# design 1

<file path="config.mk">
export PLATFORM = sky130hd
export DESIGN_NAME = rgb_led_pwm
export DESIGN_NICKNAME = d
export VERILOG_FILES = /design/src/rtl/rgb_led_pkg.sv /design/src/rtl/rgb_led_pwm_ch.sv /design/src/rtl/rgb_led_pwm.sv
export SDC_FILE = /design/constraint.sdc
export NUM_CORES = 1
export LEC_CHECK = 0
export ABC_AREA = 1
export CORE_MARGIN = 2
export CORE_UTILIZATION = 50
export DETAILED_ROUTE_END_ITERATION = 8
export PLACE_DENSITY_LB_ADDON = 0.08
export SLEW_MARGIN = 20
export SYNTH_ARGS = -nofsm -noshare
export SYNTH_HDL_FRONTEND = slang
export SYNTH_SLANG_ARGS = --single-unit
</file>
<file path="constraint.sdc">
create_clock -name aclk -period 2 [get_ports aclk]
set_clock_uncertainty 0.05 [all_clocks]
set_input_delay 0.6 -clock aclk [delete_from_list [all_inputs] [get_ports aclk]]
set_output_delay 0.6 -clock aclk [all_outputs]
set_load 0.005 [all_outputs]
</file>
<file path="src/rtl/rgb_led_pkg.sv">
// Shared types for the RGB LED PWM driver: channel modes and the default-width
// channel configuration record.
package rgb_led_pkg;

    typedef enum logic [1:0] {
        LED_OFF     = 2'd0,
        LED_ON      = 2'd1,
        LED_BLINK   = 2'd2,
        LED_BREATHE = 2'd3
    } led_mode_t;

    localparam int unsigned LED_PWM_W_DEF = 8;

    // Default-width channel record; channels build the same layout at their
    // own PWM_W.
    typedef struct packed {
        led_mode_t                mode;
        logic [LED_PWM_W_DEF-1:0] duty;
    } led_cfg_t;

endpackage

</file>
<file path="src/rtl/rgb_led_pwm_ch.sv">
// One LED channel: shadow/active configuration, level select and the
// registered PWM compare. Optional breathe support is controlled by the
// macro RGB_LED_PWM_BREATHE_EN (undefined: BREATHE acts as ON).
module rgb_led_pwm_ch
    import rgb_led_pkg::*;
#(
    parameter int unsigned PWM_W = 8
) (
    input  logic             clk_i,
    input  logic             rst_i,
    input  logic             wr_i,
    input  led_mode_t        mode_i,
    input  logic [PWM_W-1:0] duty_i,
    input  logic             frame_i,     // high in the cycle whose edge wraps the PWM counter
    input  logic             blink_ph_i,
`ifdef RGB_LED_PWM_BREATHE_EN
    input  logic [PWM_W-1:0] ramp_i,
`endif
    input  logic [PWM_W-1:0] pwm_cnt_i,
    output logic             led_o
);

    typedef struct packed {
        led_mode_t        mode;
        logic [PWM_W-1:0] duty;
    } ch_cfg_t;

    ch_cfg_t          wr_cfg;
    ch_cfg_t          shadow_q, shadow_d;
    ch_cfg_t          active_q, active_d;
    logic [PWM_W-1:0] level;
    logic             led_q, led_d;

`ifdef RGB_LED_PWM_BREATHE_EN
    function automatic logic [PWM_W-1:0] level_min(input logic [PWM_W-1:0] a,
                                                   input logic [PWM_W-1:0] b);
        return (a < b) ? a : b;
    endfunction
`endif

    // Shadow captures every write; active reloads only at the frame wrap, and a
    // write landing on that same edge goes straight through.
    always_comb begin
        wr_cfg   = '{mode: mode_i, duty: duty_i};
        shadow_d = wr_i ? wr_cfg : shadow_q;
        active_d = active_q;
        if (frame_i) begin
            active_d = wr_i ? wr_cfg : shadow_q;
        end
    end

    // Level selection from the active mode, then the unsigned PWM compare.
    always_comb begin
        level = '0;
        case (active_q.mode)
            LED_OFF:     level = '0;
            LED_ON:      level = active_q.duty;
            LED_BLINK:   level = blink_ph_i ? active_q.duty : '0;
`ifdef RGB_LED_PWM_BREATHE_EN
            LED_BREATHE: level = level_min(ramp_i, active_q.duty);
`else
            LED_BREATHE: level = active_q.duty;
`endif
            default:     level = '0;
        endcase
        led_d = (pwm_cnt_i < level);
    end

    // Configuration and output registers; reset drops any pending write.
    always_ff @(posedge clk_i) begin
        if (rst_i) begin
            shadow_q <= '{mode: LED_OFF, duty: '0};
            active_q <= '{mode: LED_OFF, duty: '0};
            led_q    <= 1'b0;
        end else begin
            shadow_q <= shadow_d;
            active_q <= active_d;
            led_q    <= led_d;
        end
    end

    assign led_o = led_q;

endmodule

</file>
<file path="src/rtl/rgb_led_pwm.sv">
// Multi-channel LED PWM driver: shared prescaler, PWM counter, blink phase
// and breathe ramp feeding N_CH channel instances. Breathe ramp is built only
// when RGB_LED_PWM_BREATHE_EN is defined.
module rgb_led_pwm
    import rgb_led_pkg::*;
#(
    parameter int unsigned N_CH         = 6,
    parameter int unsigned PWM_W        = 8,
    parameter int unsigned PRESCALE     = 16,
    parameter int unsigned BLINK_FRAMES = 64
) (
    input  logic                    aclk,
    input  logic                    areset,
    input  logic                    cfg_wr,
    input  logic [$clog2(N_CH)-1:0] cfg_ch,
    input  logic [1:0]              cfg_mode,
    input  logic [PWM_W-1:0]        cfg_duty,
    output logic [N_CH-1:0]         led_o,
    output logic                    frame_o
);

    localparam int unsigned CH_W    = $clog2(N_CH);
    localparam int unsigned PRESC_W = (PRESCALE > 1) ? $clog2(PRESCALE) : 1;
    localparam int unsigned BF_W    = (BLINK_FRAMES > 1) ? $clog2(BLINK_FRAMES) : 1;

    logic [PRESC_W-1:0] presc_q, presc_d;
    logic [PWM_W-1:0]   pwm_q, pwm_d;
    logic [BF_W-1:0]    bcnt_q, bcnt_d;
    logic               blink_ph_q, blink_ph_d;
    logic               frame_q, frame_d;
    logic               tick;
    logic               wrap;

    // Prescaler, PWM counter and blink phase; everything frame-based moves on wrap.
    always_comb begin
        tick       = (presc_q == PRESC_W'(PRESCALE - 1));
        wrap       = tick && (pwm_q == '1);
        presc_d    = tick ? '0 : presc_q + PRESC_W'(1);
        pwm_d      = tick ? pwm_q + PWM_W'(1) : pwm_q;
        frame_d    = wrap;
        bcnt_d     = bcnt_q;
        blink_ph_d = blink_ph_q;
        if (wrap) begin
            if (bcnt_q == BF_W'(BLINK_FRAMES - 1)) begin
                bcnt_d     = '0;
                blink_ph_d = ~blink_ph_q;
            end else begin
                bcnt_d = bcnt_q + BF_W'(1);
            end
        end
    end

    // Shared timebase registers.
    always_ff @(posedge aclk) begin
        if (areset) begin
            presc_q    <= '0;
            pwm_q      <= '0;
            bcnt_q     <= '0;
            blink_ph_q <= 1'b0;
            frame_q    <= 1'b0;
        end else begin
            presc_q    <= presc_d;
            pwm_q      <= pwm_d;
            bcnt_q     <= bcnt_d;
            blink_ph_q <= blink_ph_d;
            frame_q    <= frame_d;
        end
    end

`ifdef RGB_LED_PWM_BREATHE_EN
    logic [PWM_W-1:0] ramp_q, ramp_d;
    logic             ramp_up_q, ramp_up_d;

    // Triangle ramp: one step per frame, end values held for a frame while the
    // direction flips.
    always_comb begin
        ramp_d    = ramp_q;
        ramp_up_d = ramp_up_q;
        if (wrap) begin
            if (ramp_up_q) begin
                if (ramp_q == '1) ramp_up_d = 1'b0;
                else              ramp_d    = ramp_q + PWM_W'(1);
            end else begin
                if (ramp_q == '0) ramp_up_d = 1'b1;
                else              ramp_d    = ramp_q - PWM_W'(1);
            end
        end
    end

    // Ramp registers, starting at 0 counting up.
    always_ff @(posedge aclk) begin
        if (areset) begin
            ramp_q    <= '0;
            ramp_up_q <= 1'b1;
        end else begin
            ramp_q    <= ramp_d;
            ramp_up_q <= ramp_up_d;
        end
    end
`endif

    for (genvar i = 0; i < N_CH; i++) begin : g_ch
        rgb_led_pwm_ch #(
            .PWM_W(PWM_W)
        ) u_ch (
            .clk_i      (aclk),
            .rst_i      (areset),
            .wr_i       (cfg_wr && (cfg_ch == CH_W'(i))),
            .mode_i     (led_mode_t'(cfg_mode)),
            .duty_i     (cfg_duty),
            .frame_i    (wrap),
            .blink_ph_i (blink_ph_q),
`ifdef RGB_LED_PWM_BREATHE_EN
            .ramp_i     (ramp_q),
`endif
            .pwm_cnt_i  (pwm_q),
            .led_o      (led_o[i])
        );
    end

    assign frame_o = frame_q;

endmodule

</file>
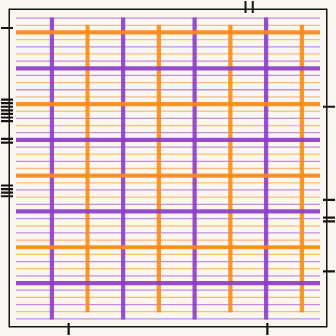
Design 1: PDN straps and rails
Pins as bars on the die edge.
| net | color |
|---|---|
| VSS | purple |
| VDD | orange |
met1 rails: 43
signal pins: 23
worst vdd ir: 573 µV
core area: 13,200 µm²

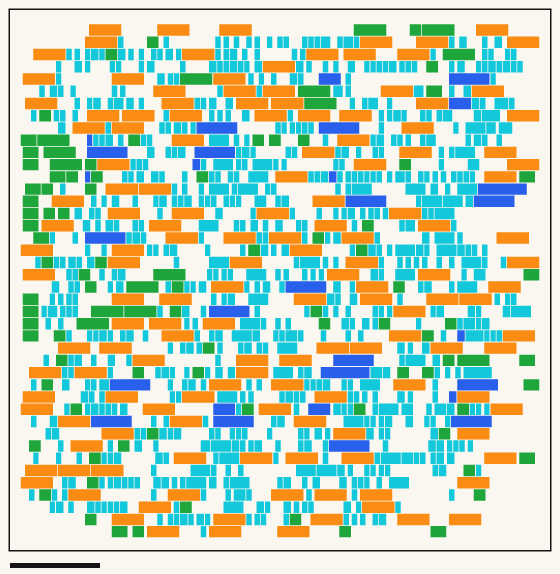
Design 1: placement by cell class
The bar under the picture is 20 µm long.
| class | color | cells | share of their area |
|---|---|---|---|
| other buffers and delay cells | green | 97 | 12% |
| all other logic | cyan | 768 | 44% |
| clock drivers and dummy loads | blue | 29 | 7.1% |
| flip-flops | orange | 146 | 36% |

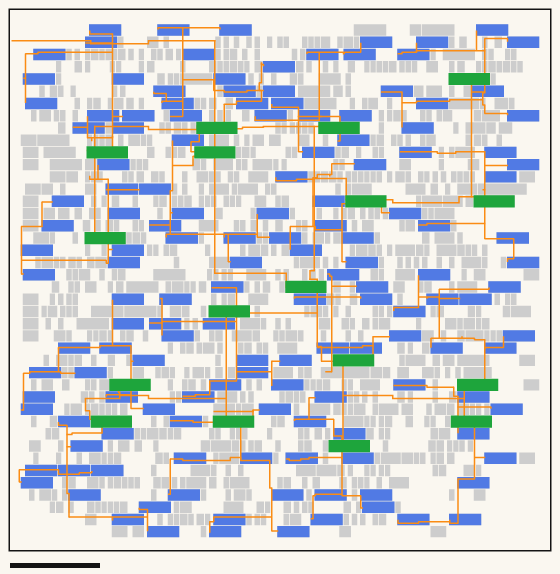
Design 1: clock wires, drivers and flops
The bar under the picture is 20 µm long.
[cells driving clock nets] green | count: 17
[flip-flops] blue | count: 146
[clock wires] orange | length: 1,800 µm
flops lie: spread over the die

==> reports/metrics.cfg <==
[power_and_ir_drop]
p_int_w = 0.00505
p_comb_w = 0.000364
p_clk_frac = 0.480
p_total_w = 0.00641
power.density_nw_per_um2 = 777
p_switching_w = 0.00136
comb_power_share = 0.057
p_clk_w = 0.00308

[place]
hpwl_um = 10200
dp_worst_setup_slack_ns = -0.200
gp_congestion = 0.775
postPlaceCellArea_um2 = 7670

[final_timing]
tns_ns = 0
hold_viol = 0
whs_ns = 0.396
finalWorstSetupSlack_ns = 0.113
min_period_over_period = 0.944
rsz0062_at_grt = false
slew_viol_final = 0

[logic_synthesis]
edf_count = 0
synth_cells = 963
yosysTopAreaCell = dfxtp_1
synth.most_common_cell = nand2_1
synth_cell_types = 26
flop_cell = dfxtp_1
mux_area_frac = 0
top_cell_area_share = 0.434
netlist_logic_family_top = simple AND/OR/NAND/NOR gates
synth_stat.cells = 963
adder_share = 0.0836
synth.net_count = 1024
synth_flops = 146
ys_area_um2 = 6740

[final_layout]
antenna_cells = 0
drive_gt1_frac = 0.116
lay_top_count = nand2_1
layout_top_cells = 252 x nand2_1, 184 x nor2_1, 146 x dfxtp_1

[run]
warnings = 28
maxCapViolations = 0

[route]
wl_um = 15900
drtIter0Drc = 341

[setup_path]
r2r_end = g_ch[1].u_ch.led_o
cp-endpoint = led_o[3]
critPathRequiredTime_ns = 1.35
cp.depth = 1
critPathLaunchType = flip-flop

[die]
dieArea_um2 = 14400
pin_count = 23
initCoreUtil = 0.511
die_height_um = 120

[grt]
antenna_found_initial = 0
grt-ovfl-total = 0
grt_pass1_vias = 5263

[clocking]
cts_buffer_depth = 2
cts_root_buf = clkbuf_16
cts.sink_count = 146
clk_pin_slew_ns = 0.06

[worst_hold_path]
hp-class = reg2reg
holdPathEnd = g_ch[2].u_ch.active_q[6]

[outcome]
status = complete, no violations

[state kept, by name, summed over array words and instances (netlist names)]
signal / count
g_ch.u_ch.active_q: 60
g_ch.u_ch.led_o: 6
blink_ph_q: 1
presc_q: 4
frame_o: 1
g_ch.u_ch.shadow_q: 60
bcnt_q: 6
pwm_q: 8
[final cells by class]
| class | instances | area [µm²] | share of cell area |
|---|---|---|---|
| multi-input combinational | 658 | 3160 | 0.383 |
| sequential | 146 | 2920 | 0.354 |
| timing repair buffer | 97 | 968 | 0.117 |
| clock buffer | 23 | 488 | 0.0591 |
| inverter | 110 | 413 | 0.0500 |
| tap | 176 | 220 | 0.0267 |
| clock inverter | 6 | 80.1 | 0.00970 |
[metal layers]
| layer | global-route usage | up-vias | wire length, µm |
|---|---|---|---|
| met5 | 0 | - | 0 |
| met4 | 0.0816 | 0 | 284 |
| met3 | 0.0532 | 23 | 699 |
| met2 | 0.376 | 115 | 7000 |
| met1 | 0.326 | 2506 | 7870 |
| li1 | - | 3108 | - |
[repair_timing]
| item | in CTS | in global routing |
|---|---|---|
| hold buffers | 0 | 0 |
| resized | 0 | 4 |
| endpoints found under the hold margin | 0 | 0 |
| setup endpoints to repair | 0 | 4 |

# design 2

Design 2, PDN straps and rails:
Pins as bars on the die edge.
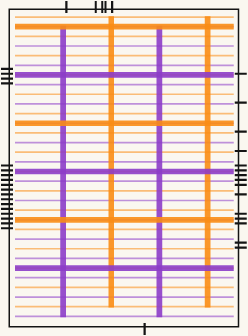
[src/rtl/pa_capture_dma.sv]
// Parallel-input capture into a small first-word-fall-through FIFO, with a
// level-based DMA request and sticky overflow/underflow flags.
module pa_capture_dma #(
   parameter int WIDTH     = 8,
   parameter int DEPTH     = 4,
   parameter int DIV_W     = 8,
   parameter int DMA_LEVEL = 1
) (
   input  logic                     clock,
   input  logic                     reset,
   input  logic                     enable,
   input  logic [1:0]               mode,
   input  logic [DIV_W-1:0]         div,
   input  logic [WIDTH-1:0]         pi,
   input  logic                     strobe,
   input  logic                     rd_en,
   output logic [WIDTH-1:0]         rd_data,
   output logic [$clog2(DEPTH):0]   level,
   output logic                     dma,
   output logic                     overflow,
   output logic                     underflow,
   input  logic                     flag_clr,
   output logic                     dbg_state
);

   localparam int AW = $clog2(DEPTH);
   localparam int LW = AW + 1;
   localparam int L  = $clog2(WIDTH);
   localparam int KW = 3;

   localparam logic [1:0] MODE_PAT    = 2'b00;
   localparam logic [1:0] MODE_PERIOD = 2'b01;
   localparam logic [1:0] MODE_STROBE = 2'b10;
   localparam logic [1:0] MODE_OFF    = 2'b11;

   typedef enum logic {
      S_IDLE = 1'b0,
      S_RUN  = 1'b1
   } state_t;

   state_t             state_q, state_d;
   logic [DIV_W-1:0]   cnt_q, cnt_d;
   logic               strobe_q;
   logic [KW-1:0]      k_q, k_d;
   logic [AW-1:0]      rd_ptr_q, rd_ptr_d;
   logic [AW-1:0]      wr_ptr_q, wr_ptr_d;
   logic [LW-1:0]      level_q, level_d;
   logic               ovf_q, ovf_d;
   logic               udf_q, udf_d;
   logic [WIDTH-1:0]   mem_q [DEPTH];

   logic               tick;
   logic               push_req;
   logic [WIDTH-1:0]   push_data;
   logic               empty, full;
   logic               pop, wr;

   // P[0] is all ones; P[k] sets bit i to bit (L-k) of the index i.
   function automatic logic [WIDTH-1:0] pattern(input logic [KW-1:0] k);
      logic [WIDTH-1:0] p;
      logic [31:0]      idx;
      int               sel;
      p = '1;
      if (k != '0) begin
         sel = L - int'(k);
         for (int i = 0; i < WIDTH; i++) begin
            idx  = i;
            p[i] = idx[sel];
         end
      end
      return p;
   endfunction

   always_comb begin
      state_d = state_q;
      cnt_d   = cnt_q;
      tick    = 1'b0;
      case (state_q)
         S_IDLE: begin
            cnt_d = '0;
            if (enable && mode != MODE_OFF) state_d = S_RUN;
         end
         S_RUN: begin
            if (cnt_q == div) begin
               tick  = 1'b1;
               cnt_d = '0;
            end else begin
               cnt_d = cnt_q + DIV_W'(1);
            end
            // Leaving RUN clears the counter so re-entry always starts a full period.
            if (!enable || mode == MODE_OFF) begin
               state_d = S_IDLE;
               cnt_d   = '0;
            end
         end
         default: begin
            state_d = S_IDLE;
            cnt_d   = '0;
         end
      endcase
   end

   always_comb begin
      push_req = 1'b0;
      if (state_q == S_RUN) begin
         case (mode)
            MODE_PAT, MODE_PERIOD: push_req = tick;
            MODE_STROBE:           push_req = strobe & ~strobe_q;
            default:               push_req = 1'b0;
         endcase
      end
   end

   assign push_data = (mode == MODE_PAT) ? pattern(k_q) : pi;

   assign empty = (level_q == '0);
   assign full  = (level_q == LW'(DEPTH));
   assign pop   = rd_en & ~empty;
   // A pop in the same cycle frees the slot, so a push into a full FIFO still lands.
   assign wr    = push_req & (~full | pop);

   always_comb begin
      k_d      = k_q;
      rd_ptr_d = rd_ptr_q;
      wr_ptr_d = wr_ptr_q;
      level_d  = level_q;
      if (push_req && mode == MODE_PAT) begin
         k_d = (k_q == KW'(L)) ? '0 : k_q + KW'(1);
      end
      if (wr)  wr_ptr_d = wr_ptr_q + AW'(1);
      if (pop) rd_ptr_d = rd_ptr_q + AW'(1);
      case ({wr, pop})
         2'b10:   level_d = level_q + LW'(1);
         2'b01:   level_d = level_q - LW'(1);
         default: level_d = level_q;
      endcase
      ovf_d = (ovf_q & ~flag_clr) | (push_req & full & ~rd_en);
      udf_d = (udf_q & ~flag_clr) | (rd_en & empty);
   end

   always_ff @(posedge clock) begin
      if (reset) begin
         state_q  <= S_IDLE;
         cnt_q    <= '0;
         strobe_q <= 1'b0;
         k_q      <= '0;
         rd_ptr_q <= '0;
         wr_ptr_q <= '0;
         level_q  <= '0;
         ovf_q    <= 1'b0;
         udf_q    <= 1'b0;
      end else begin
         state_q  <= state_d;
         cnt_q    <= cnt_d;
         strobe_q <= strobe;
         k_q      <= k_d;
         rd_ptr_q <= rd_ptr_d;
         wr_ptr_q <= wr_ptr_d;
         level_q  <= level_d;
         ovf_q    <= ovf_d;
         udf_q    <= udf_d;
      end
   end

   // Storage needs no reset: the pointers and level define what is valid.
   always_ff @(posedge clock) begin
      if (wr && !reset) mem_q[wr_ptr_q] <= push_data;
   end

   assign rd_data   = empty ? '0 : mem_q[rd_ptr_q];
   assign level     = level_q;
   assign dma       = (level_q >= LW'(DMA_LEVEL));
   assign overflow  = ovf_q;
   assign underflow = udf_q;
   assign dbg_state = state_q;

endmodule

[config.mk]
export PLATFORM = sky130hd
export DESIGN_NAME = pa_capture_dma
export DESIGN_NICKNAME = d
export VERILOG_FILES = /design/src/rtl/pa_capture_dma.sv
export SDC_FILE = /design/constraint.sdc
export NUM_CORES = 1
export LEC_CHECK = 0
export CAP_MARGIN = 25
export CORE_ASPECT_RATIO = 1.4
export CORE_UTILIZATION = 48
export DETAILED_ROUTE_END_ITERATION = 12
export MAX_ROUTING_LAYER = met4
export PLACE_DENSITY = 0.83
export SYNTH_ARGS = -nofsm -noshare
export SYNTH_HDL_FRONTEND = slang
export SYNTH_SLANG_ARGS = --single-unit
[constraint.sdc]
create_clock -name clock -period 2.25 [get_ports clock]
set_clock_uncertainty 0.1 [all_clocks]
set_input_delay 0.45 -clock clock [delete_from_list [all_inputs] [get_ports clock]]
set_output_delay 0.45 -clock clock [all_outputs]
set_load 0.02 [all_outputs]
==> reports/metrics.cfg <==
[route]
met3_length_um = 224
ant_nets = 0
post-route-drc-count = 0

[grt]
antenna_found_initial = 0
grt.busiest_layer = met2
grt_pass1_wl_um = 7930

[place]
hpwl_um = 3720

[die]
rows = 31
chipWidth_um = 64.2
pin_count = 39
initCoreUtil = 0.500

[power_and_ir_drop]
p_seq_frac = 0.454
swShare = 0.310
power.density_nw_per_um2 = 781
p_switching_w = 0.000805

[run]
maxCapViolations = 0
warnings = 35

[final_timing]
worst_slew_pin_slew_ns = 0.468
max_freq_mhz = 464
whs_ns = 0.404
relSlewSlack = 0.686
min_period_over_period = 0.958

[clocking]
clk_latency_ns = 0.31

[logic_synthesis]
top_cells_by_count = 32 x edfxtp_1, 24 x dfxtp_1, 24 x nor2_1
avgSynthCellArea_um2 = 12.0
top_cell_area_share = 0.370
edf_count = 32
mux_area_frac = 0.0814

[setup_path]
r2r_end = mem_q[3][7]
cp.depth = 7
critPathMaxFanout = 8

[outcome]
status = complete, no violations

[worst_hold_path]
hp-class = reg2reg

[final_layout]
fillers = 435

## Picture notes: 'PDN straps and rails' of design 2
| net | color |
|---|---|
| VDD | orange |
| VSS | purple |
signal pins: 39
met1 rails: 32
met4 straps: 4
rows: 31

==> flip-flops by register name, indices dropped and copies added (netlist names), named ones only <==
| register | count |
|---|---|
| mem_q | 32 |
| rd_ptr_q | 2 |
| strobe_q | 1 |
| wr_ptr_q | 2 |
| overflow | 1 |
| level | 3 |
| k_q | 3 |
| dbg_state | 1 |
| cnt_q | 8 |
| underflow | 1 |
==> cell type report <==
class                   instances  share of cell area
clock buffers                   5              0.0207
clock inverters                 3             0.00677
inverters                      10              0.0113
multi-input cells             142               0.333
flip-flops and latches         56               0.434
well taps                      66              0.0248
repair buffers                 67               0.170
==> cells in the final DEF (no fill, tap or decap), types with 6 or more instances in the layout <==
| master | synthesis | layout |
|---|---|---|
| xor2_1 | 6 | 6 |
| nor2_1 | 24 | 24 |
| mux4_2 | 8 | 8 |
| buf_2 | 1 | 9 |
| dfxtp_1 | 24 | 23 |
| edfxtp_1 | 32 | 32 |
| inv_1 | 10 | 10 |
| xnor2_1 | 11 | 11 |
| nand3_1 | 6 | 6 |
| clkdlybuf4s50_1 | 0 | 29 |
| nor2b_1 | 12 | 11 |
| buf_4 | 0 | 28 |
| ha_1 | 12 | 12 |
| nand2_1 | 11 | 10 |
| o31ai_1 | 8 | 8 |

# design 3

Design 3, metal layers overlaid:
Two of the layers only.
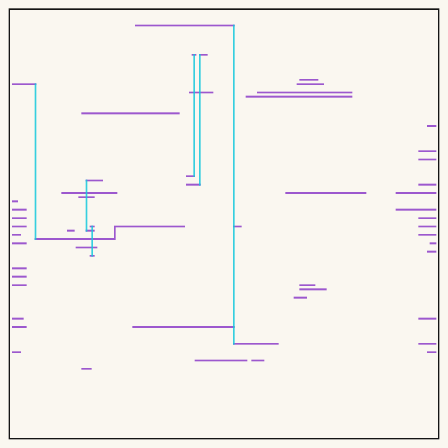
Design 3, placement by cell class:
The bar under the picture is 20 µm long.
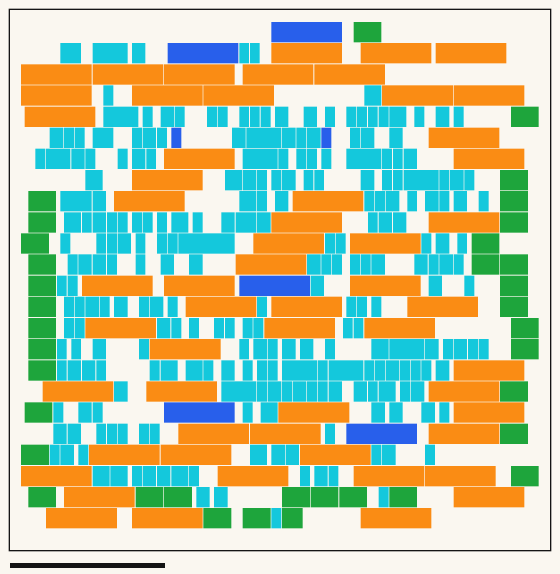
===== src/rtl/convertidor_bin_a_bcd_if.sv =====
// rtl/convertidor_bin_a_bcd_if.sv - start request and BCD result bundle of the binary-to-BCD converter
// The requester (master) drives value and start; the converter (slave) returns digits and status.
interface convertidor_bin_a_bcd_if #(
  parameter int ANCHO_BIN = 14
);
  logic [ANCHO_BIN-1:0] i_Binario;
  logic                 i_Inicio;
  logic [3:0]           o_Datos_0;
  logic [3:0]           o_Datos_1;
  logic [3:0]           o_Datos_2;
  logic [3:0]           o_Datos_3;
  logic                 o_Ocupado;
  logic                 o_Listo;
  logic                 o_Desborde;

  modport master (
    output i_Binario,
    output i_Inicio,
    input  o_Datos_0,
    input  o_Datos_1,
    input  o_Datos_2,
    input  o_Datos_3,
    input  o_Ocupado,
    input  o_Listo,
    input  o_Desborde
  );

  modport slave (
    input  i_Binario,
    input  i_Inicio,
    output o_Datos_0,
    output o_Datos_1,
    output o_Datos_2,
    output o_Datos_3,
    output o_Ocupado,
    output o_Listo,
    output o_Desborde
  );
endinterface


===== src/rtl/convertidor_bin_a_bcd.sv =====
// rtl/convertidor_bin_a_bcd.sv - sequential shift-and-add-3 binary-to-BCD converter, 4 digits
// One iteration per clock; result digits are held until the next conversion completes.
module convertidor_bin_a_bcd #(
  parameter int ANCHO_BIN = 14
) (
  input  logic                    i_Reloj,
  input  logic                    i_Reset,
  convertidor_bin_a_bcd_if.slave  bus
);

  localparam int ANCHO_CNT = $clog2(ANCHO_BIN + 1);

  typedef enum logic [1:0] {
    REPOSO   = 2'd0,
    DESPLAZA = 2'd1,
    FIN      = 2'd2
  } estado_t;

  estado_t                    estado;
  estado_t                    estado_sig;
  logic                       cargar;
  logic                       iterar;
  logic                       publicar;

  logic [ANCHO_BIN-1:0]       bin_reg;
  logic [15:0]                bcd_reg;
  logic [ANCHO_CNT-1:0]       cnt;
  logic                       ovf;
  logic [15:0]                datos;
  logic                       ocupado;
  logic                       listo;
  logic                       desborde;

  logic [15:0]                ajustado;
  logic [16+ANCHO_BIN-1:0]    desplazado;
  logic                       excede;

  function automatic logic [15:0] suma_tres(input logic [15:0] bcd);
    logic [15:0] r;
    logic [3:0]  nib;
    r = bcd;
    for (int i = 0; i < 4; i++) begin
      nib = bcd[4*i +: 4];
      if (nib >= 4'd5) begin
        r[4*i +: 4] = nib + 4'd3;
      end
    end
    return r;
  endfunction

  // All four nibbles are corrected in parallel before the combined shift.
  assign ajustado   = suma_tres(bcd_reg);
  assign desplazado = {ajustado, bin_reg} << 1;
  assign excede     = 16'(bus.i_Binario) > 16'd9999;

  always_comb begin
    estado_sig = estado;
    cargar     = 1'b0;
    iterar     = 1'b0;
    publicar   = 1'b0;
    case (estado)
      REPOSO: begin
        if (bus.i_Inicio) begin
          cargar     = 1'b1;
          estado_sig = DESPLAZA;
        end
      end
      DESPLAZA: begin
        iterar = 1'b1;
        if (cnt == ANCHO_CNT'(1)) begin
          estado_sig = FIN;
        end
      end
      FIN: begin
        publicar   = 1'b1;
        estado_sig = REPOSO;
      end
      default: begin
        estado_sig = REPOSO;
      end
    endcase
  end

  always_ff @(posedge i_Reloj or posedge i_Reset) begin
    if (i_Reset) begin
      estado   <= REPOSO;
      bin_reg  <= '0;
      bcd_reg  <= '0;
      cnt      <= '0;
      ovf      <= 1'b0;
      datos    <= '0;
      ocupado  <= 1'b0;
      listo    <= 1'b0;
      desborde <= 1'b0;
    end else begin
      estado  <= estado_sig;
      ocupado <= (estado_sig != REPOSO);
      listo   <= publicar;
      if (cargar) begin
        bin_reg <= bus.i_Binario;
        bcd_reg <= '0;
        cnt     <= ANCHO_CNT'(ANCHO_BIN);
        ovf     <= excede;
      end
      if (iterar) begin
        {bcd_reg, bin_reg} <= desplazado;
        cnt                <= cnt - ANCHO_CNT'(1);
      end
      // Out-of-range inputs saturate so the display never shows a wrapped value.
      if (publicar) begin
        datos    <= ovf ? 16'h9999 : bcd_reg;
        desborde <= ovf;
      end
    end
  end

  assign bus.o_Datos_0  = datos[3:0];
  assign bus.o_Datos_1  = datos[7:4];
  assign bus.o_Datos_2  = datos[11:8];
  assign bus.o_Datos_3  = datos[15:12];
  assign bus.o_Ocupado  = ocupado;
  assign bus.o_Listo    = listo;
  assign bus.o_Desborde = desborde;

endmodule


===== src/flat_wrapper.sv =====
// flat-port wrapper written by rule: the top's interface ports become plain ports
module convertidor_bin_a_bcd_flat 
#(
  parameter int ANCHO_BIN = 14
)
  (i_Reloj, i_Reset, bus_i_Binario, bus_i_Inicio, bus_o_Datos_0, bus_o_Datos_1, bus_o_Datos_2, bus_o_Datos_3, bus_o_Ocupado, bus_o_Listo, bus_o_Desborde);
  convertidor_bin_a_bcd_if #(.ANCHO_BIN(ANCHO_BIN)) bus_i ();
  input  logic i_Reloj;
  input  logic i_Reset;
  input wire logic [$bits(bus_i.i_Binario)-1:0] bus_i_Binario;
  input wire logic [$bits(bus_i.i_Inicio)-1:0] bus_i_Inicio;
  output wire logic [$bits(bus_i.o_Datos_0)-1:0] bus_o_Datos_0;
  output wire logic [$bits(bus_i.o_Datos_1)-1:0] bus_o_Datos_1;
  output wire logic [$bits(bus_i.o_Datos_2)-1:0] bus_o_Datos_2;
  output wire logic [$bits(bus_i.o_Datos_3)-1:0] bus_o_Datos_3;
  output wire logic [$bits(bus_i.o_Ocupado)-1:0] bus_o_Ocupado;
  output wire logic [$bits(bus_i.o_Listo)-1:0] bus_o_Listo;
  output wire logic [$bits(bus_i.o_Desborde)-1:0] bus_o_Desborde;
  assign bus_i.i_Binario = bus_i_Binario;
  assign bus_i.i_Inicio = bus_i_Inicio;
  assign bus_o_Datos_0 = bus_i.o_Datos_0;
  assign bus_o_Datos_1 = bus_i.o_Datos_1;
  assign bus_o_Datos_2 = bus_i.o_Datos_2;
  assign bus_o_Datos_3 = bus_i.o_Datos_3;
  assign bus_o_Ocupado = bus_i.o_Ocupado;
  assign bus_o_Listo = bus_i.o_Listo;
  assign bus_o_Desborde = bus_i.o_Desborde;
  convertidor_bin_a_bcd #(.ANCHO_BIN(ANCHO_BIN)) u_core (.i_Reloj(i_Reloj), .i_Reset(i_Reset), .bus(bus_i));
endmodule

===== config.mk =====
export PLATFORM = sky130hd
export DESIGN_NAME = convertidor_bin_a_bcd_flat
export DESIGN_NICKNAME = d
export VERILOG_FILES = /design/src/rtl/convertidor_bin_a_bcd_if.sv /design/src/rtl/convertidor_bin_a_bcd.sv /design/src/flat_wrapper.sv
export SDC_FILE = /design/constraint.sdc
export NUM_CORES = 1
export LEC_CHECK = 0
export ABC_AREA = 1
export CORE_UTILIZATION = 59
export CTS_BUF_LIST = sky130_fd_sc_hd__clkbuf_16
export CTS_CLUSTER_SIZE = 16
export DETAILED_ROUTE_END_ITERATION = 10
export MAX_ROUTING_LAYER = met4
export PLACE_DENSITY = 0.95
export SLEW_MARGIN = 15
export SYNTH_ARGS = -nofsm -noshare
export SYNTH_HDL_FRONTEND = slang
export SYNTH_SLANG_ARGS = --single-unit

===== constraint.sdc =====
create_clock -name i_Reloj -period 4.6 [get_ports i_Reloj]
set_input_delay 0.92 -clock i_Reloj [delete_from_list [all_inputs] [get_ports i_Reloj]]
set_output_delay 0.92 -clock i_Reloj [all_outputs]
set_load 0.02 [all_outputs]

==> reports/metrics.cfg <==
[outcome]
status = complete, no violations

[logic_synthesis]
ys_seq_frac = 0.521
mux_area_frac = 0
synth_flops = 56
edf_count = 0
ys_area_um2 = 2690

[setup_path]
r2r_end = u_core.bin_reg[7]
worstSetupPathType = in2reg
slowest_delay_ns = 0.69
ff2ff_path_depth = 5
path_cells = clkdlybuf4s50_1 -> nand2_4 -> nand2_1 -> o21ai_0 -> o21ai_0
cp-endpoint = u_core.bin_reg[7]
cp.depth = 5

[clocking]
clk_pin_slew_ns = 0.07
cts_buffer_depth = 2
cts_htree_levels = 2

[final_layout]
buffer_area_frac = 0.113
clkbuf_count = 5

[power_and_ir_drop]
comb_power_share = 0.455
power.density_nw_per_um2 = 716

[final_timing]
relSlewSlack = 0.266
slew_viol_final = 0

[grt]
grt_pass1_vias = 2230

[route]
post-route-drc-count = 0

About 'metal layers overlaid' of design 3:
| layer | color | wire length |
|---|---|---|
| met3 | purple | 245 µm |
| met4 | cyan | 131 µm |
WL/cell: 13.0 µm
routed wire length: 5260 µm
Total GRT Usage: 0.256

About 'placement by cell class' of design 3:
| class | color | cells | share of their area |
|---|---|---|---|
| flip-flops | orange | 56 | 45% |
| clock drivers and dummy loads | blue | 7 | 4.3% |
| other buffers and delay cells | green | 36 | 12% |
| all other logic | cyan | 253 | 39% |
number of core rows: 24
final instance area: 3170 µm²
flop share of the area: 0.442
final design utilization: 0.728

-- cell families (layout without fill, tap and decap cells) --
| family | after synthesis | in the layout |
|---|---|---|
| DFF | 56 | 56 |
| buffers and inverters | 45 | 79 |
| adders and majority gates | 10 | 10 |
| and+or+nand+nor | 150 | 150 |
| AOI/OAI and AO/OA | 57 | 57 |
-- layout by cell type, fill, tap and decap left out, drive strengths merged --
cell type and count:
o22ai 6, nand2 82, o21ai 38, nor3 5, inv 36, a22oi 1, clkdlybuf4s50 35, nand3b 1
o21bai 1, nor2 30, clkinv 2, buf 1, ha 10, clkbuf 5, a21oi 11, nand4 8
nand3 24, dfrtp 56
-- metrics by stage --
step	total power (W)	std cells	worst slack [ns]	area (µm²)
CTS	0.00228	404	2.14	3170
detailed placement	0.00192	397	1.81	3040
finish	0.00227	404	2.11	3170
global route	0.00248	404	1.98	3170
floorplan	0.00162	318	2.31	2690
global placement	0.00185	397	1.93	3040
-- layer usage --
layer | up-vias | GRT usage
met4 | 0 | 0.122
met2 | 75 | 0.417
met3 | 14 | 0.0494
li1 | 1102 | -
met5 | - | -
met1 | 1058 | 0.306

# design 4

Design 4, PDN straps and rails:
Pins as bars on the die edge.
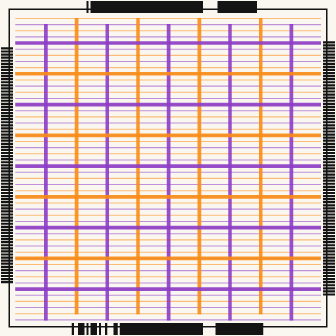
Design 4, placement by cell class:
The bar under the picture is 50 µm long.
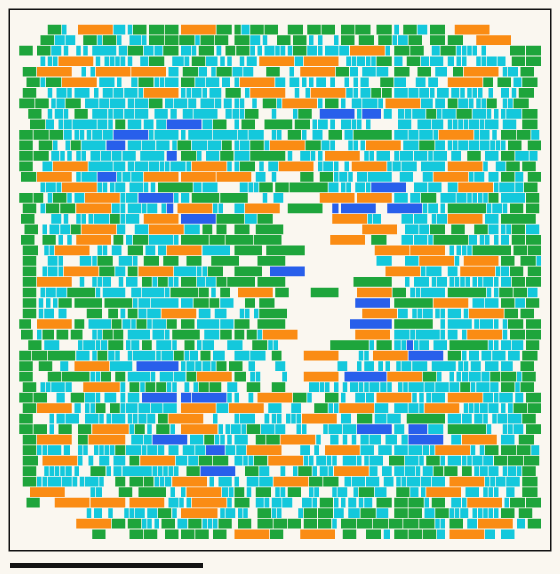
Design 4, clock wires, drivers and flops:
The bar under the picture is 50 µm long.
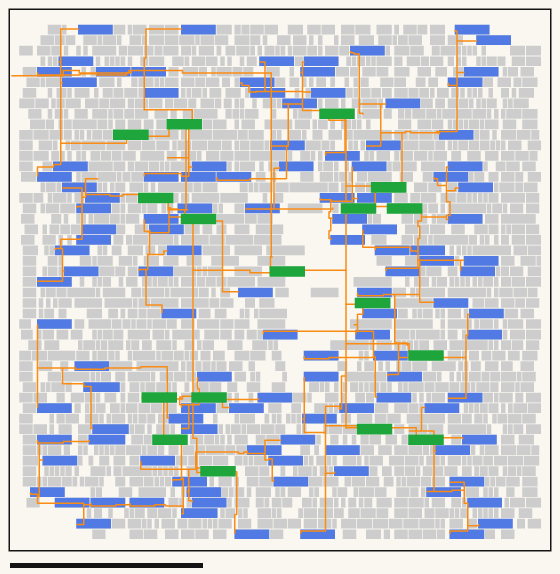
==> src/rtl/id_ex_operand_stage.sv <==
`default_nettype none
// ============================================================================
// Module   : id_ex_operand_stage
// Brief    : ID/EX pipeline register with load-use bubble insertion and
//            EX/MEM + MEM/WB operand forwarding in front of the ALU.
// Revision : 1.0 - initial release
// ============================================================================
module id_ex_operand_stage #(
  parameter int WIDTH = 32
) (
  input  logic             clk,
  input  logic             rst,
  input  logic [WIDTH-1:0] readData1,
  input  logic [WIDTH-1:0] readData2,
  input  logic [WIDTH-1:0] signExtImm,
  input  logic [4:0]       rsIn,
  input  logic [4:0]       rtIn,
  input  logic [4:0]       rdIn,
  input  logic [2:0]       aluOperationIn,
  input  logic             aluSrcIn,
  input  logic             regDstIn,
  input  logic             regWriteIn,
  input  logic             memReadIn,
  input  logic             memWriteIn,
  input  logic             memToRegIn,
  input  logic             stall,
  input  logic             flush,
  input  logic             exMemRegWrite,
  input  logic [4:0]       exMemRd,
  input  logic [WIDTH-1:0] exMemAluOut,
  input  logic             memWbRegWrite,
  input  logic [4:0]       memWbRd,
  input  logic [WIDTH-1:0] memWbWriteData,
  output logic [WIDTH-1:0] A,
  output logic [WIDTH-1:0] B,
  output logic [2:0]       aluOperation,
  output logic [WIDTH-1:0] storeData,
  output logic [4:0]       writeReg,
  output logic             regWrite,
  output logic             memRead,
  output logic             memWrite,
  output logic             memToReg,
  output logic             loadUseHazard
);

  // Pipeline registers
  logic [4:0]       r_rs;
  logic [4:0]       r_rt;
  logic [4:0]       r_writeReg;
  logic [WIDTH-1:0] r_readData1;
  logic [WIDTH-1:0] r_readData2;
  logic [WIDTH-1:0] r_signExtImm;
  logic [2:0]       r_aluOperation;
  logic             r_aluSrc;
  logic             r_regWrite;
  logic             r_memRead;
  logic             r_memWrite;
  logic             r_memToReg;

  // Combinational helpers
  logic             w_loadUseHazard;
  logic [WIDTH-1:0] w_fwdRs;
  logic [WIDTH-1:0] w_fwdRt;

  // A load in this stage whose destination feeds the instruction in ID
  assign w_loadUseHazard = r_memRead & (r_rt != 5'd0) &
                           ((r_rt == rsIn) | (r_rt == rtIn));

  // Capture from ID; flush beats stall, stall beats the load-use bubble
  always_ff @(posedge clk or negedge rst) begin
    if (!rst) begin
      r_rs           <= '0;
      r_rt           <= '0;
      r_writeReg     <= '0;
      r_readData1    <= '0;
      r_readData2    <= '0;
      r_signExtImm   <= '0;
      r_aluOperation <= '0;
      r_aluSrc       <= 1'b0;
      r_regWrite     <= 1'b0;
      r_memRead      <= 1'b0;
      r_memWrite     <= 1'b0;
      r_memToReg     <= 1'b0;
    end else if (flush || (!stall && w_loadUseHazard)) begin
      // Bubble: a harmless no-op with no register write or memory access
      r_rs           <= '0;
      r_rt           <= '0;
      r_writeReg     <= '0;
      r_readData1    <= '0;
      r_readData2    <= '0;
      r_signExtImm   <= '0;
      r_aluOperation <= '0;
      r_aluSrc       <= 1'b0;
      r_regWrite     <= 1'b0;
      r_memRead      <= 1'b0;
      r_memWrite     <= 1'b0;
      r_memToReg     <= 1'b0;
    end else if (!stall) begin
      r_rs           <= rsIn;
      r_rt           <= rtIn;
      r_writeReg     <= regDstIn ? rdIn : rtIn;
      r_readData1    <= readData1;
      r_readData2    <= readData2;
      r_signExtImm   <= signExtImm;
      r_aluOperation <= aluOperationIn;
      r_aluSrc       <= aluSrcIn;
      r_regWrite     <= regWriteIn;
      r_memRead      <= memReadIn;
      r_memWrite     <= memWriteIn;
      r_memToReg     <= memToRegIn;
    end
  end

  // Operand forwarding: youngest producer (EX/MEM) wins, $0 is never forwarded
  always_comb begin
    w_fwdRs = r_readData1;
    if (exMemRegWrite && (exMemRd != 5'd0) && (exMemRd == r_rs))
      w_fwdRs = exMemAluOut;
    else if (memWbRegWrite && (memWbRd != 5'd0) && (memWbRd == r_rs))
      w_fwdRs = memWbWriteData;

    w_fwdRt = r_readData2;
    if (exMemRegWrite && (exMemRd != 5'd0) && (exMemRd == r_rt))
      w_fwdRt = exMemAluOut;
    else if (memWbRegWrite && (memWbRd != 5'd0) && (memWbRd == r_rt))
      w_fwdRt = memWbWriteData;
  end

  assign A             = w_fwdRs;
  assign B             = r_aluSrc ? r_signExtImm : w_fwdRt;
  assign storeData     = w_fwdRt;
  assign aluOperation  = r_aluOperation;
  assign writeReg      = r_writeReg;
  assign regWrite      = r_regWrite;
  assign memRead       = r_memRead;
  assign memWrite      = r_memWrite;
  assign memToReg      = r_memToReg;
  assign loadUseHazard = w_loadUseHazard;

endmodule
`default_nettype wire
==> config.mk <==
export PLATFORM = sky130hd
export DESIGN_NAME = id_ex_operand_stage
export DESIGN_NICKNAME = d
export VERILOG_FILES = /design/src/rtl/id_ex_operand_stage.sv
export SDC_FILE = /design/constraint.sdc
export NUM_CORES = 1
export LEC_CHECK = 0
export ABC_AREA = 1
export CAP_MARGIN = 15
export CORE_MARGIN = 2
export CORE_UTILIZATION = 46
export CTS_CLUSTER_DIAMETER = 150
export DETAILED_ROUTE_END_ITERATION = 10
export PLACE_DENSITY = 0.82
export SYNTH_ARGS = -nofsm -noshare
export SYNTH_HDL_FRONTEND = slang
export SYNTH_SLANG_ARGS = --single-unit
==> constraint.sdc <==
create_clock -name clk -period 2.2 [get_ports clk]
set_input_delay 0.44 -clock clk [delete_from_list [all_inputs] [get_ports clk]]
set_output_delay 0.44 -clock clk [all_outputs]
set_load 0.02 [all_outputs]
==> reports/metrics.cfg <==
[logic_synthesis]
yosysTopAreaCell = dfrtp_1
yosys_warnings = 0
ys_seq_frac = 0.351
syn-cell-area_um2 = 8480
top_cell_area_share = 0.351
adder_share = 0
synth-async-reset-ratio = 1.00
aoi_share = 0.00650

[power_and_ir_drop]
power.density_nw_per_um2 = 532
ir_drop_uv = 579
p_leak_nw = 7.37

[final_layout]
fin_util = 0.832
flops = 119
antenna_cells = 2
final_cell_count_no_fill = 1835
finalInstanceArea_um2 = 15000
buffers = 430
buffer_area_frac = 0.321
drive_gt1_frac = 0.337
nNetsFinal = 1793

[final_timing]
max_freq_mhz = 373
whs_ns = 0.475
finalWorstSetupSlack_ns = -0.480
finClkSkew_ns = 0.0116
finalSetupViolCount = 97
rsz0062_at_grt = true
slew_viol_final = 0

[place]
postPlaceCellArea_um2 = 12300
hpwl_um = 22000
gp_congestion = 0.895

[route]
post-route-drc-count = 0
route.met2.wl_um = 19400
routed.top_layer = met4
ant_nets = 0
drtIter0Drc = 1010

[setup_path]
endpoint_kind = output port
slowest_delay_ns = 0.46
rr_startpoint = r_rt[4]
crit_slowest_cell = dfrtp_2
r2r_slack_ns = 0.09
crit_arrival_ns = 2.24
crit_family = simple AND/OR/NAND/NOR gates
timing.critical_path.mode_cell = buf_6
critPathLaunchType = flip-flop

[clocking]
cts_setup_buffers = 17
cts_resized = 716
cts.sink_count = 119
cts_buffer_depth = 2
cts_root_buf = clkbuf_16
cts_htree_levels = 4

[grt]
grt.busiest_layer = met2
grt_max_degree = 91
grt_pass1_wl_um = 56300

[outcome]
status = finished, violations left
violations = negative setup slack

[die]
dieArea_um2 = 19500
coreArea_um2 = 18000
chipWidth_um = 140

[worst_hold_path]
hp-class = reg2reg
min-delay-start = writeReg[4]

Notes on 'PDN straps and rails' of design 4 above:
| net | color |
|---|---|
| VSS | purple |
| VDD | orange |
met5 straps: 9
signal pins: 309
rows: 49
met1 rails: 50

Notes on 'placement by cell class' of design 4 above:
| class | color | cells | share of their area |
|---|---|---|---|
| all other logic | cyan | 1,025 | 43% |
| flip-flops | orange | 119 | 20% |
| other buffers and delay cells | green | 430 | 33% |
| clock drivers and dummy loads | blue | 30 | 4.2% |

Notes on 'clock wires, drivers and flops' of design 4 above:
[flip-flops] blue | count: 119
[clock wires] orange | length: 1,900 µm
[cells driving clock nets] green | count: 17
flops lie: spread over the die
routed clock nets: 18

[synthesized netlist by cell type, types with 2 or more instances]
cell        n
xnor2_1     9
nor2_2      3
nand2_1   558
nand2_2     2
buf_1      13
nand3_2     9
inv_1      47
nand3b_1  171
and2_1     32
a21oi_1     5
buf_6      13
nor3_1      5
nor2_1     23
dfrtp_1   119
buf_4       3
nand3_1   135
buf_2      35
inv_2       3
clkbuf_1   31
xor2_1     15
o22ai_1     2
[placed cells by master (no fill, tap or decap), drive strengths merged, types with 2 or more instances in the layout]
master	synthesis	routed
inv	50	49
nand3b	172	172
and2	32	32
o22ai	2	2
nor3	7	7
clkinv	0	4
a21oi	5	5
nand2	560	560
nor2	27	27
dlygate4sd2	0	9
dfrtp	119	119
diode	0	2
buf	64	214
nand3	144	144
clkinvlp	0	2
xor2	15	15
clkbuf	31	27
xnor2	9	9
clkdlybuf4s50	0	200
bufinv	0	3
[where the power goes]
group	switching [W]	internal (W)	leakage [nW]
combinational	0.00131	0.00125	5.50
clock	0.00107	0.00191	0.300
sequential	0.000105	0.00232	1.57
total	0.00249	0.00549	7.37
[worst min-delay path: cells and delay by family (launching register included)]
kind             cells  cell delay (ns)
flip-flops           1             0.34
AND/OR/NAND/NOR      2             0.10

# design 5

Design 5, PDN straps and rails:
Pins as bars on the die edge.
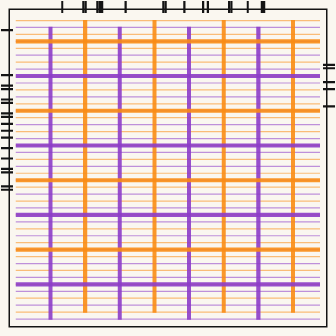
Design 5, placement by cell class:
The bar under the picture is 20 µm long.
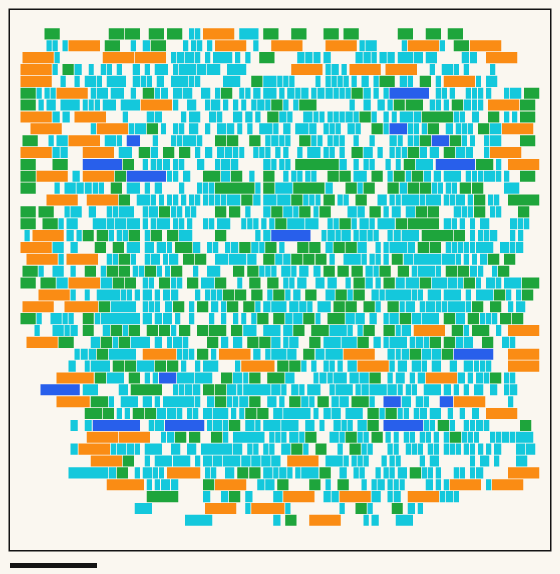
Design 5, clock wires, drivers and flops:
The bar under the picture is 20 µm long.
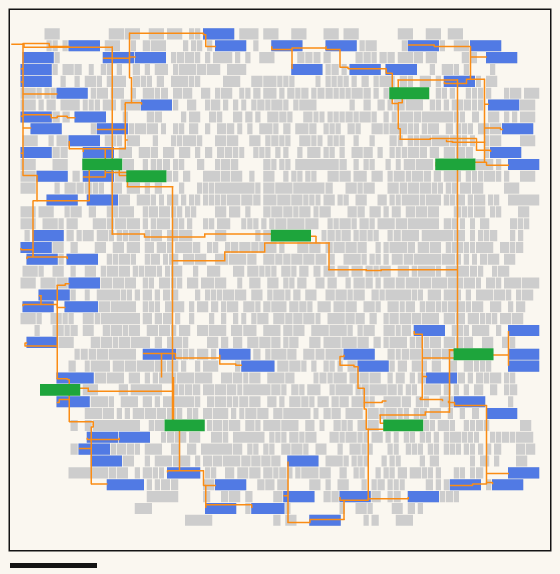
$ cat config.mk
export PLATFORM = sky130hd
export DESIGN_NAME = clock_period_monitor_flat
export DESIGN_NICKNAME = d
export VERILOG_FILES = /design/src/rtl/clock_period_monitor_if.sv /design/src/rtl/clock_period_monitor.sv /design/src/flat_wrapper.sv
export SDC_FILE = /design/constraint.sdc
export NUM_CORES = 1
export LEC_CHECK = 0
export ABC_AREA = 1
export CAP_MARGIN = 20
export CORE_MARGIN = 2
export CORE_UTILIZATION = 45
export CTS_BUF_LIST = sky130_fd_sc_hd__clkbuf_16
export DETAILED_ROUTE_END_ITERATION = 10
export GPL_ROUTABILITY_DRIVEN = 0
export PLACE_DENSITY = 0.66
export SKIP_LAST_GASP = 1
export SLEW_MARGIN = 20
export SYNTH_ARGS = -nofsm -noshare
export SYNTH_HDL_FRONTEND = slang
export SYNTH_SLANG_ARGS = --single-unit
$ cat constraint.sdc
create_clock -name clk -period 3.45 [get_ports clk]
set_clock_uncertainty 0.15 [all_clocks]
set_input_delay 0.5175 -clock clk [delete_from_list [all_inputs] [get_ports clk]]
set_output_delay 0.5175 -clock clk [all_outputs]
set_load 0.02 [all_outputs]
$ cat src/rtl/clock_period_monitor_if.sv
// Bundle between the period monitor and the logic it serves: the divided
// clock going in, half-period measurements and lock/loss status coming out.
interface clock_period_monitor_if #(
    parameter int CNT_W = 32
);
    logic             sclk_in;
    logic [CNT_W-1:0] half_period;
    logic             period_valid;
    logic             mismatch;
    logic             locked;
    logic             lost;

    // Monitor side.
    modport master (
        input  sclk_in,
        output half_period,
        output period_valid,
        output mismatch,
        output locked,
        output lost
    );

    // Environment side: supplies sclk, consumes the status.
    modport slave (
        output sclk_in,
        input  half_period,
        input  period_valid,
        input  mismatch,
        input  locked,
        input  lost
    );
endinterface

$ cat src/rtl/clock_period_monitor.sv
// Measures the half-period of an asynchronous divided clock in clk cycles,
// reporting each interval and tracking lock/loss against an expected value.
module clock_period_monitor #(
    parameter int CNT_W       = 32,
    parameter int EXPECT_HALF = 5000001,
    parameter int TOL         = 2,
    parameter int LOCK_COUNT  = 4,
    parameter int TIMEOUT     = 10000002
) (
    input  logic                  clk,
    input  logic                  reset,
    clock_period_monitor_if.master bus
);
    localparam int MC_W = (LOCK_COUNT < 1) ? 1 : $clog2(LOCK_COUNT + 1);
    localparam logic [CNT_W:0]   EXP_W    = (CNT_W+1)'(EXPECT_HALF);
    localparam logic [CNT_W:0]   TOL_W    = (CNT_W+1)'(TOL);
    localparam logic [CNT_W:0]   ONE_W    = (CNT_W+1)'(1);
    localparam logic [CNT_W-1:0] TMO_LAST = CNT_W'(TIMEOUT - 1);
    localparam logic [MC_W-1:0]  LOCK_W   = MC_W'(LOCK_COUNT);

    typedef enum logic [1:0] {IDLE, ACQUIRE, LOCKED, LOST} state_t;

    state_t           state_reg, state_next;
    logic             sync1_reg, sync2_reg, hist_reg;
    logic [CNT_W-1:0] run_cnt_reg, run_cnt_next;
    logic [MC_W-1:0]  match_cnt_reg, match_cnt_next;
    logic [CNT_W-1:0] half_period_reg, half_period_next;
    logic             period_valid_reg, period_valid_next;
    logic             mismatch_reg, mismatch_next;

    logic             edge_det, timeout_hit, in_tol, lock_reached;
    logic [CNT_W:0]   meas, dev;

    // Both sclk polarities count as an edge; the history flop trails the synchroniser.
    assign edge_det     = sync2_reg ^ hist_reg;
    assign timeout_hit  = !edge_det && (run_cnt_reg == TMO_LAST);
    assign meas         = {1'b0, run_cnt_reg} + ONE_W;
    assign dev          = (meas >= EXP_W) ? (meas - EXP_W) : (EXP_W - meas);
    assign in_tol       = (dev <= TOL_W);
    assign lock_reached = (match_cnt_reg + MC_W'(1)) == LOCK_W;

    assign run_cnt_next = edge_det          ? '0 :
                          (&run_cnt_reg)    ? run_cnt_reg :
                                              run_cnt_reg + CNT_W'(1);

    always_ff @(posedge clk) begin
        if (reset) begin
            state_reg        <= IDLE;
            sync1_reg        <= 1'b0;
            sync2_reg        <= 1'b0;
            hist_reg         <= 1'b0;
            run_cnt_reg      <= '0;
            match_cnt_reg    <= '0;
            half_period_reg  <= '0;
            period_valid_reg <= 1'b0;
            mismatch_reg     <= 1'b0;
        end else begin
            state_reg        <= state_next;
            sync1_reg        <= bus.sclk_in;
            sync2_reg        <= sync1_reg;
            hist_reg         <= sync2_reg;
            run_cnt_reg      <= run_cnt_next;
            match_cnt_reg    <= match_cnt_next;
            half_period_reg  <= half_period_next;
            period_valid_reg <= period_valid_next;
            mismatch_reg     <= mismatch_next;
        end
    end

    always_comb begin
        state_next     = state_reg;
        match_cnt_next = match_cnt_reg;
        case (state_reg)
            IDLE: begin
                if (edge_det) begin
                    state_next     = ACQUIRE;
                    match_cnt_next = '0;
                end else if (timeout_hit) begin
                    state_next     = LOST;
                    match_cnt_next = '0;
                end
            end
            ACQUIRE: begin
                if (edge_det) begin
                    if (!in_tol) begin
                        match_cnt_next = '0;
                    end else if (lock_reached) begin
                        state_next     = LOCKED;
                        match_cnt_next = '0;
                    end else begin
                        match_cnt_next = match_cnt_reg + MC_W'(1);
                    end
                end else if (timeout_hit) begin
                    state_next     = LOST;
                    match_cnt_next = '0;
                end
            end
            LOCKED: begin
                if (edge_det) begin
                    if (!in_tol) begin
                        state_next     = ACQUIRE;
                        match_cnt_next = '0;
                    end
                end else if (timeout_hit) begin
                    state_next     = LOST;
                    match_cnt_next = '0;
                end
            end
            LOST: begin
                // The interval that ends here spans the outage, so it is not measured.
                if (edge_det) begin
                    state_next     = ACQUIRE;
                    match_cnt_next = '0;
                end
            end
            default: begin
                state_next     = IDLE;
                match_cnt_next = '0;
            end
        endcase
    end

    always_comb begin
        period_valid_next = edge_det && ((state_reg == ACQUIRE) || (state_reg == LOCKED));
        mismatch_next     = period_valid_next && !in_tol;
        half_period_next  = period_valid_next ? meas[CNT_W-1:0] : half_period_reg;
    end

    assign bus.half_period  = half_period_reg;
    assign bus.period_valid = period_valid_reg;
    assign bus.mismatch     = mismatch_reg;
    assign bus.locked       = (state_reg == LOCKED);
    assign bus.lost         = (state_reg == LOST);
endmodule

$ cat src/flat_wrapper.sv
// flat-port wrapper written by rule: the top's interface ports become plain ports
module clock_period_monitor_flat 
#(
    parameter int CNT_W       = 32,
    parameter int EXPECT_HALF = 5000001,
    parameter int TOL         = 2,
    parameter int LOCK_COUNT  = 4,
    parameter int TIMEOUT     = 10000002
)
  (clk, reset, bus_sclk_in, bus_half_period, bus_period_valid, bus_mismatch, bus_locked, bus_lost);
  clock_period_monitor_if #(.CNT_W(CNT_W)) bus_i ();
  input  logic clk;
  input  logic reset;
  input wire logic [$bits(bus_i.sclk_in)-1:0] bus_sclk_in;
  output wire logic [$bits(bus_i.half_period)-1:0] bus_half_period;
  output wire logic [$bits(bus_i.period_valid)-1:0] bus_period_valid;
  output wire logic [$bits(bus_i.mismatch)-1:0] bus_mismatch;
  output wire logic [$bits(bus_i.locked)-1:0] bus_locked;
  output wire logic [$bits(bus_i.lost)-1:0] bus_lost;
  assign bus_i.sclk_in = bus_sclk_in;
  assign bus_half_period = bus_i.half_period;
  assign bus_period_valid = bus_i.period_valid;
  assign bus_mismatch = bus_i.mismatch;
  assign bus_locked = bus_i.locked;
  assign bus_lost = bus_i.lost;
  clock_period_monitor #(.CNT_W(CNT_W), .EXPECT_HALF(EXPECT_HALF), .TOL(TOL), .LOCK_COUNT(LOCK_COUNT), .TIMEOUT(TIMEOUT)) u_core (.clk(clk), .reset(reset), .bus(bus_i));
endmodule
==> reports/metrics.cfg <==
[outcome]
status = finished, violations left
violations = negative setup slack

[logic_synthesis]
top_cells_by_area = dfxtp_1 23%, nand2_1 23%, inv_1 7.9%
top_cells_by_count = 391 x nand2_1, 136 x inv_1, 124 x nor2_1
synth_flops = 74

[setup_path]
timing.critical_path.mode_cell = nand2_4
crit_start = u_core.run_cnt_reg[1]
crit_family = simple AND/OR/NAND/NOR gates
crit_slowest_cell = dfxtp_2

[final_layout]
area_growth_pct = 52.3
seq_area_um2 = 1500
layout_top_cells = 353 x nand2_1, 229 x buf_4, 135 x inv_1
buffer_area_frac = 0.249
final-clk-cell-share = 0.0323
final_cell_count_no_fill = 1594
fin_util = 0.706
fillers = 1159

[final_timing]
finalSetupViolCount = 6
finalWorstSetupSlack_ns = -0.243
fin_crit_ns = 3.69

[power_and_ir_drop]
ir_drop_uv = 415
swShare = 0.297

[route]
routed.top_layer = met4
met3_length_um = 1720
wl_um = 25000

[grt]
grt_max_degree = 40

[clocking]
cts.sink_count = 74
cts_root_buf = clkbuf_16
clk_pin_slew_ns = 0.07

[die]
coreArea_um2 = 13900

About 'PDN straps and rails' of design 5:
| net | color |
|---|---|
| VDD | orange |
| VSS | purple |
met5 straps: 8
met4 straps: 8

About 'placement by cell class' of design 5:
| class | color | cells | share of their area |
|---|---|---|---|
| all other logic | cyan | 1,034 | 56% |
| other buffers and delay cells | green | 290 | 25% |
| clock drivers and dummy loads | blue | 16 | 3.3% |
| flip-flops | orange | 74 | 16% |

About 'clock wires, drivers and flops' of design 5:
[flip-flops] blue | count: 74
[cells driving clock nets] green | count: 9
[clock wires] orange | length: 1,210 µm
routed clock nets: 10
flops lie: spread over the die

==> metrics by stage <==
step                      total power [W]  worst slack [ns]  cell area, µm²  setup TNS [ns]
after floorplan                   0.00114             0.230            6460               0
after global placement            0.00128            -0.175            8580          -0.818
after detailed placement          0.00129            -0.238            8580           -1.18
after CTS                         0.00234           -0.0500            9580          -0.109
after global routing              0.00241            -0.504            9840           -2.67
final                             0.00234            -0.243            9840           -1.16
==> power by group through the flow <==
stage	Clock (W)	Combinational (W)	Sequential, W
floorplan	0	0.000170	0.000970
global placement	0	0.000348	0.000936
detailed placement	0	0.000350	0.000936
CTS	0.00105	0.000369	0.000919
global route	0.00108	0.000411	0.000923
finish	0.00104	0.000377	0.000919
==> cell families after synthesis <==
logic type / share of synthesized area
flops: 0.229
xor+xnor: 0.0339
buf+inv: 0.112
simple gates: 0.502
fa+ha+maj: 0.0213
compound gates: 0.102
==> routing by layer <==
layer | track usage | vias to the layer above
li1 | - | 4125
met1 | 0.418 | 3830
met2 | 0.524 | 366
met3 | 0.0646 | 97
met4 | 0.183 | 0
met5 | 0 | -

# design 6

--- config.mk ---
export PLATFORM = sky130hd
export DESIGN_NAME = feat_concat_stream
export DESIGN_NICKNAME = d
export VERILOG_FILES = /design/src/rtl/feat_concat_stream.sv
export SDC_FILE = /design/constraint.sdc
export NUM_CORES = 2
export LEC_CHECK = 0
export CAP_MARGIN = 20
export CORE_AREA = 2 2 570 572
export CTS_BUF_LIST = sky130_fd_sc_hd__clkbuf_4
export CTS_CLUSTER_SIZE = 20
export DETAILED_ROUTE_END_ITERATION = 10
export DIE_AREA = 0 0 572 574
export GPL_ROUTABILITY_DRIVEN = 0
export PLACE_DENSITY = 0.4
export SLEW_MARGIN = 15
export SYNTH_ARGS = -nofsm -noshare
export SYNTH_HDL_FRONTEND = slang
export SYNTH_SLANG_ARGS = --single-unit
--- constraint.sdc ---
create_clock -name clk -period 5 [get_ports clk]
set_input_delay 0.75 -clock clk [delete_from_list [all_inputs] [get_ports clk]]
set_output_delay 0.75 -clock clk [all_outputs]
set_load 0.005 [all_outputs]
--- src/rtl/feat_concat_stream.sv ---
// feat_concat_stream
// Collects up to three parallel input vectors per frame (each with its own
// valid/ready handshake) and streams their concatenation one element per
// beat with backpressure. A disabled source is never waited for and its
// slot range streams as zeros.
//
// Ports:
//   clk, rst                  rising-edge clock, synchronous active-high reset
//   src_en[2:0]               per-source enable, sampled only between frames
//   sK_vec/sK_valid/sK_ready  source K vector (element j at [j*DW +: DW])
//   out_data/out_valid/out_ready  element stream
//   out_index                 slot index of out_data (0..TOTAL-1)
//   out_last                  high with slot TOTAL-1
//   busy                      high while streaming
module feat_concat_stream #(
    parameter int DW    = 16,
    parameter int LEN0  = 24,
    parameter int LEN1  = 24,
    parameter int LEN2  = 42,
    parameter int TOTAL = LEN0 + LEN1 + LEN2,
    parameter int IW    = $clog2(TOTAL)
) (
    input  logic                 clk,
    input  logic                 rst,
    input  logic [2:0]           src_en,
    input  logic [LEN0*DW-1:0]   s0_vec,
    input  logic                 s0_valid,
    output logic                 s0_ready,
    input  logic [LEN1*DW-1:0]   s1_vec,
    input  logic                 s1_valid,
    output logic                 s1_ready,
    input  logic [LEN2*DW-1:0]   s2_vec,
    input  logic                 s2_valid,
    output logic                 s2_ready,
    output logic [DW-1:0]        out_data,
    output logic                 out_valid,
    input  logic                 out_ready,
    output logic [IW-1:0]        out_index,
    output logic                 out_last,
    output logic                 busy
);

    typedef enum logic [0:0] {
        ST_COLLECT = 1'b0,
        ST_STREAM  = 1'b1
    } state_t;

    localparam logic [IW-1:0] LAST_IDX = IW'(TOTAL - 1);

    state_t              r_state;
    logic [2:0]          r_got;
    logic [2:0]          r_en_q;
    logic [IW-1:0]       r_index;
    logic [LEN0*DW-1:0]  r_cap0;
    logic [LEN1*DW-1:0]  r_cap1;
    logic [LEN2*DW-1:0]  r_cap2;
    logic [DW-1:0]       r_out_data;
    logic                r_out_valid;
    logic                r_out_last;
    logic                r_busy;

    logic [2:0]          w_ready;
    logic [2:0]          w_acc;
    logic [2:0]          w_got_c;
    logic                w_go;
    logic                w_fire;
    logic                w_fin;
    logic [IW-1:0]       w_index_nxt;
    logic                w_valid_nxt;
    logic [LEN0*DW-1:0]  w_cap0_nxt;
    logic [LEN1*DW-1:0]  w_cap1_nxt;
    logic [LEN2*DW-1:0]  w_cap2_nxt;
    logic [DW-1:0]       w_data_nxt;

    // Element at slot idx of the concatenated vector; disabled slots read as zero.
    function automatic logic [DW-1:0] slot_elem(
        input logic [IW-1:0]       idx,
        input logic [LEN0*DW-1:0]  c0,
        input logic [LEN1*DW-1:0]  c1,
        input logic [LEN2*DW-1:0]  c2,
        input logic [2:0]          en
    );
        logic [LEN0*DW-1:0] t0;
        logic [LEN1*DW-1:0] t1;
        logic [LEN2*DW-1:0] t2;
        int i;
        i = int'(idx);
        if (i < LEN0) begin
            t0 = c0 >> (i * DW);
            slot_elem = en[0] ? t0[DW-1:0] : '0;
        end else if (i < LEN0 + LEN1) begin
            t1 = c1 >> ((i - LEN0) * DW);
            slot_elem = en[1] ? t1[DW-1:0] : '0;
        end else begin
            t2 = c2 >> ((i - LEN0 - LEN1) * DW);
            slot_elem = en[2] ? t2[DW-1:0] : '0;
        end
    endfunction

    // Handshake decode and next-value computation for the registered outputs.
    always_comb begin
        w_ready     = 3'b000;
        w_go        = 1'b0;
        w_fire      = 1'b0;
        w_fin       = 1'b0;
        w_valid_nxt = 1'b0;
        if (r_state == ST_COLLECT) begin
            w_ready = r_en_q & ~r_got;
        end else begin
            w_ready = 3'b000;
        end
        w_acc   = w_ready & {s2_valid, s1_valid, s0_valid};
        w_got_c = r_got | w_acc;
        if (r_state == ST_COLLECT) begin
            // Every enabled source captured (including this cycle's accepts).
            w_go        = ((w_got_c & r_en_q) == r_en_q) && (r_en_q != 3'b000);
            w_valid_nxt = w_go;
        end else begin
            w_fire      = r_out_valid && out_ready;
            w_fin       = w_fire && r_out_last;
            w_valid_nxt = !w_fin;
        end
        if (w_fire && !r_out_last) begin
            w_index_nxt = r_index + IW'(1);
        end else if (w_fin) begin
            w_index_nxt = '0;
        end else begin
            w_index_nxt = r_index;
        end
        w_cap0_nxt = w_acc[0] ? s0_vec : r_cap0;
        w_cap1_nxt = w_acc[1] ? s1_vec : r_cap1;
        w_cap2_nxt = w_acc[2] ? s2_vec : r_cap2;
        // Data is looked up one cycle ahead so out_data comes straight from a flop.
        w_data_nxt = slot_elem(w_index_nxt, w_cap0_nxt, w_cap1_nxt, w_cap2_nxt, r_en_q);
    end

    // Frame FSM, capture registers and registered stream outputs.
    always_ff @(posedge clk) begin
        if (rst) begin
            r_state     <= ST_COLLECT;
            r_got       <= 3'b000;
            r_en_q      <= src_en;
            r_index     <= '0;
            r_cap0      <= '0;
            r_cap1      <= '0;
            r_cap2      <= '0;
            r_out_data  <= '0;
            r_out_valid <= 1'b0;
            r_out_last  <= 1'b0;
            r_busy      <= 1'b0;
        end else begin
            case (r_state)
                ST_COLLECT: begin
                    r_cap0 <= w_cap0_nxt;
                    r_cap1 <= w_cap1_nxt;
                    r_cap2 <= w_cap2_nxt;
                    r_got  <= w_got_c;
                    // The enable set is frozen once the first source of a frame lands.
                    if (w_got_c == 3'b000) begin
                        r_en_q <= src_en;
                    end
                    if (w_go) begin
                        r_state <= ST_STREAM;
                    end
                end
                ST_STREAM: begin
                    if (w_fin) begin
                        r_state <= ST_COLLECT;
                        r_got   <= 3'b000;
                    end
                end
                default: begin
                    r_state <= ST_COLLECT;
                    r_got   <= 3'b000;
                end
            endcase
            r_index     <= w_index_nxt;
            r_out_data  <= w_data_nxt;
            r_out_valid <= w_valid_nxt;
            r_out_last  <= w_valid_nxt && (w_index_nxt == LAST_IDX);
            r_busy      <= w_valid_nxt;
        end
    end

    assign s0_ready  = w_ready[0];
    assign s1_ready  = w_ready[1];
    assign s2_ready  = w_ready[2];
    assign out_data  = r_out_data;
    assign out_valid = r_out_valid;
    assign out_index = r_index;
    assign out_last  = r_out_last;
    assign busy      = r_busy;

endmodule

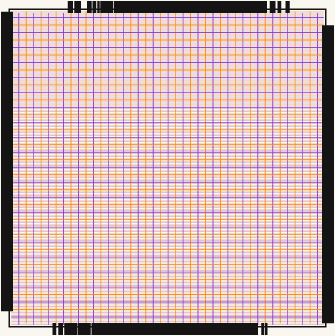
Design 6: PDN straps and rails
Pins as bars on the die edge.
| net | color |
|---|---|
| VSS | purple |
| VDD | orange |
met5 straps: 41
rows: 209
met1 rails: 210
met4 straps: 41
signal pins: 1,478

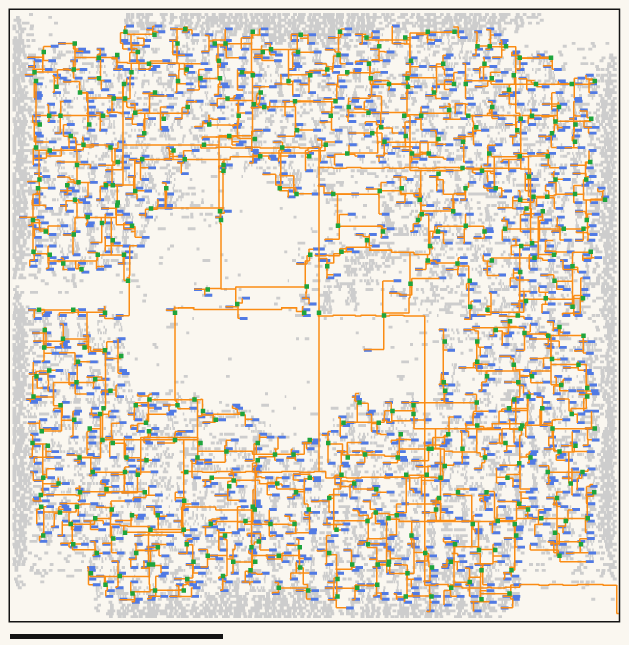
Design 6: clock wires, drivers and flops
The bar under the picture is 200 µm long.
[clock wires] orange | length: 28.3 mm
[flip-flops] blue | count: 1,471
[cells driving clock nets] green | count: 454
routed clock nets: 455
flops lie: spread over the die

==> reports/metrics.cfg <==
[clocking]
cts_htree_levels = 5
cts_setup_buffers = 0
clk_pin_slew_ns = 0.07
cts_tree = done

[outcome]
status = finished, violations left
violations = negative setup slack

[place]
dp_worst_setup_slack_ns = -0.947
hpwl_um = 392000
dp_cells = 16000

[setup_path]
critPathLaunchType = flip-flop
timing.critical_path.mode_cell = buf_4
endpoint_kind = flip-flop
r2r_slack_ns = -0.07
r2r_end = out_data[10]
cp-endpoint = out_data[10]
worstSetupPathType = reg2reg

[route]
met3_length_um = 37500
wl_um = 512000
route.met2.wl_um = 236000
drtIter0Drc = 8841

[final_layout]
antenna_cells = 118
nNetsFinal = 15000
logic_area_um2 = 42100
buffers = 3417
fin_util = 0.362
clkbuf_count = 638
drive_gt1_frac = 0.107

[grt]
met2_usage = 0.487
grt_use_met1 = 0.375
grt_pass1_wl_um = 694000
track_usage = 0.297
grt_max_degree = 187

[final_timing]
finalSetupViolCount = 1
hold_viol = 0
finalWorstSetupSlack_ns = -0.0691
relSlewSlack = 0.0385

[die]
chipWidth_um = 572
pin_count = 1478
rows = 209
die_height_um = 574

[logic_synthesis]
synth.net_count = 12000
ys_sh_xor = 0.000581
aoi_share = 0.173
adder_share = 0.000665
syn-cell-area_um2 = 75300
ys_area_um2 = 75300
yosysTopAreaCell = dfxtp_1
synth.most_common_cell = nand2_1

[power_and_ir_drop]
swShare = 0.356
comb_power_share = 0.285
p_int_w = 0.0227
ir_drop_uv = 173

[run]
warnings = 73

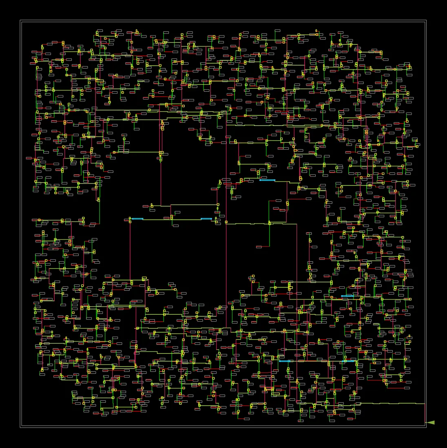
Design 6: clock wiring as the flow saved it
Late-Pin Clk Latency: 1.53 ns
Clock Skews: 0.133 ns
TritonCTS Buffers: 454
flop count: 1,471

## power by group through the flow
stage                     sequential (W)  combinational [W]  clock (W)
final                             0.0130             0.0100     0.0122
after floorplan                   0.0131            0.00434          0
after global placement            0.0132            0.00892          0
after global routing              0.0130             0.0106     0.0131
after CTS                         0.0130             0.0100     0.0125
after detailed placement          0.0132            0.00896          0
## registers in the layout, indices dropped and copies added, names as in the netlist, 3 cells and up
signal     flops
r_cap1       384
out_data      16
r_cap2       672
out_index      7
r_cap0       384
r_got          3
r_en_q         3
## worst max-delay path, delay by kind of cell, from the launching register on
| family | cells | cell delay (ns) |
|---|---|---|
| buffers and inverters | 4 | 1.11 |
| flip-flops | 1 | 0.92 |
| multiplexers | 1 | 0.33 |
| AND-OR/OR-AND | 5 | 1.94 |
| AND/OR/NAND/NOR | 2 | 0.57 |
## repair_timing
item,CTS,global route
setup endpoints to repair,2,1
hold buffers,1393,0
resized,2,1
hold endpoints to repair,1402,0

# design 7

**src/rtl/fifo_pkg.sv**
```systemverilog
// Shared definitions for the FIFO read-side drain: state encoding,
// FIFO geometry and the byte-count helpers used to size the byte index.
package fifo_pkg;

  typedef enum logic [1:0] {
    IDLE = 2'd0,
    REQ  = 2'd1,
    WAIT = 2'd2,
    SEND = 2'd3
  } drainState_e;

  localparam int FIFO_WIDTH = 32;
  localparam int FIFO_DEPTH = 8;

  // Number of bytes carried by one FIFO word of the given width.
  function automatic int bytesPerWord(input int width);
    return width / 8;
  endfunction

  // Width of a byte index; a single-byte word still needs one bit.
  function automatic int idxWidth(input int bytes);
    return (bytes > 1) ? $clog2(bytes) : 1;
  endfunction

  localparam int BYTES_PER_WORD = bytesPerWord(FIFO_WIDTH);

endpackage

```
**src/rtl/fifo_byte_drain_if.sv**
```systemverilog
// FIFO read port plus the byte-wide valid/ready stream. The master side is
// the drain controller; the slave side is the FIFO together with the consumer.
interface fifo_byte_drain_if #(
  parameter int WIDTH = 32
);

  logic             fifoEmpty;
  logic [WIDTH-1:0] fifoData;
  logic             fifoRd;
  logic [7:0]       byteData;
  logic             byteValid;
  logic             byteReady;

  modport master (
    input  fifoEmpty,
    input  fifoData,
    input  byteReady,
    output fifoRd,
    output byteData,
    output byteValid
  );

  modport slave (
    output fifoEmpty,
    output fifoData,
    output byteReady,
    input  fifoRd,
    input  byteData,
    input  byteValid
  );

endinterface

```
**src/rtl/byte_select.sv**
```systemverilog
// Combinational WIDTH-to-8 mux: picks the byte of a word addressed by idx,
// counting from the least or most significant end depending on LSB_FIRST.
module byte_select
  import fifo_pkg::*;
#(
  parameter int WIDTH     = 32,
  parameter bit LSB_FIRST = 1'b1,
  localparam int BYTES    = bytesPerWord(WIDTH),
  localparam int IDX_W    = idxWidth(BYTES)
) (
  input  logic [WIDTH-1:0] word,
  input  logic [IDX_W-1:0] idx,
  output logic [7:0]       byteOut
);

  // Walk every byte lane and forward the one whose position matches idx.
  always_comb begin
    byteOut = 8'h00;
    for (int i = 0; i < BYTES; i++) begin
      if (idx == IDX_W'(i)) begin
        if (LSB_FIRST) begin
          byteOut = word[8*i +: 8];
        end else begin
          byteOut = word[8*(BYTES-1-i) +: 8];
        end
      end
    end
  end

endmodule

```
**src/rtl/fifo_byte_drain.sv**
```systemverilog
// Read-side controller for the word FIFO: pops one word at a time, absorbs
// the FIFO's one-cycle registered read latency and streams the word out as
// bytes on a valid/ready interface. Counts fully delivered words.
module fifo_byte_drain
  import fifo_pkg::*;
#(
  parameter int WIDTH     = 32,
  parameter bit LSB_FIRST = 1'b1,
  parameter int CNT_W     = 16
) (
  input  logic             Clk,
  input  logic             Rst,
  input  logic             EN,
  fifo_byte_drain_if.master bus,
  output logic             busy,
  output logic [CNT_W-1:0] wordCount
);

  localparam int BYTES = bytesPerWord(WIDTH);
  localparam int IDX_W = idxWidth(BYTES);
  localparam logic [IDX_W-1:0] LAST_IDX = IDX_W'(BYTES - 1);

  drainState_e      state;
  drainState_e      stateNext;
  logic [IDX_W-1:0] idx;
  logic [IDX_W-1:0] idxNext;
  logic [WIDTH-1:0] wordReg;
  logic             wordLoad;
  logic             wordDone;
  logic             byteAccept;

  // The only handshake that matters is in SEND, where byteValid is always high.
  assign byteAccept = (state == SEND) && bus.byteReady;

  // Next-state logic; fifoEmpty is only looked at in IDLE and on the final
  // byte accept, so a flag that has not yet caught up with a pop is ignored.
  always_comb begin
    stateNext = state;
    idxNext   = idx;
    wordLoad  = 1'b0;
    wordDone  = 1'b0;
    case (state)
      IDLE: begin
        if (EN && !bus.fifoEmpty) begin
          stateNext = REQ;
        end
      end
      REQ: begin
        stateNext = WAIT;
      end
      WAIT: begin
        wordLoad  = 1'b1;
        idxNext   = '0;
        stateNext = SEND;
      end
      SEND: begin
        if (byteAccept) begin
          if (idx == LAST_IDX) begin
            wordDone  = 1'b1;
            idxNext   = '0;
            stateNext = (EN && !bus.fifoEmpty) ? REQ : IDLE;
          end else begin
            idxNext = idx + IDX_W'(1);
          end
        end
      end
      default: begin
        stateNext = IDLE;
      end
    endcase
  end

  // State and byte index register.
  always_ff @(posedge Clk) begin
    if (Rst) begin
      state <= IDLE;
      idx   <= '0;
    end else begin
      state <= stateNext;
      idx   <= idxNext;
    end
  end

  // Registered strobes decoded from the next state so they line up with
  // REQ and SEND and never depend combinationally on byteReady.
  always_ff @(posedge Clk) begin
    if (Rst) begin
      bus.fifoRd    <= 1'b0;
      bus.byteValid <= 1'b0;
    end else begin
      bus.fifoRd    <= (stateNext == REQ);
      bus.byteValid <= (stateNext == SEND);
    end
  end

  // Capture the FIFO output in WAIT, the cycle its registered data is valid.
  always_ff @(posedge Clk) begin
    if (Rst) begin
      wordReg <= '0;
    end else if (wordLoad) begin
      wordReg <= bus.fifoData;
    end
  end

  // Delivered-word counter; wraps naturally at 2^CNT_W.
  always_ff @(posedge Clk) begin
    if (Rst) begin
      wordCount <= '0;
    end else if (wordDone) begin
      wordCount <= wordCount + CNT_W'(1);
    end
  end

  assign busy = (state != IDLE);

  byte_select #(
    .WIDTH     (WIDTH),
    .LSB_FIRST (LSB_FIRST)
  ) byteMux (
    .word    (wordReg),
    .idx     (idx),
    .byteOut (bus.byteData)
  );

endmodule

```
**src/flat_wrapper.sv**
```systemverilog
// flat-port wrapper written by rule: the top's interface ports become plain ports
module fifo_byte_drain_flat import fifo_pkg::*;
#(
  parameter int WIDTH     = 32,
  parameter bit LSB_FIRST = 1'b1,
  parameter int CNT_W     = 16
)
  (Clk, Rst, EN, busy, wordCount, bus_fifoEmpty, bus_fifoData, bus_byteReady, bus_fifoRd, bus_byteData, bus_byteValid);
  fifo_byte_drain_if #(.WIDTH(WIDTH)) bus_i ();
  input  logic Clk;
  input  logic Rst;
  input  logic EN;
  output logic busy;
  output logic [CNT_W-1:0] wordCount;
  input wire logic [$bits(bus_i.fifoEmpty)-1:0] bus_fifoEmpty;
  input wire logic [$bits(bus_i.fifoData)-1:0] bus_fifoData;
  input wire logic [$bits(bus_i.byteReady)-1:0] bus_byteReady;
  output wire logic [$bits(bus_i.fifoRd)-1:0] bus_fifoRd;
  output wire logic [$bits(bus_i.byteData)-1:0] bus_byteData;
  output wire logic [$bits(bus_i.byteValid)-1:0] bus_byteValid;
  assign bus_i.fifoEmpty = bus_fifoEmpty;
  assign bus_i.fifoData = bus_fifoData;
  assign bus_i.byteReady = bus_byteReady;
  assign bus_fifoRd = bus_i.fifoRd;
  assign bus_byteData = bus_i.byteData;
  assign bus_byteValid = bus_i.byteValid;
  fifo_byte_drain #(.WIDTH(WIDTH), .LSB_FIRST(LSB_FIRST), .CNT_W(CNT_W)) u_core (.Clk(Clk), .Rst(Rst), .EN(EN), .bus(bus_i), .busy(busy), .wordCount(wordCount));
endmodule
```
**config.mk**
```make
export PLATFORM = sky130hd
export DESIGN_NAME = fifo_byte_drain_flat
export DESIGN_NICKNAME = d
export VERILOG_FILES = /design/src/rtl/fifo_pkg.sv /design/src/rtl/fifo_byte_drain_if.sv /design/src/rtl/byte_select.sv /design/src/rtl/fifo_byte_drain.sv /design/src/flat_wrapper.sv
export SDC_FILE = /design/constraint.sdc
export NUM_CORES = 1
export LEC_CHECK = 0
export CORE_ASPECT_RATIO = 0.8
export CORE_MARGIN = 4
export CORE_UTILIZATION = 34
export CTS_CLUSTER_DIAMETER = 200
export CTS_CLUSTER_SIZE = 25
export DETAILED_ROUTE_END_ITERATION = 10
export PLACE_DENSITY_LB_ADDON = 0.3
export SYNTH_ARGS = -nofsm -noshare
export SYNTH_HDL_FRONTEND = slang
export SYNTH_SLANG_ARGS = --single-unit
export TNS_END_PERCENT = 100
```
**constraint.sdc**
```tcl
create_clock -name Clk -period 5.2 [get_ports Clk]
set_input_delay 1.04 -clock Clk [delete_from_list [all_inputs] [get_ports Clk]]
set_output_delay 1.04 -clock Clk [all_outputs]
set_load 0.02 [all_outputs]
```
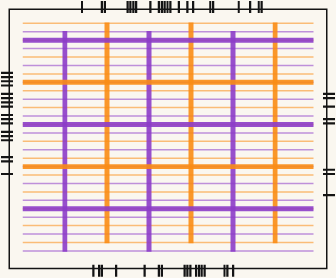
Design 7: PDN straps and rails
Pins as bars on the die edge.
| net | color |
|---|---|
| VSS | purple |
| VDD | orange |
met5 straps: 5
rows: 27
met4 straps: 6
met1 rails: 28
die width: 102 µm
core area: 6890 µm²

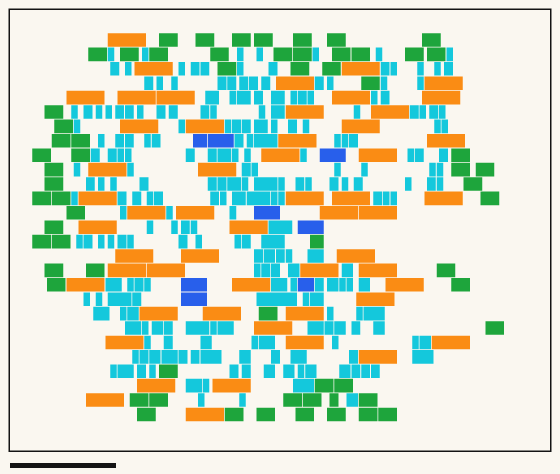
Design 7: placement by cell class
The bar under the picture is 20 µm long.
| class | color | cells | share of their area |
|---|---|---|---|
| flip-flops | orange | 54 | 35% |
| clock drivers and dummy loads | blue | 8 | 3.2% |
| all other logic | cyan | 239 | 41% |
| other buffers and delay cells | green | 64 | 21% |

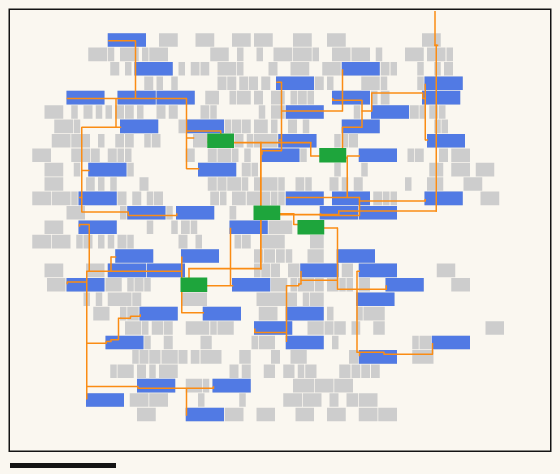
Design 7: clock wires, drivers and flops
The bar under the picture is 20 µm long.
[clock wires] orange | length: 627 µm
[cells driving clock nets] green | count: 5
[flip-flops] blue | count: 54
routed clock nets: 6
clock share of power: 0.320
Power Clock: 0.000251 W
Late-Pin Clk Latency: 0.31 ns

==> reports/metrics.cfg <==
[setup_path]
crit_family = buffers and inverters
worstSetupPathType = reg2out
crit_start = u_core.idx[1]
crit_slowest_cell = clkdlybuf4s50_1
slowest_delay_ns = 0.64
timing.critical_path.mode_cell = a21oi_1
rr_startpoint = u_core.idx[0]
cp-endpoint = bus_byteData[6]
r2r_end = u_core.wordCount[15]
r2r_slack_ns = 3.20
critPathRequiredTime_ns = 4.16

[die]
rows = 27

[clocking]
cts_htree_levels = 2
cts_buffer_depth = 2
cts_root_buf = clkbuf_8
cts_setup_buffers = 0
cts_resized = 0
cts.sink_count = 54
ctsHoldBuffers = 0

[final_layout]
layout_top_cells = 90 x nand2_1, 62 x clkdlybuf4s50_1, 57 x a21oi_1
area_growth_pct = 31.8
fillers = 699
nNetsFinal = 407
lay_top_count = nand2_1
fin_util = 0.459
finalInstanceArea_um2 = 3170

[final_timing]
whs_ns = 0.460
min_period_over_period = 0.670
rsz0062_at_grt = false
finalWorstSetupSlack_ns = 1.71
tns_ns = 0
finClkSkew_ns = 0.00841
max_freq_mhz = 287
worst_slew_pin_slew_ns = 1.06

[run]
warnings = 30

[route]
route.met2.wl_um = 2310
post_drt_via_cell_ratio = 4.80
ant_nets = 0
post-route-drc-count = 0

[logic_synthesis]
synth_cells = 314
ys_sh_xor = 0.0255
ys_area_um2 = 2400
avgSynthCellArea_um2 = 7.65
synth_flops = 54
edf_count = 0
aoi_share = 0.154
syn-cell-area_um2 = 2400
synth-async-reset-ratio = 0
flop_cell = dfxtp_1

[outcome]
status = complete, no violations

[worst_hold_path]
hold_depth = 2
hp-class = reg2reg

[power_and_ir_drop]
p_int_w = 0.000585
comb_power_share = 0.119
p_seq_frac = 0.561
ir_drop_uv = 95.0
p_leak_nw = 1.06

[grt]
grt_pass1_wl_um = 9820
grt_pass1_vias = 2017
track_usage = 0.143
grt.busiest_layer = met1
grtUsageMet3 = 0.0353

[place]
port_buffers = 63
postPlaceCellArea_um2 = 3070
dp_worst_setup_slack_ns = 2.09

[area by class of cell]
| class | instances | area, µm² | share of cell area |
|---|---|---|---|
| multi-input combinational | 234 | 1220 | 0.387 |
| timing repair buffer | 64 | 633 | 0.200 |
| clock buffer | 6 | 82.6 | 0.0261 |
| clock inverter | 2 | 16.3 | 0.00514 |
| tap | 87 | 109 | 0.0344 |
| inverter | 5 | 18.8 | 0.00593 |
| sequential | 54 | 1080 | 0.342 |
[sequential cells by signal, summed over array words and instances, names as in the netlist]
signal and count:
u_core.state 2, u_core.idx 2, u_core.bus.byteValid 1, u_core.wordCount 16
u_core.wordReg 32, u_core.bus.fifoRd 1
[synth_stat cells (all sizes together), types with 5 or more instances]
cell type  instances  area share
nand2             90        0.14
a21oi             57        0.12
dfxtp             54        0.45
clkbuf            17       0.027
nor2              14       0.022
o21ai             12       0.025
nand3b             8       0.025
ha                 6       0.031
nand3              6       0.013
nand4              6       0.022
inv                5      0.0078
xnor2              5       0.018

# design 8

Design 8, placement by cell class:
The bar under the picture is 20 µm long.
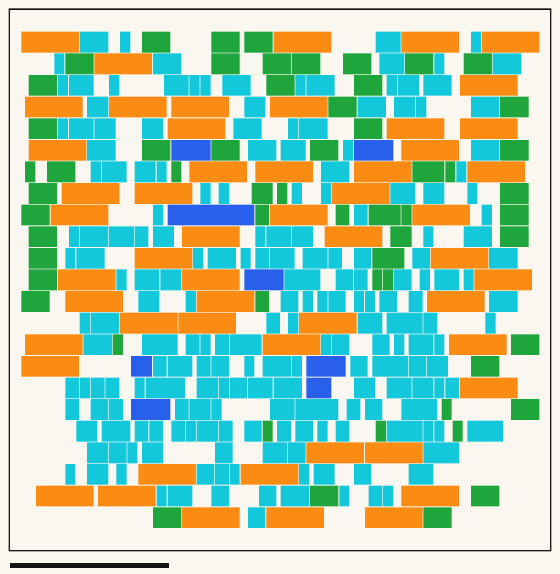
`src/rtl/i2s_transmitter.sv`:
```
// i2s_transmitter: serializes a 32-bit stereo sample word onto a 3-wire I2S-style DAC link.
//
// Ports:
//   MasterCLK      system clock (the only clock domain)
//   Reset          synchronous, active-high reset
//   Enable         level-sensitive run request
//   SampleData     [31:16] left, [15:0] right, two's complement
//   SampleRequest  one-cycle pulse to the synthesizer's OutputDataClock
//   BCLK           bit clock, CLK_DIV cycles low then CLK_DIV cycles high per slot
//   LRCLK          word select, 0 = left, 1 = right
//   SDATA          serial data, MSB first, changes only at slot start
//   Busy           high whenever the transmitter is not idle
//
// Parameter CLK_DIV (2..255): MasterCLK cycles per BCLK half-period.
// Build option I2S_DELAY_EN: Philips I2S timing, LRCLK leads the data by one slot.
// Without it, LRCLK is left-justified (aligned with the data).

module i2s_transmitter #(
  parameter int unsigned CLK_DIV = 4
) (
  input  logic        MasterCLK,
  input  logic        Reset,
  input  logic        Enable,
  input  logic [31:0] SampleData,
  output logic        SampleRequest,
  output logic        BCLK,
  output logic        LRCLK,
  output logic        SDATA,
  output logic        Busy
);

  localparam logic [8:0] HalfCnt = 9'(CLK_DIV);
  localparam logic [8:0] LastCnt = 9'(2 * CLK_DIV - 1);

  typedef enum logic [1:0] {
    StIdle  = 2'd0,
    StPrime = 2'd1,
    StRun   = 2'd2
  } state_e;

  state_e      state_q, state_d;
  logic [8:0]  cnt_q, cnt_d;     // cycle within slot (RUN) or within the PRIME period
  logic [4:0]  slot_q, slot_d;
  logic [31:0] shift_q, shift_d;
  logic        req_q, req_d;
  logic        bclk_q, bclk_d;
  logic        lrclk_q, lrclk_d;
  logic        sdata_q, sdata_d;
  logic        busy_q, busy_d;
  logic        run_d;

  always_comb begin
    state_d = state_q;
    cnt_d   = cnt_q;
    slot_d  = slot_q;
    shift_d = shift_q;
    req_d   = 1'b0;

    unique case (state_q)
      StIdle: begin
        if (Enable) begin
          state_d = StPrime;
          cnt_d   = '0;
          req_d   = 1'b1;
        end
      end
      StPrime: begin
        if (cnt_q == LastCnt) begin
          state_d = StRun;
          cnt_d   = '0;
          slot_d  = '0;
          shift_d = SampleData;
        end else begin
          cnt_d = cnt_q + 9'd1;
        end
      end
      StRun: begin
        if (cnt_q == LastCnt) begin
          cnt_d = '0;
          if (slot_q == 5'd31) begin
            slot_d = '0;
            if (Enable) begin
              // Back-to-back frame: capture the word requested at slot 16.
              shift_d = SampleData;
            end else begin
              state_d = StIdle;
              shift_d = '0;
            end
          end else begin
            slot_d  = slot_q + 5'd1;
            shift_d = {shift_q[30:0], 1'b0};
            // Request the next word as the right channel starts, if still running.
            req_d   = (slot_q == 5'd15) && Enable;
          end
        end else begin
          cnt_d = cnt_q + 9'd1;
        end
      end
      default: state_d = StIdle;
    endcase

    // Outputs are derived from next-state values so the registers line up with the state.
    run_d   = (state_d == StRun);
    bclk_d  = run_d && (cnt_d >= HalfCnt);
    sdata_d = run_d && shift_d[31];
`ifdef I2S_DELAY_EN
    lrclk_d = run_d && (slot_d >= 5'd15) && (slot_d <= 5'd30);
`else
    lrclk_d = run_d && slot_d[4];
`endif
    busy_d  = (state_d != StIdle);
  end

  always_ff @(posedge MasterCLK) begin
    if (Reset) begin
      state_q <= StIdle;
      cnt_q   <= '0;
      slot_q  <= '0;
      shift_q <= '0;
      req_q   <= 1'b0;
      bclk_q  <= 1'b0;
      lrclk_q <= 1'b0;
      sdata_q <= 1'b0;
      busy_q  <= 1'b0;
    end else begin
      state_q <= state_d;
      cnt_q   <= cnt_d;
      slot_q  <= slot_d;
      shift_q <= shift_d;
      req_q   <= req_d;
      bclk_q  <= bclk_d;
      lrclk_q <= lrclk_d;
      sdata_q <= sdata_d;
      busy_q  <= busy_d;
    end
  end

  assign SampleRequest = req_q;
  assign BCLK          = bclk_q;
  assign LRCLK         = lrclk_q;
  assign SDATA         = sdata_q;
  assign Busy          = busy_q;

endmodule

```
`config.mk`:
```
export PLATFORM = sky130hd
export DESIGN_NAME = i2s_transmitter
export DESIGN_NICKNAME = d
export VERILOG_FILES = /design/src/rtl/i2s_transmitter.sv
export SDC_FILE = /design/constraint.sdc
export NUM_CORES = 1
export LEC_CHECK = 0
export CAP_MARGIN = 20
export CORE_UTILIZATION = 57
export DETAILED_ROUTE_END_ITERATION = 7
export GPL_TIMING_DRIVEN = 0
export PLACE_DENSITY_LB_ADDON = 0.25
export SYNTH_ARGS = -nofsm -noshare
export SYNTH_HDL_FRONTEND = slang
export SYNTH_SLANG_ARGS = --single-unit
export TNS_END_PERCENT = 100
```
`constraint.sdc`:
```
create_clock -name MasterCLK -period 3.5 [get_ports MasterCLK]
set_input_delay 0.7 -clock MasterCLK [delete_from_list [all_inputs] [get_ports MasterCLK]]
set_output_delay 0.7 -clock MasterCLK [all_outputs]
set_load 0.01 [all_outputs]
```
==> reports/metrics.cfg <==
[route]
met3_length_um = 338
drt-wirelength-per-cell_um = 16.3
routed.top_layer = met4

[final_layout]
clkbuf_count = 5
logic_gates = 190
final-clk-cell-share = 0.0379
fin_util = 0.744
buffers = 58
comb_share = 0.419
nNonClkInverters = 10
area_growth_pct = 22.5

[setup_path]
crit_arrival_ns = 2.94
cp.depth = 7
r2r_slack_ns = 0.80
worst-path-buf-inv = 1
crit_start = cnt_q[0]
path_cells = ha_1 -> nor4b_1 -> nand3_1 -> nor2_2 -> buf_2 -> a222oi_1 -> nor2_1
critPathRequiredTime_ns = 3.74
endpoint_kind = flip-flop
critPathMaxFanout = 10

[power_and_ir_drop]
p_clk_frac = 0.368
power.density_nw_per_um2 = 377
p_comb_w = 0.000113
p_total_w = 0.00115
p_switching_w = 0.000265
ir_drop_uv = 268

[outcome]
status = complete, no violations

[grt]
antenna_found_initial = 0
track_usage = 0.267
grt_pass1_wl_um = 9250

[logic_synthesis]
top_cells_by_area = dfxtp_1 43%, a222oi_1 8.1%, nor2_1 6.4%
synth_stat.cells = 273
synth_flops = 53

[place]
port_buffers = 38

[final_timing]
finClkSkew_ns = 0.0121
tns_ns = 0
finalWorstSetupSlack_ns = 0.804

[worst_hold_path]
holdPathEnd = slot_q[3]
min-delay-start = slot_q[3]

[clocking]
cts_root_buf = clkbuf_8
cts_buffers = 5

[die]
coreArea_um2 = 4090
rows = 23

Notes on 'placement by cell class' of design 8 above:
| class | color | cells | share of their area |
|---|---|---|---|
| flip-flops | orange | 53 | 36% |
| other buffers and delay cells | green | 58 | 16% |
| all other logic | cyan | 200 | 44% |
| clock drivers and dummy loads | blue | 8 | 3.9% |

==> stage by stage <==
| stage | cell area [µm²] | instances | hold WS, ns |
|---|---|---|---|
| 3_5_place_dp | 2920 | 361 | 0.478 |
| 6_report | 3040 | 369 | 0.496 |
| 4_1_cts | 3040 | 369 | 0.493 |
| 2_1_floorplan | 2480 | 273 | 0.442 |
| 5_1_grt | 3040 | 369 | 0.532 |
| 3_3_place_gp | 2920 | 361 | 0.473 |
==> cells by family (layout without fill, tap and decap cells) <==
| family | after synthesis | in the layout | synth area share |
|---|---|---|---|
| compound gates | 81 | 81 | 0.264 |
| fa+ha+maj | 8 | 8 | 0.0403 |
| buf+inv | 30 | 76 | 0.0590 |
| flops | 53 | 53 | 0.428 |
| mux | 3 | 3 | 0.0126 |
| simple gates | 98 | 98 | 0.197 |
==> registers in the layout (all words and copies together), names as in the netlist <==
| signal | count |
|---|---|
| BCLK | 1 |
| Busy | 1 |
| LRCLK | 1 |
| SDATA | 1 |
| SampleRequest | 1 |
| cnt_q | 9 |
| shift_q | 32 |
| slot_q | 5 |
| state_q | 2 |
==> metal layers <==
metal	vias up	track usage
li1	1128	-
met1	1117	0.362
met2	88	0.428
met3	4	0.0567
met4	0	0.0703
met5	-	0

# design 9

**src/rtl/des_byte_serializer_if.sv**
```systemverilog
// Block-in / byte-out bus of the DES output serializer.
// Handshake: a block transfers at a rising clk2x edge where blk_valid & blk_ready & clk_en.
interface des_byte_serializer_if #(
  parameter int BYTES = 8
);
  localparam int NBW = (BYTES > 1) ? $clog2(BYTES) : 1;

  logic [8*BYTES-1:0] blk_in;
  logic               blk_valid;
  logic               blk_last;
  logic [NBW-1:0]     blk_nbytes;
  logic               blk_ready;
  logic               down_full;
  logic [7:0]         byte_out;
  logic               byte_en;
  logic               stream_done;
  logic [31:0]        byte_cnt;

  modport master (
    output blk_in, blk_valid, blk_last, blk_nbytes, down_full,
    input  blk_ready, byte_out, byte_en, stream_done, byte_cnt
  );

  modport slave (
    input  blk_in, blk_valid, blk_last, blk_nbytes, down_full,
    output blk_ready, byte_out, byte_en, stream_done, byte_cnt
  );
endinterface

```
**src/rtl/des_byte_serializer.sv**
```systemverilog
// Splits DES output blocks into an MSB-first byte stream with a one-block holding
// register so consecutive blocks stream without a bubble; the last block is truncated.
module des_byte_serializer #(
  parameter int BYTES = 8
) (
  input  logic                 clk2x,
  input  logic                 srst,
  input  logic                 clk_en,
  des_byte_serializer_if.slave bus,
  output logic [1:0]           o_dbg_state
);
  localparam int W  = 8*BYTES;
  localparam int RW = $clog2(BYTES+1);

  typedef enum logic [1:0] {
    ST_IDLE  = 2'd0,
    ST_SHIFT = 2'd1,
    ST_DONE  = 2'd2
  } state_t;

  state_t         r_state, w_state_nxt;
  logic [W-1:0]   r_sr, r_hold;
  logic [RW-1:0]  r_rem, r_hold_rem;
  logic           r_sr_last, r_hold_last, r_hold_full;
  logic           r_rst_q;
  logic [7:0]     r_byte;
  logic           r_byte_en;
  logic [31:0]    r_cnt;

  logic           w_emit, w_finish, w_final, w_accept;
  logic [RW-1:0]  w_blk_rem;

  // r_rst_q keeps blk_ready low through reset and raises it one edge after release.
  assign bus.blk_ready   = ~r_hold_full & (r_state != ST_DONE) & r_rst_q;
  assign w_emit          = clk_en & ~bus.down_full & (r_rem != '0);
  assign w_finish        = w_emit & (r_rem == RW'(1));
  assign w_final         = w_finish & r_sr_last;
  assign w_accept        = clk_en & bus.blk_valid & bus.blk_ready;
  assign w_blk_rem       = bus.blk_last ? (RW'(bus.blk_nbytes) + RW'(1)) : RW'(BYTES);

  assign bus.byte_out    = r_byte;
  assign bus.byte_en     = r_byte_en;
  assign bus.stream_done = (r_state == ST_DONE);
  assign bus.byte_cnt    = r_cnt;
  assign o_dbg_state     = r_state;

  always_comb begin
    w_state_nxt = r_state;
    if (clk_en) begin
      case (r_state)
        ST_IDLE:  if (w_accept) w_state_nxt = ST_SHIFT;
        ST_SHIFT: begin
          if (w_final)
            w_state_nxt = ST_DONE;
          else if (w_finish && !r_hold_full && !w_accept)
            w_state_nxt = ST_IDLE;
        end
        ST_DONE:  w_state_nxt = ST_DONE;
        default:  w_state_nxt = ST_IDLE;
      endcase
    end
  end

  always_ff @(posedge clk2x) begin
    if (!srst) begin
      r_state     <= ST_IDLE;
      r_sr        <= '0;
      r_hold      <= '0;
      r_rem       <= '0;
      r_hold_rem  <= '0;
      r_sr_last   <= 1'b0;
      r_hold_last <= 1'b0;
      r_hold_full <= 1'b0;
      r_rst_q     <= 1'b0;
      r_byte      <= '0;
      r_byte_en   <= 1'b0;
      r_cnt       <= '0;
    end else begin
      r_rst_q   <= 1'b1;
      r_state   <= w_state_nxt;
      r_byte_en <= w_emit;
      if (w_emit) begin
        r_byte <= r_sr[W-1 -: 8];
        r_cnt  <= r_cnt + 32'd1;
      end
      if (clk_en) begin
        if (w_final) begin
          // Anything parked in HOLD past the end of stream is dropped.
          r_rem       <= '0;
          r_sr_last   <= 1'b0;
          r_hold_full <= 1'b0;
        end else if ((r_rem == '0) || w_finish) begin
          if (r_hold_full) begin
            r_sr        <= r_hold;
            r_rem       <= r_hold_rem;
            r_sr_last   <= r_hold_last;
            r_hold_full <= w_accept;
            if (w_accept) begin
              r_hold      <= bus.blk_in;
              r_hold_rem  <= w_blk_rem;
              r_hold_last <= bus.blk_last;
            end
          end else if (w_accept) begin
            r_sr      <= bus.blk_in;
            r_rem     <= w_blk_rem;
            r_sr_last <= bus.blk_last;
          end else if (w_finish) begin
            r_rem     <= '0;
            r_sr_last <= 1'b0;
          end
        end else begin
          if (w_emit) begin
            r_sr  <= {r_sr[W-9:0], 8'h00};
            r_rem <= r_rem - RW'(1);
          end
          if (w_accept) begin
            r_hold      <= bus.blk_in;
            r_hold_rem  <= w_blk_rem;
            r_hold_last <= bus.blk_last;
            r_hold_full <= 1'b1;
          end
        end
      end
    end
  end
endmodule

```
**src/flat_wrapper.sv**
```systemverilog
// flat-port wrapper written by rule: the top's interface ports become plain ports
module des_byte_serializer_flat 
#(
  parameter int BYTES = 8
)
  (clk2x, srst, clk_en, o_dbg_state, bus_blk_in, bus_blk_valid, bus_blk_last, bus_blk_nbytes, bus_down_full, bus_blk_ready, bus_byte_out, bus_byte_en, bus_stream_done, bus_byte_cnt);
  des_byte_serializer_if #(.BYTES(BYTES)) bus_i ();
  input  logic clk2x;
  input  logic srst;
  input  logic clk_en;
  output logic [1:0] o_dbg_state;
  input wire logic [$bits(bus_i.blk_in)-1:0] bus_blk_in;
  input wire logic [$bits(bus_i.blk_valid)-1:0] bus_blk_valid;
  input wire logic [$bits(bus_i.blk_last)-1:0] bus_blk_last;
  input wire logic [$bits(bus_i.blk_nbytes)-1:0] bus_blk_nbytes;
  input wire logic [$bits(bus_i.down_full)-1:0] bus_down_full;
  output wire logic [$bits(bus_i.blk_ready)-1:0] bus_blk_ready;
  output wire logic [$bits(bus_i.byte_out)-1:0] bus_byte_out;
  output wire logic [$bits(bus_i.byte_en)-1:0] bus_byte_en;
  output wire logic [$bits(bus_i.stream_done)-1:0] bus_stream_done;
  output wire logic [$bits(bus_i.byte_cnt)-1:0] bus_byte_cnt;
  assign bus_i.blk_in = bus_blk_in;
  assign bus_i.blk_valid = bus_blk_valid;
  assign bus_i.blk_last = bus_blk_last;
  assign bus_i.blk_nbytes = bus_blk_nbytes;
  assign bus_i.down_full = bus_down_full;
  assign bus_blk_ready = bus_i.blk_ready;
  assign bus_byte_out = bus_i.byte_out;
  assign bus_byte_en = bus_i.byte_en;
  assign bus_stream_done = bus_i.stream_done;
  assign bus_byte_cnt = bus_i.byte_cnt;
  des_byte_serializer #(.BYTES(BYTES)) u_core (.clk2x(clk2x), .srst(srst), .clk_en(clk_en), .bus(bus_i), .o_dbg_state(o_dbg_state));
endmodule
```
**config.mk**
```make
export PLATFORM = sky130hd
export DESIGN_NAME = des_byte_serializer_flat
export DESIGN_NICKNAME = d
export VERILOG_FILES = /design/src/rtl/des_byte_serializer_if.sv /design/src/rtl/des_byte_serializer.sv /design/src/flat_wrapper.sv
export SDC_FILE = /design/constraint.sdc
export NUM_CORES = 1
export LEC_CHECK = 0
export CAP_MARGIN = 20
export CORE_UTILIZATION = 59
export DETAILED_ROUTE_END_ITERATION = 8
export PLACE_DENSITY_LB_ADDON = 0.08
export SETUP_SLACK_MARGIN = 0.05
export SLEW_MARGIN = 10
export SYNTH_ARGS = -nofsm -noshare
export SYNTH_HDL_FRONTEND = slang
export SYNTH_SLANG_ARGS = --single-unit
```
**constraint.sdc**
```tcl
create_clock -name clk2x -period 6.05 [get_ports clk2x]
set_input_delay 1.21 -clock clk2x [delete_from_list [all_inputs] [get_ports clk2x]]
set_output_delay 1.21 -clock clk2x [all_outputs]
set_load 0.1 [all_outputs]
```
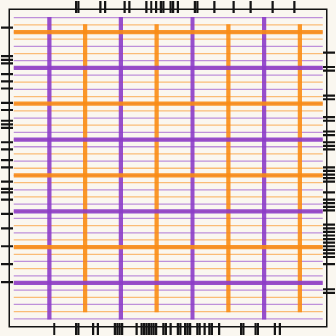
Design 9: PDN straps and rails
Pins as bars on the die edge.
| net | color |
|---|---|
| VSS | purple |
| VDD | orange |
met1 rails: 43
signal pins: 118
met4 straps: 8
met5 straps: 8
rows: 42
core area: 13,400 µm²
Die Y: 120 µm
die width: 120 µm
worst vdd ir: 203 µV

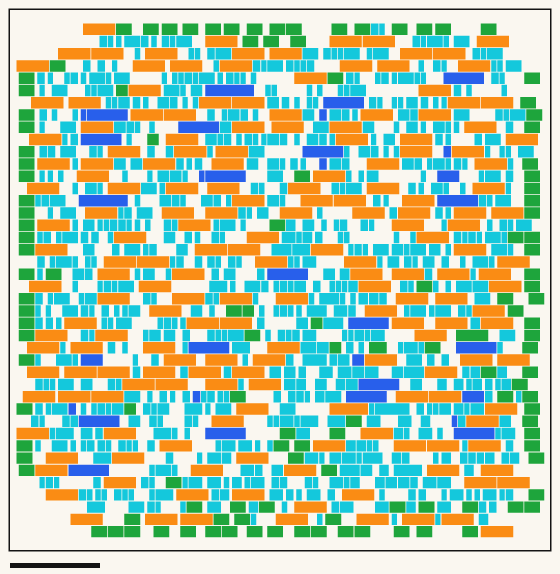
Design 9: placement by cell class
The bar under the picture is 20 µm long.
| class | color | cells | share of their area |
|---|---|---|---|
| other buffers and delay cells | green | 125 | 13% |
| clock drivers and dummy loads | blue | 32 | 6.1% |
| flip-flops | orange | 183 | 38% |
| all other logic | cyan | 748 | 43% |

==> reports/metrics.cfg <==
[grt]
grt_pass1_vias = 6310
grt_use_met1 = 0.354
grt.busiest_layer = met2
grt_pass1_wl_um = 30600

[setup_path]
crit_slowest_cell = o211a_2
crit_arrival_ns = 4.13
endpoint_kind = flip-flop
crit_family = AND-OR/OR-AND gates
critPathMaxFanout = 40
r2r_slack_ns = 2.94
critPathLaunchType = input pin
slowest_delay_ns = 0.85

[final_timing]
hold_viol = 0
finalWorstSetupSlack_ns = 2.28
whs_ns = 0.453
fin_crit_ns = 3.77
slew_viol_final = 0
relSlewSlack = 0.318

[final_layout]
area_dominant_class = multi-input combinational cells
drive_gt1_frac = 0.0597
buffers = 125
seq_area_um2 = 3670
nNonClkInverters = 14
logic_area_um2 = 4160
layout_top_cells = 276 x nand2_1, 182 x dfxtp_1, 147 x a21oi_1
fin_util = 0.742
logic_gates = 734
finalInstanceArea_um2 = 9940

[clocking]
ctsHoldBuffers = 0
cts_tree = done
cts_resized = 0
cts_buffer_depth = 2
cts.sink_count = 183
cts_setup_buffers = 0
clk_pin_slew_ns = 0.07
cts_htree_levels = 4

[logic_synthesis]
ys_sh_xor = 0.0235
top_cells_by_count = 276 x nand2_1, 183 x dfxtp_1, 147 x a21oi_1
top_cells_by_area = dfxtp_1 45%, nand2_1 13%, a21oi_1 9.0%
yosys_warnings = 0
aoi_share = 0.174
top_cell_area_share = 0.447
avgSynthCellArea_um2 = 8.13
ys_sh_simple = 0.209
syn-cell-area_um2 = 8200
synth-async-reset-ratio = 0
adder_share = 0.00763

[route]
routed.top_layer = met4
ant_nets = 0
post-route-drc-count = 0
post_drt_via_cell_ratio = 5.67
route.met2.wl_um = 9030
met3_length_um = 896
wl_met1_um = 8370

[place]
dp_cells = 1231

[worst_hold_path]
hp-class = reg2reg

[power_and_ir_drop]
p_clk_frac = 0.436
p_total_w = 0.00256
power.density_nw_per_um2 = 257
p_comb_w = 0.000204
p_int_w = 0.00198
swShare = 0.227

[die]
nWellTaps = 176
dieArea_um2 = 14400
rows = 42

[outcome]
status = complete, no violations

## worst register-to-register path, stage by stage, from the launching register on
cell,delay (ns)
dfxtp_1,0.34
inv_1,0.11
ha_1,0.28
or3b_1,0.54
a21boi_2,0.25
o211a_2,0.78
buf_4,0.43
o211ai_1,0.15
a21oi_1,0.16
## kinds of logic after synthesis
group	after synthesis
flip-flops	183
AND/OR/NAND/NOR	391
AND-OR/OR-AND	242
buffers and inverters	91
XOR/XNOR	22
multiplexers	74
adder cells (fa/ha/maj)	5
## worst paths after layout
path              startpoint              end  depth (start not counted)
min           u_core.r_sr[6]   u_core.r_sr[6]                          2
max                   clk_en  u_core.r_sr[32]                          7
max reg2reg  u_core.r_rem[0]  u_core.r_sr[32]                          8
min reg2reg   u_core.r_sr[6]   u_core.r_sr[6]                          2
## registers in the layout, summed over array words and instances, names as in the netlist, 2 cells and up
name / count
u_core.r_hold: 64
u_core.r_sr: 64
u_core.bus.byte_cnt: 32
u_core.bus.byte_out: 8
u_core.r_hold_rem: 4
u_core.r_rem: 4
u_core.o_dbg_state: 2

# design 10

Design 10, PDN straps and rails:
Pins as bars on the die edge.
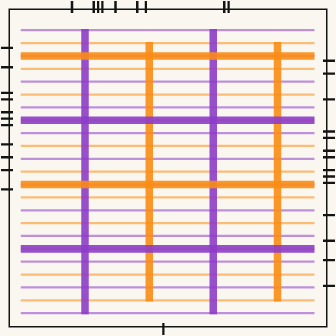
Design 10, placement by cell class:
The bar under the picture is 20 µm long.
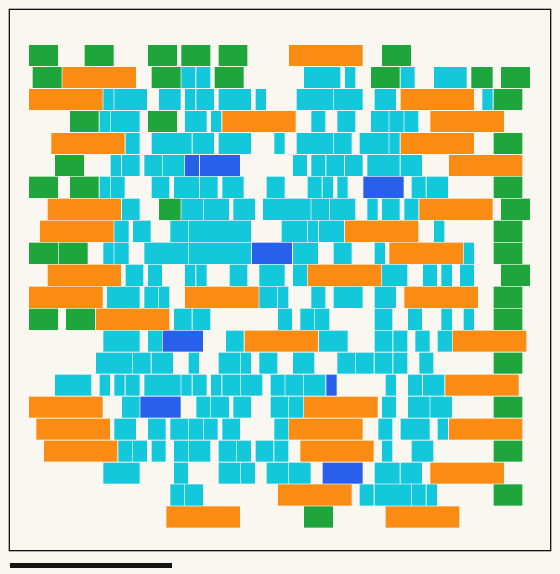
Design 10, clock wires, drivers and flops:
The bar under the picture is 20 µm long.
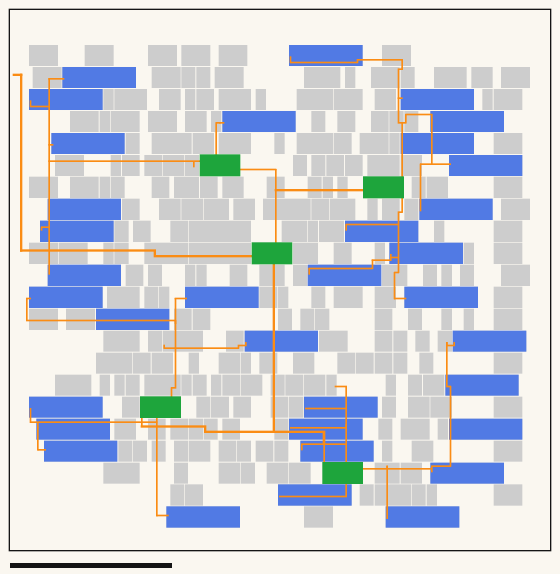
<file path="src/rtl/text_writer_if.sv">
// Handshake and character-RAM write bus between the terminal input path,
// the text writer and the character RAM.
interface text_writer_if #(
    parameter int ROW_W = 4,
    parameter int COL_W = 4
);
    logic [6:0]             in_ascii;
    logic                   in_valid;
    logic                   in_ready;
    logic                   wr_en;
    logic [ROW_W+COL_W-1:0] wr_addr;
    logic [6:0]             wr_data;
    logic [ROW_W-1:0]       cursor_row;
    logic [COL_W-1:0]       cursor_col;

    modport master (
        output in_ascii, in_valid,
        input  in_ready, wr_en, wr_addr, wr_data, cursor_row, cursor_col
    );

    modport slave (
        input  in_ascii, in_valid,
        output in_ready, wr_en, wr_addr, wr_data, cursor_row, cursor_col
    );
endinterface

</file>
<file path="src/rtl/text_writer.sv">
// Character-cell writer: consumes ASCII bytes, tracks the cursor and issues
// registered writes (including row/screen clear sweeps) to the character RAM.
//
// state   | meaning
// CLR_ALL | sweeping 0x20 into every cell, counter = cell address
// IDLE    | accepting bytes, one per cycle
// CLR_ROW | sweeping 0x20 into the cursor row, counter = column
module text_writer #(
    parameter int COLS  = 16,
    parameter int ROWS  = 16,
    parameter int COL_W = 4,
    parameter int ROW_W = 4
) (
    input logic         clk,
    input logic         rst,
    text_writer_if.slave tw
);
    localparam int AW    = ROW_W + COL_W;
    localparam int CELLS = ROWS * COLS;

    localparam logic [6:0] ASC_SP  = 7'h20;
    localparam logic [6:0] ASC_DEL = 7'h7F;
    localparam logic [6:0] ASC_BS  = 7'h08;
    localparam logic [6:0] ASC_LF  = 7'h0A;
    localparam logic [6:0] ASC_FF  = 7'h0C;
    localparam logic [6:0] ASC_CR  = 7'h0D;

    typedef enum logic [1:0] {CLR_ALL, IDLE, CLR_ROW} state_t;

    state_t           state, state_nxt;
    logic [AW-1:0]    cnt, cnt_nxt;
    logic [ROW_W-1:0] row, row_nxt;
    logic [COL_W-1:0] col, col_nxt;
    logic             wr_en_q, wr_en_nxt;
    logic [AW-1:0]    wr_addr_q, wr_addr_nxt;
    logic [6:0]       wr_data_q, wr_data_nxt;
    logic             accept;
    logic             printable;

    assign accept    = tw.in_valid && (state == IDLE);
    assign printable = (tw.in_ascii >= ASC_SP) && (tw.in_ascii != ASC_DEL);

    always_comb begin
        state_nxt   = state;
        cnt_nxt     = cnt;
        row_nxt     = row;
        col_nxt     = col;
        wr_en_nxt   = 1'b0;
        wr_addr_nxt = wr_addr_q;
        wr_data_nxt = wr_data_q;
        case (state)
            CLR_ALL: begin
                wr_en_nxt   = 1'b1;
                wr_addr_nxt = cnt;
                wr_data_nxt = ASC_SP;
                cnt_nxt     = cnt + 1'b1;
                if (cnt == AW'(CELLS - 1)) begin
                    state_nxt = IDLE;
                    row_nxt   = '0;
                    col_nxt   = '0;
                end
            end
            CLR_ROW: begin
                wr_en_nxt   = 1'b1;
                wr_addr_nxt = {row, cnt[COL_W-1:0]};
                wr_data_nxt = ASC_SP;
                cnt_nxt     = cnt + 1'b1;
                if (cnt[COL_W-1:0] == COL_W'(COLS - 1))
                    state_nxt = IDLE;
            end
            IDLE: begin
                if (accept) begin
                    if (printable) begin
                        wr_en_nxt   = 1'b1;
                        wr_addr_nxt = {row, col};
                        wr_data_nxt = tw.in_ascii;
                        if (col != COL_W'(COLS - 1)) begin
                            col_nxt = col + 1'b1;
                        end else begin
                            // Wrapping onto a new line clears it; no scrolling.
                            col_nxt   = '0;
                            row_nxt   = row + 1'b1;
                            cnt_nxt   = '0;
                            state_nxt = CLR_ROW;
                        end
                    end else begin
                        case (tw.in_ascii)
                            ASC_LF: begin
                                col_nxt   = '0;
                                row_nxt   = row + 1'b1;
                                cnt_nxt   = '0;
                                state_nxt = CLR_ROW;
                            end
                            ASC_CR: col_nxt = '0;
                            ASC_BS: begin
                                if (col != '0) begin
                                    col_nxt     = col - 1'b1;
                                    wr_en_nxt   = 1'b1;
                                    wr_addr_nxt = {row, col - 1'b1};
                                    wr_data_nxt = ASC_SP;
                                end
                            end
                            ASC_FF: begin
                                row_nxt   = '0;
                                col_nxt   = '0;
                                cnt_nxt   = '0;
                                state_nxt = CLR_ALL;
                            end
                            default: ;
                        endcase
                    end
                end
            end
            default: begin
                state_nxt = CLR_ALL;
                cnt_nxt   = '0;
            end
        endcase
    end

    always_ff @(posedge clk or posedge rst) begin
        if (rst) begin
            state     <= CLR_ALL;
            cnt       <= '0;
            row       <= '0;
            col       <= '0;
            wr_en_q   <= 1'b0;
            wr_addr_q <= '0;
            wr_data_q <= '0;
        end else begin
            state     <= state_nxt;
            cnt       <= cnt_nxt;
            row       <= row_nxt;
            col       <= col_nxt;
            wr_en_q   <= wr_en_nxt;
            wr_addr_q <= wr_addr_nxt;
            wr_data_q <= wr_data_nxt;
        end
    end

    assign tw.in_ready   = (state == IDLE);
    assign tw.wr_en      = wr_en_q;
    assign tw.wr_addr    = wr_addr_q;
    assign tw.wr_data    = wr_data_q;
    assign tw.cursor_row = row;
    assign tw.cursor_col = col;
endmodule

</file>
<file path="src/flat_wrapper.sv">
// flat-port wrapper written by rule: the top's interface ports become plain ports
module text_writer_flat 
#(
    parameter int COLS  = 16,
    parameter int ROWS  = 16,
    parameter int COL_W = 4,
    parameter int ROW_W = 4
)
  (clk, rst, tw_in_ascii, tw_in_valid, tw_in_ready, tw_wr_en, tw_wr_addr, tw_wr_data, tw_cursor_row, tw_cursor_col);
  text_writer_if #(.ROW_W(ROW_W), .COL_W(COL_W)) tw_i ();
  input logic clk;
  input logic rst;
  input wire logic [$bits(tw_i.in_ascii)-1:0] tw_in_ascii;
  input wire logic [$bits(tw_i.in_valid)-1:0] tw_in_valid;
  output wire logic [$bits(tw_i.in_ready)-1:0] tw_in_ready;
  output wire logic [$bits(tw_i.wr_en)-1:0] tw_wr_en;
  output wire logic [$bits(tw_i.wr_addr)-1:0] tw_wr_addr;
  output wire logic [$bits(tw_i.wr_data)-1:0] tw_wr_data;
  output wire logic [$bits(tw_i.cursor_row)-1:0] tw_cursor_row;
  output wire logic [$bits(tw_i.cursor_col)-1:0] tw_cursor_col;
  assign tw_i.in_ascii = tw_in_ascii;
  assign tw_i.in_valid = tw_in_valid;
  assign tw_in_ready = tw_i.in_ready;
  assign tw_wr_en = tw_i.wr_en;
  assign tw_wr_addr = tw_i.wr_addr;
  assign tw_wr_data = tw_i.wr_data;
  assign tw_cursor_row = tw_i.cursor_row;
  assign tw_cursor_col = tw_i.cursor_col;
  text_writer #(.COLS(COLS), .ROWS(ROWS), .COL_W(COL_W), .ROW_W(ROW_W)) u_core (.clk(clk), .rst(rst), .tw(tw_i));
endmodule
</file>
<file path="config.mk">
export PLATFORM = sky130hd
export DESIGN_NAME = text_writer_flat
export DESIGN_NICKNAME = d
export VERILOG_FILES = /design/src/rtl/text_writer_if.sv /design/src/rtl/text_writer.sv /design/src/flat_wrapper.sv
export SDC_FILE = /design/constraint.sdc
export NUM_CORES = 1
export LEC_CHECK = 0
export CAP_MARGIN = 0
export CORE_MARGIN = 2
export CORE_UTILIZATION = 55
export DETAILED_ROUTE_END_ITERATION = 10
export PLACE_DENSITY = 0.79
export SETUP_SLACK_MARGIN = 0.4
export SLEW_MARGIN = 20
export SYNTH_ARGS = -nofsm -noshare
export SYNTH_HDL_FRONTEND = slang
export SYNTH_SLANG_ARGS = --single-unit
</file>
<file path="constraint.sdc">
create_clock -name clk -period 4.15 [get_ports clk]
set_input_delay 0.415 -clock clk [delete_from_list [all_inputs] [get_ports clk]]
set_output_delay 0.415 -clock clk [all_outputs]
set_load 0.02 [all_outputs]
</file>
==> reports/metrics.cfg <==
[outcome]
status = complete, no violations

[final_layout]
fin_util = 0.706
antenna_cells = 0
area_dominant_class = multi-input combinational cells
area_growth_pct = 20.7
buffers = 36
clkbuf_count = 7
final-clk-cell-share = 0.0348
buffer_area_frac = 0.135
seq_area_um2 = 851
drive_gt1_frac = 0.0852

[setup_path]
worstSetupPathType = in2reg
crit_family = AND-OR/OR-AND gates
critPathLaunchType = input pin
critPathMaxFanout = 20
cp-endpoint = u_core.cnt[3]
critPathRequiredTime_ns = 4.33
slowest_delay_ns = 0.61
r2r_slack_ns = 1.82
cp.depth = 6
crit_start = tw_in_ascii[2]

[grt]
grt_pass1_vias = 1765
grtUsageMet3 = 0.0507
antenna_found_initial = 0
grt_max_degree = 35

[logic_synthesis]
avgSynthCellArea_um2 = 9.20
ys_seq_frac = 0.392
yosysTopAreaCell = dfrtp_1
syn-cell-area_um2 = 2170
edf_count = 0
flop_cell = dfrtp_1
synth.net_count = 255

[run]
maxCapViolations = 0
warnings = 31

[power_and_ir_drop]
power_leader = combinational logic
p_int_w = 0.000984
p_switching_w = 0.000812
p_comb_w = 0.000999
comb_power_share = 0.556
swShare = 0.452
p_leak_nw = 1.05

[place]
gp_congestion = 0.863
postPlaceCellArea_um2 = 2530
dp_cells = 310

[worst_hold_path]
hold_depth = 1
hp-class = reg2reg
holdPathEnd = u_core.tw.wr_data[5]

[route]
met3_length_um = 265
drt-wirelength-per-cell_um = 15.7
wl_um = 4980
first_pass_iters = 4
post_drt_via_cell_ratio = 6.10
drtIter0Drc = 139

[die]
die_height_um = 66.8
dieArea_um2 = 4470

[final_timing]
worst_slew_pin_slew_ns = 0.787
hold_viol = 0
tns_ns = 0
max_freq_mhz = 360
finClkSkew_ns = 0.00764
finalWorstSetupSlack_ns = 1.37
whs_ns = 0.509
slew_viol_final = 0
relSlewSlack = 0.475

[clocking]
cts_setup_buffers = 0
clk_latency_ns = 0.29
cts_resized = 0
ctsHoldBuffers = 0
cts_root_buf = clkbuf_8

Notes on 'PDN straps and rails' of design 10 above:
| net | color |
|---|---|
| VSS | purple |
| VDD | orange |
met4 straps: 4
rows: 22

Notes on 'placement by cell class' of design 10 above:
| class | color | cells | share of their area |
|---|---|---|---|
| all other logic | cyan | 192 | 49% |
| other buffers and delay cells | green | 36 | 14% |
| flip-flops | orange | 34 | 33% |
| clock drivers and dummy loads | blue | 8 | 3.6% |
final instance area: 2620 µm²
core area: 3720 µm²

Notes on 'clock wires, drivers and flops' of design 10 above:
[flip-flops] blue | count: 34
[clock wires] orange | length: 457 µm
[cells driving clock nets] green | count: 5
flops lie: spread over the die
clock share of power: 0.142
Power Clock: 0.000255 W

==> cells by family after synthesis <==
family | share of synthesized area
AND/OR/NAND/NOR | 0.216
AND-OR/OR-AND | 0.233
flip-flops | 0.392
buffers and inverters | 0.0518
adder cells (fa/ha/maj) | 0.0518
multiplexers | 0.0392
XOR/XNOR | 0.0161
==> cells in the final DEF (no fill, tap or decap), types with 5 or more instances in the layout <==
master and instances:
o31ai_1 9, o21ai_0 23, nand2_1 9, a21oi_1 14, ha_1 9, clkbuf_8 6, nor2_1 12, inv_1 15
nand2b_1 6, nand4_1 11, nand3_1 14, o211ai_1 5, dfrtp_1 34, nor2b_1 7, clkdlybuf4s50_1 34
==> synthesized netlist by cell type (2+ instances only) <==
master / instances
mux2i_1: 4
mux2_2: 4
inv_1: 15
nor2_1: 12
nand2_1: 9
dfrtp_1: 34
o21ai_0: 23
and2_1: 3
xnor2_1: 4
clkbuf_1: 4
a31oi_1: 3
ha_1: 9
nor4_1: 3
and3_1: 4
buf_6: 2
buf_2: 2
or4_1: 3
nand2b_1: 6
nor2b_1: 7
or2_2: 3
o31ai_1: 9
o21a_1: 2
a21oi_1: 14
nand4_1: 11
o2111ai_1: 2
o211ai_1: 5
nand3_1: 14


==> screenshots <==
Metal layers overlaid.
Two of the layers only.
Plate I
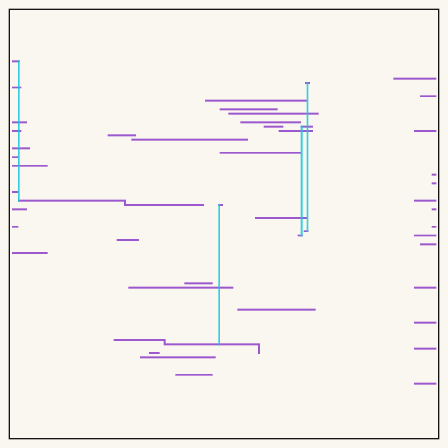
Plate II
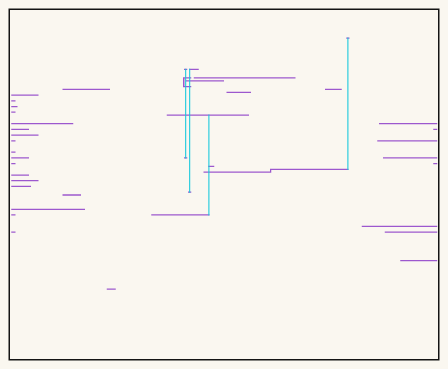
Plate III
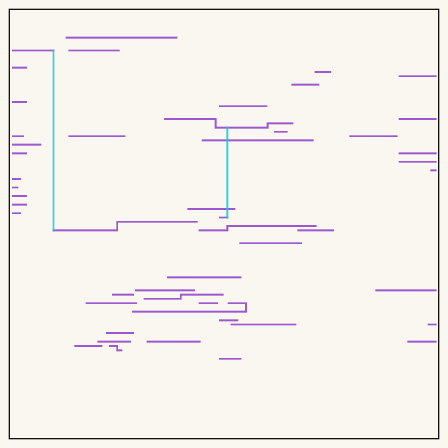
Plate IV
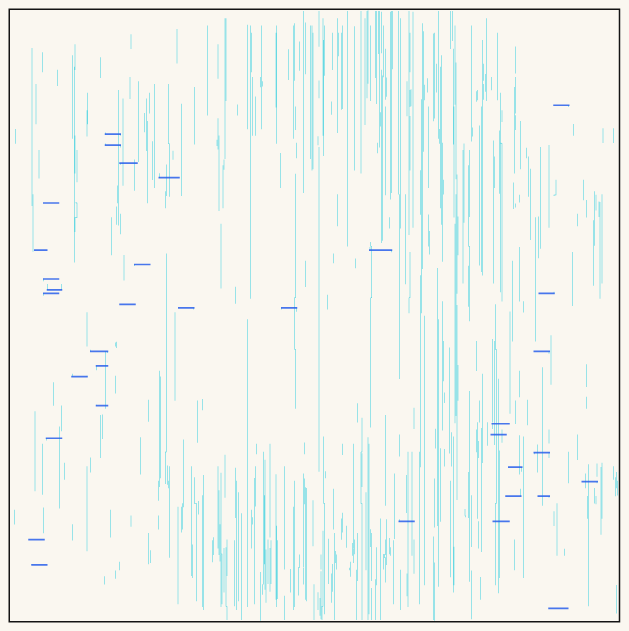
Plate V
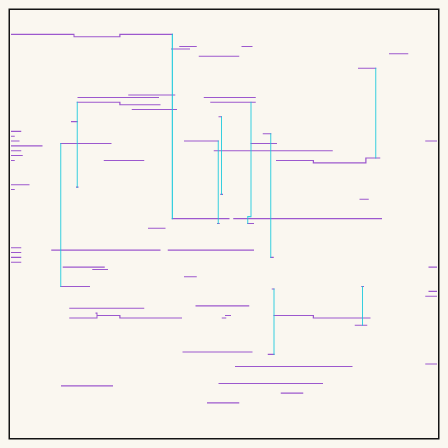
Plate VI
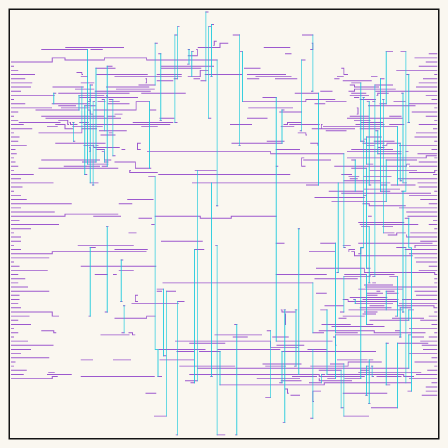
The one with the least wire is Plate I.
The one with the most wire is Plate IV.
| from | picture |
|---|---|
| design 1 | Plate V |
| design 4 | Plate VI |
| design 10 | Plate I |
| design 8 | Plate III |
| design 7 | Plate II |
| design 6 | Plate IV |


==> gallery <==
Clock wires, drivers and flops.
The bar under the picture is 20 µm long.
picture 1
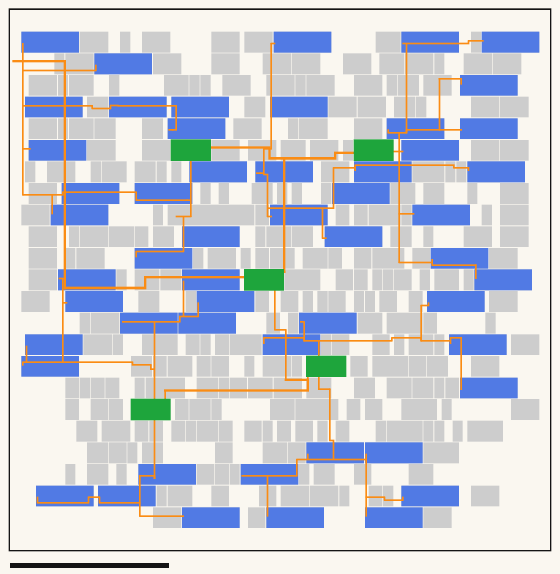
picture 2
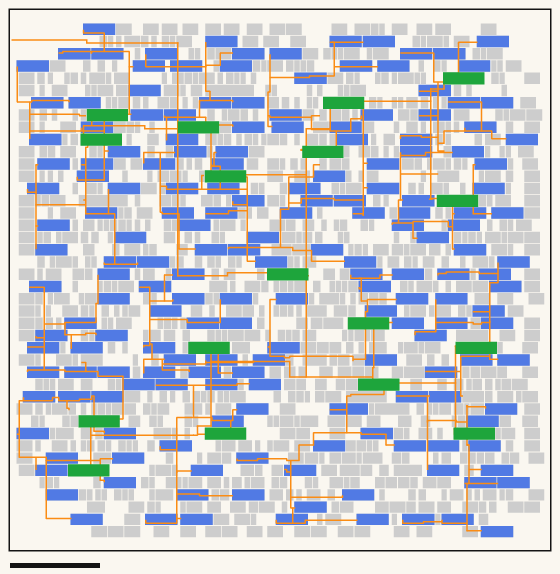
picture 3
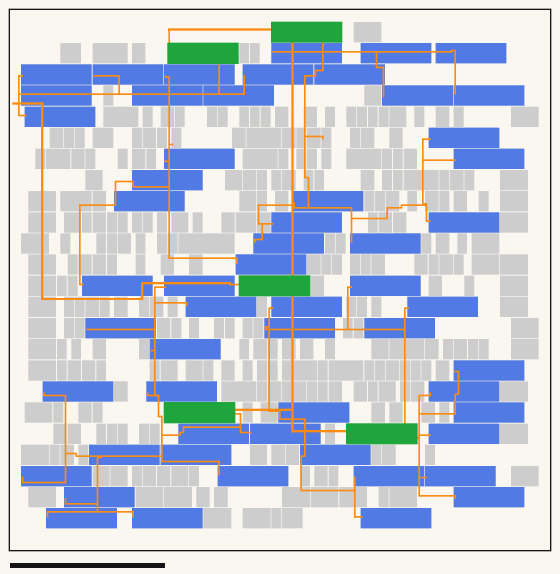
picture 4
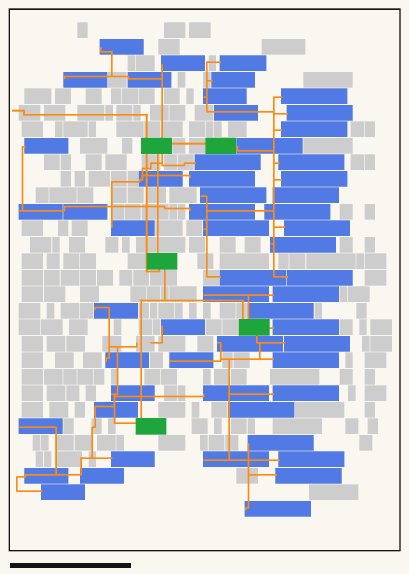
Of these, most sequential cells: picture 2
Of these, largest die: picture 2
| picture | from |
|---|---|
| picture 1 | design 8 |
| picture 2 | design 9 |
| picture 3 | design 3 |
| picture 4 | design 2 |

Power is estimated from default activity; no workload was simulated.
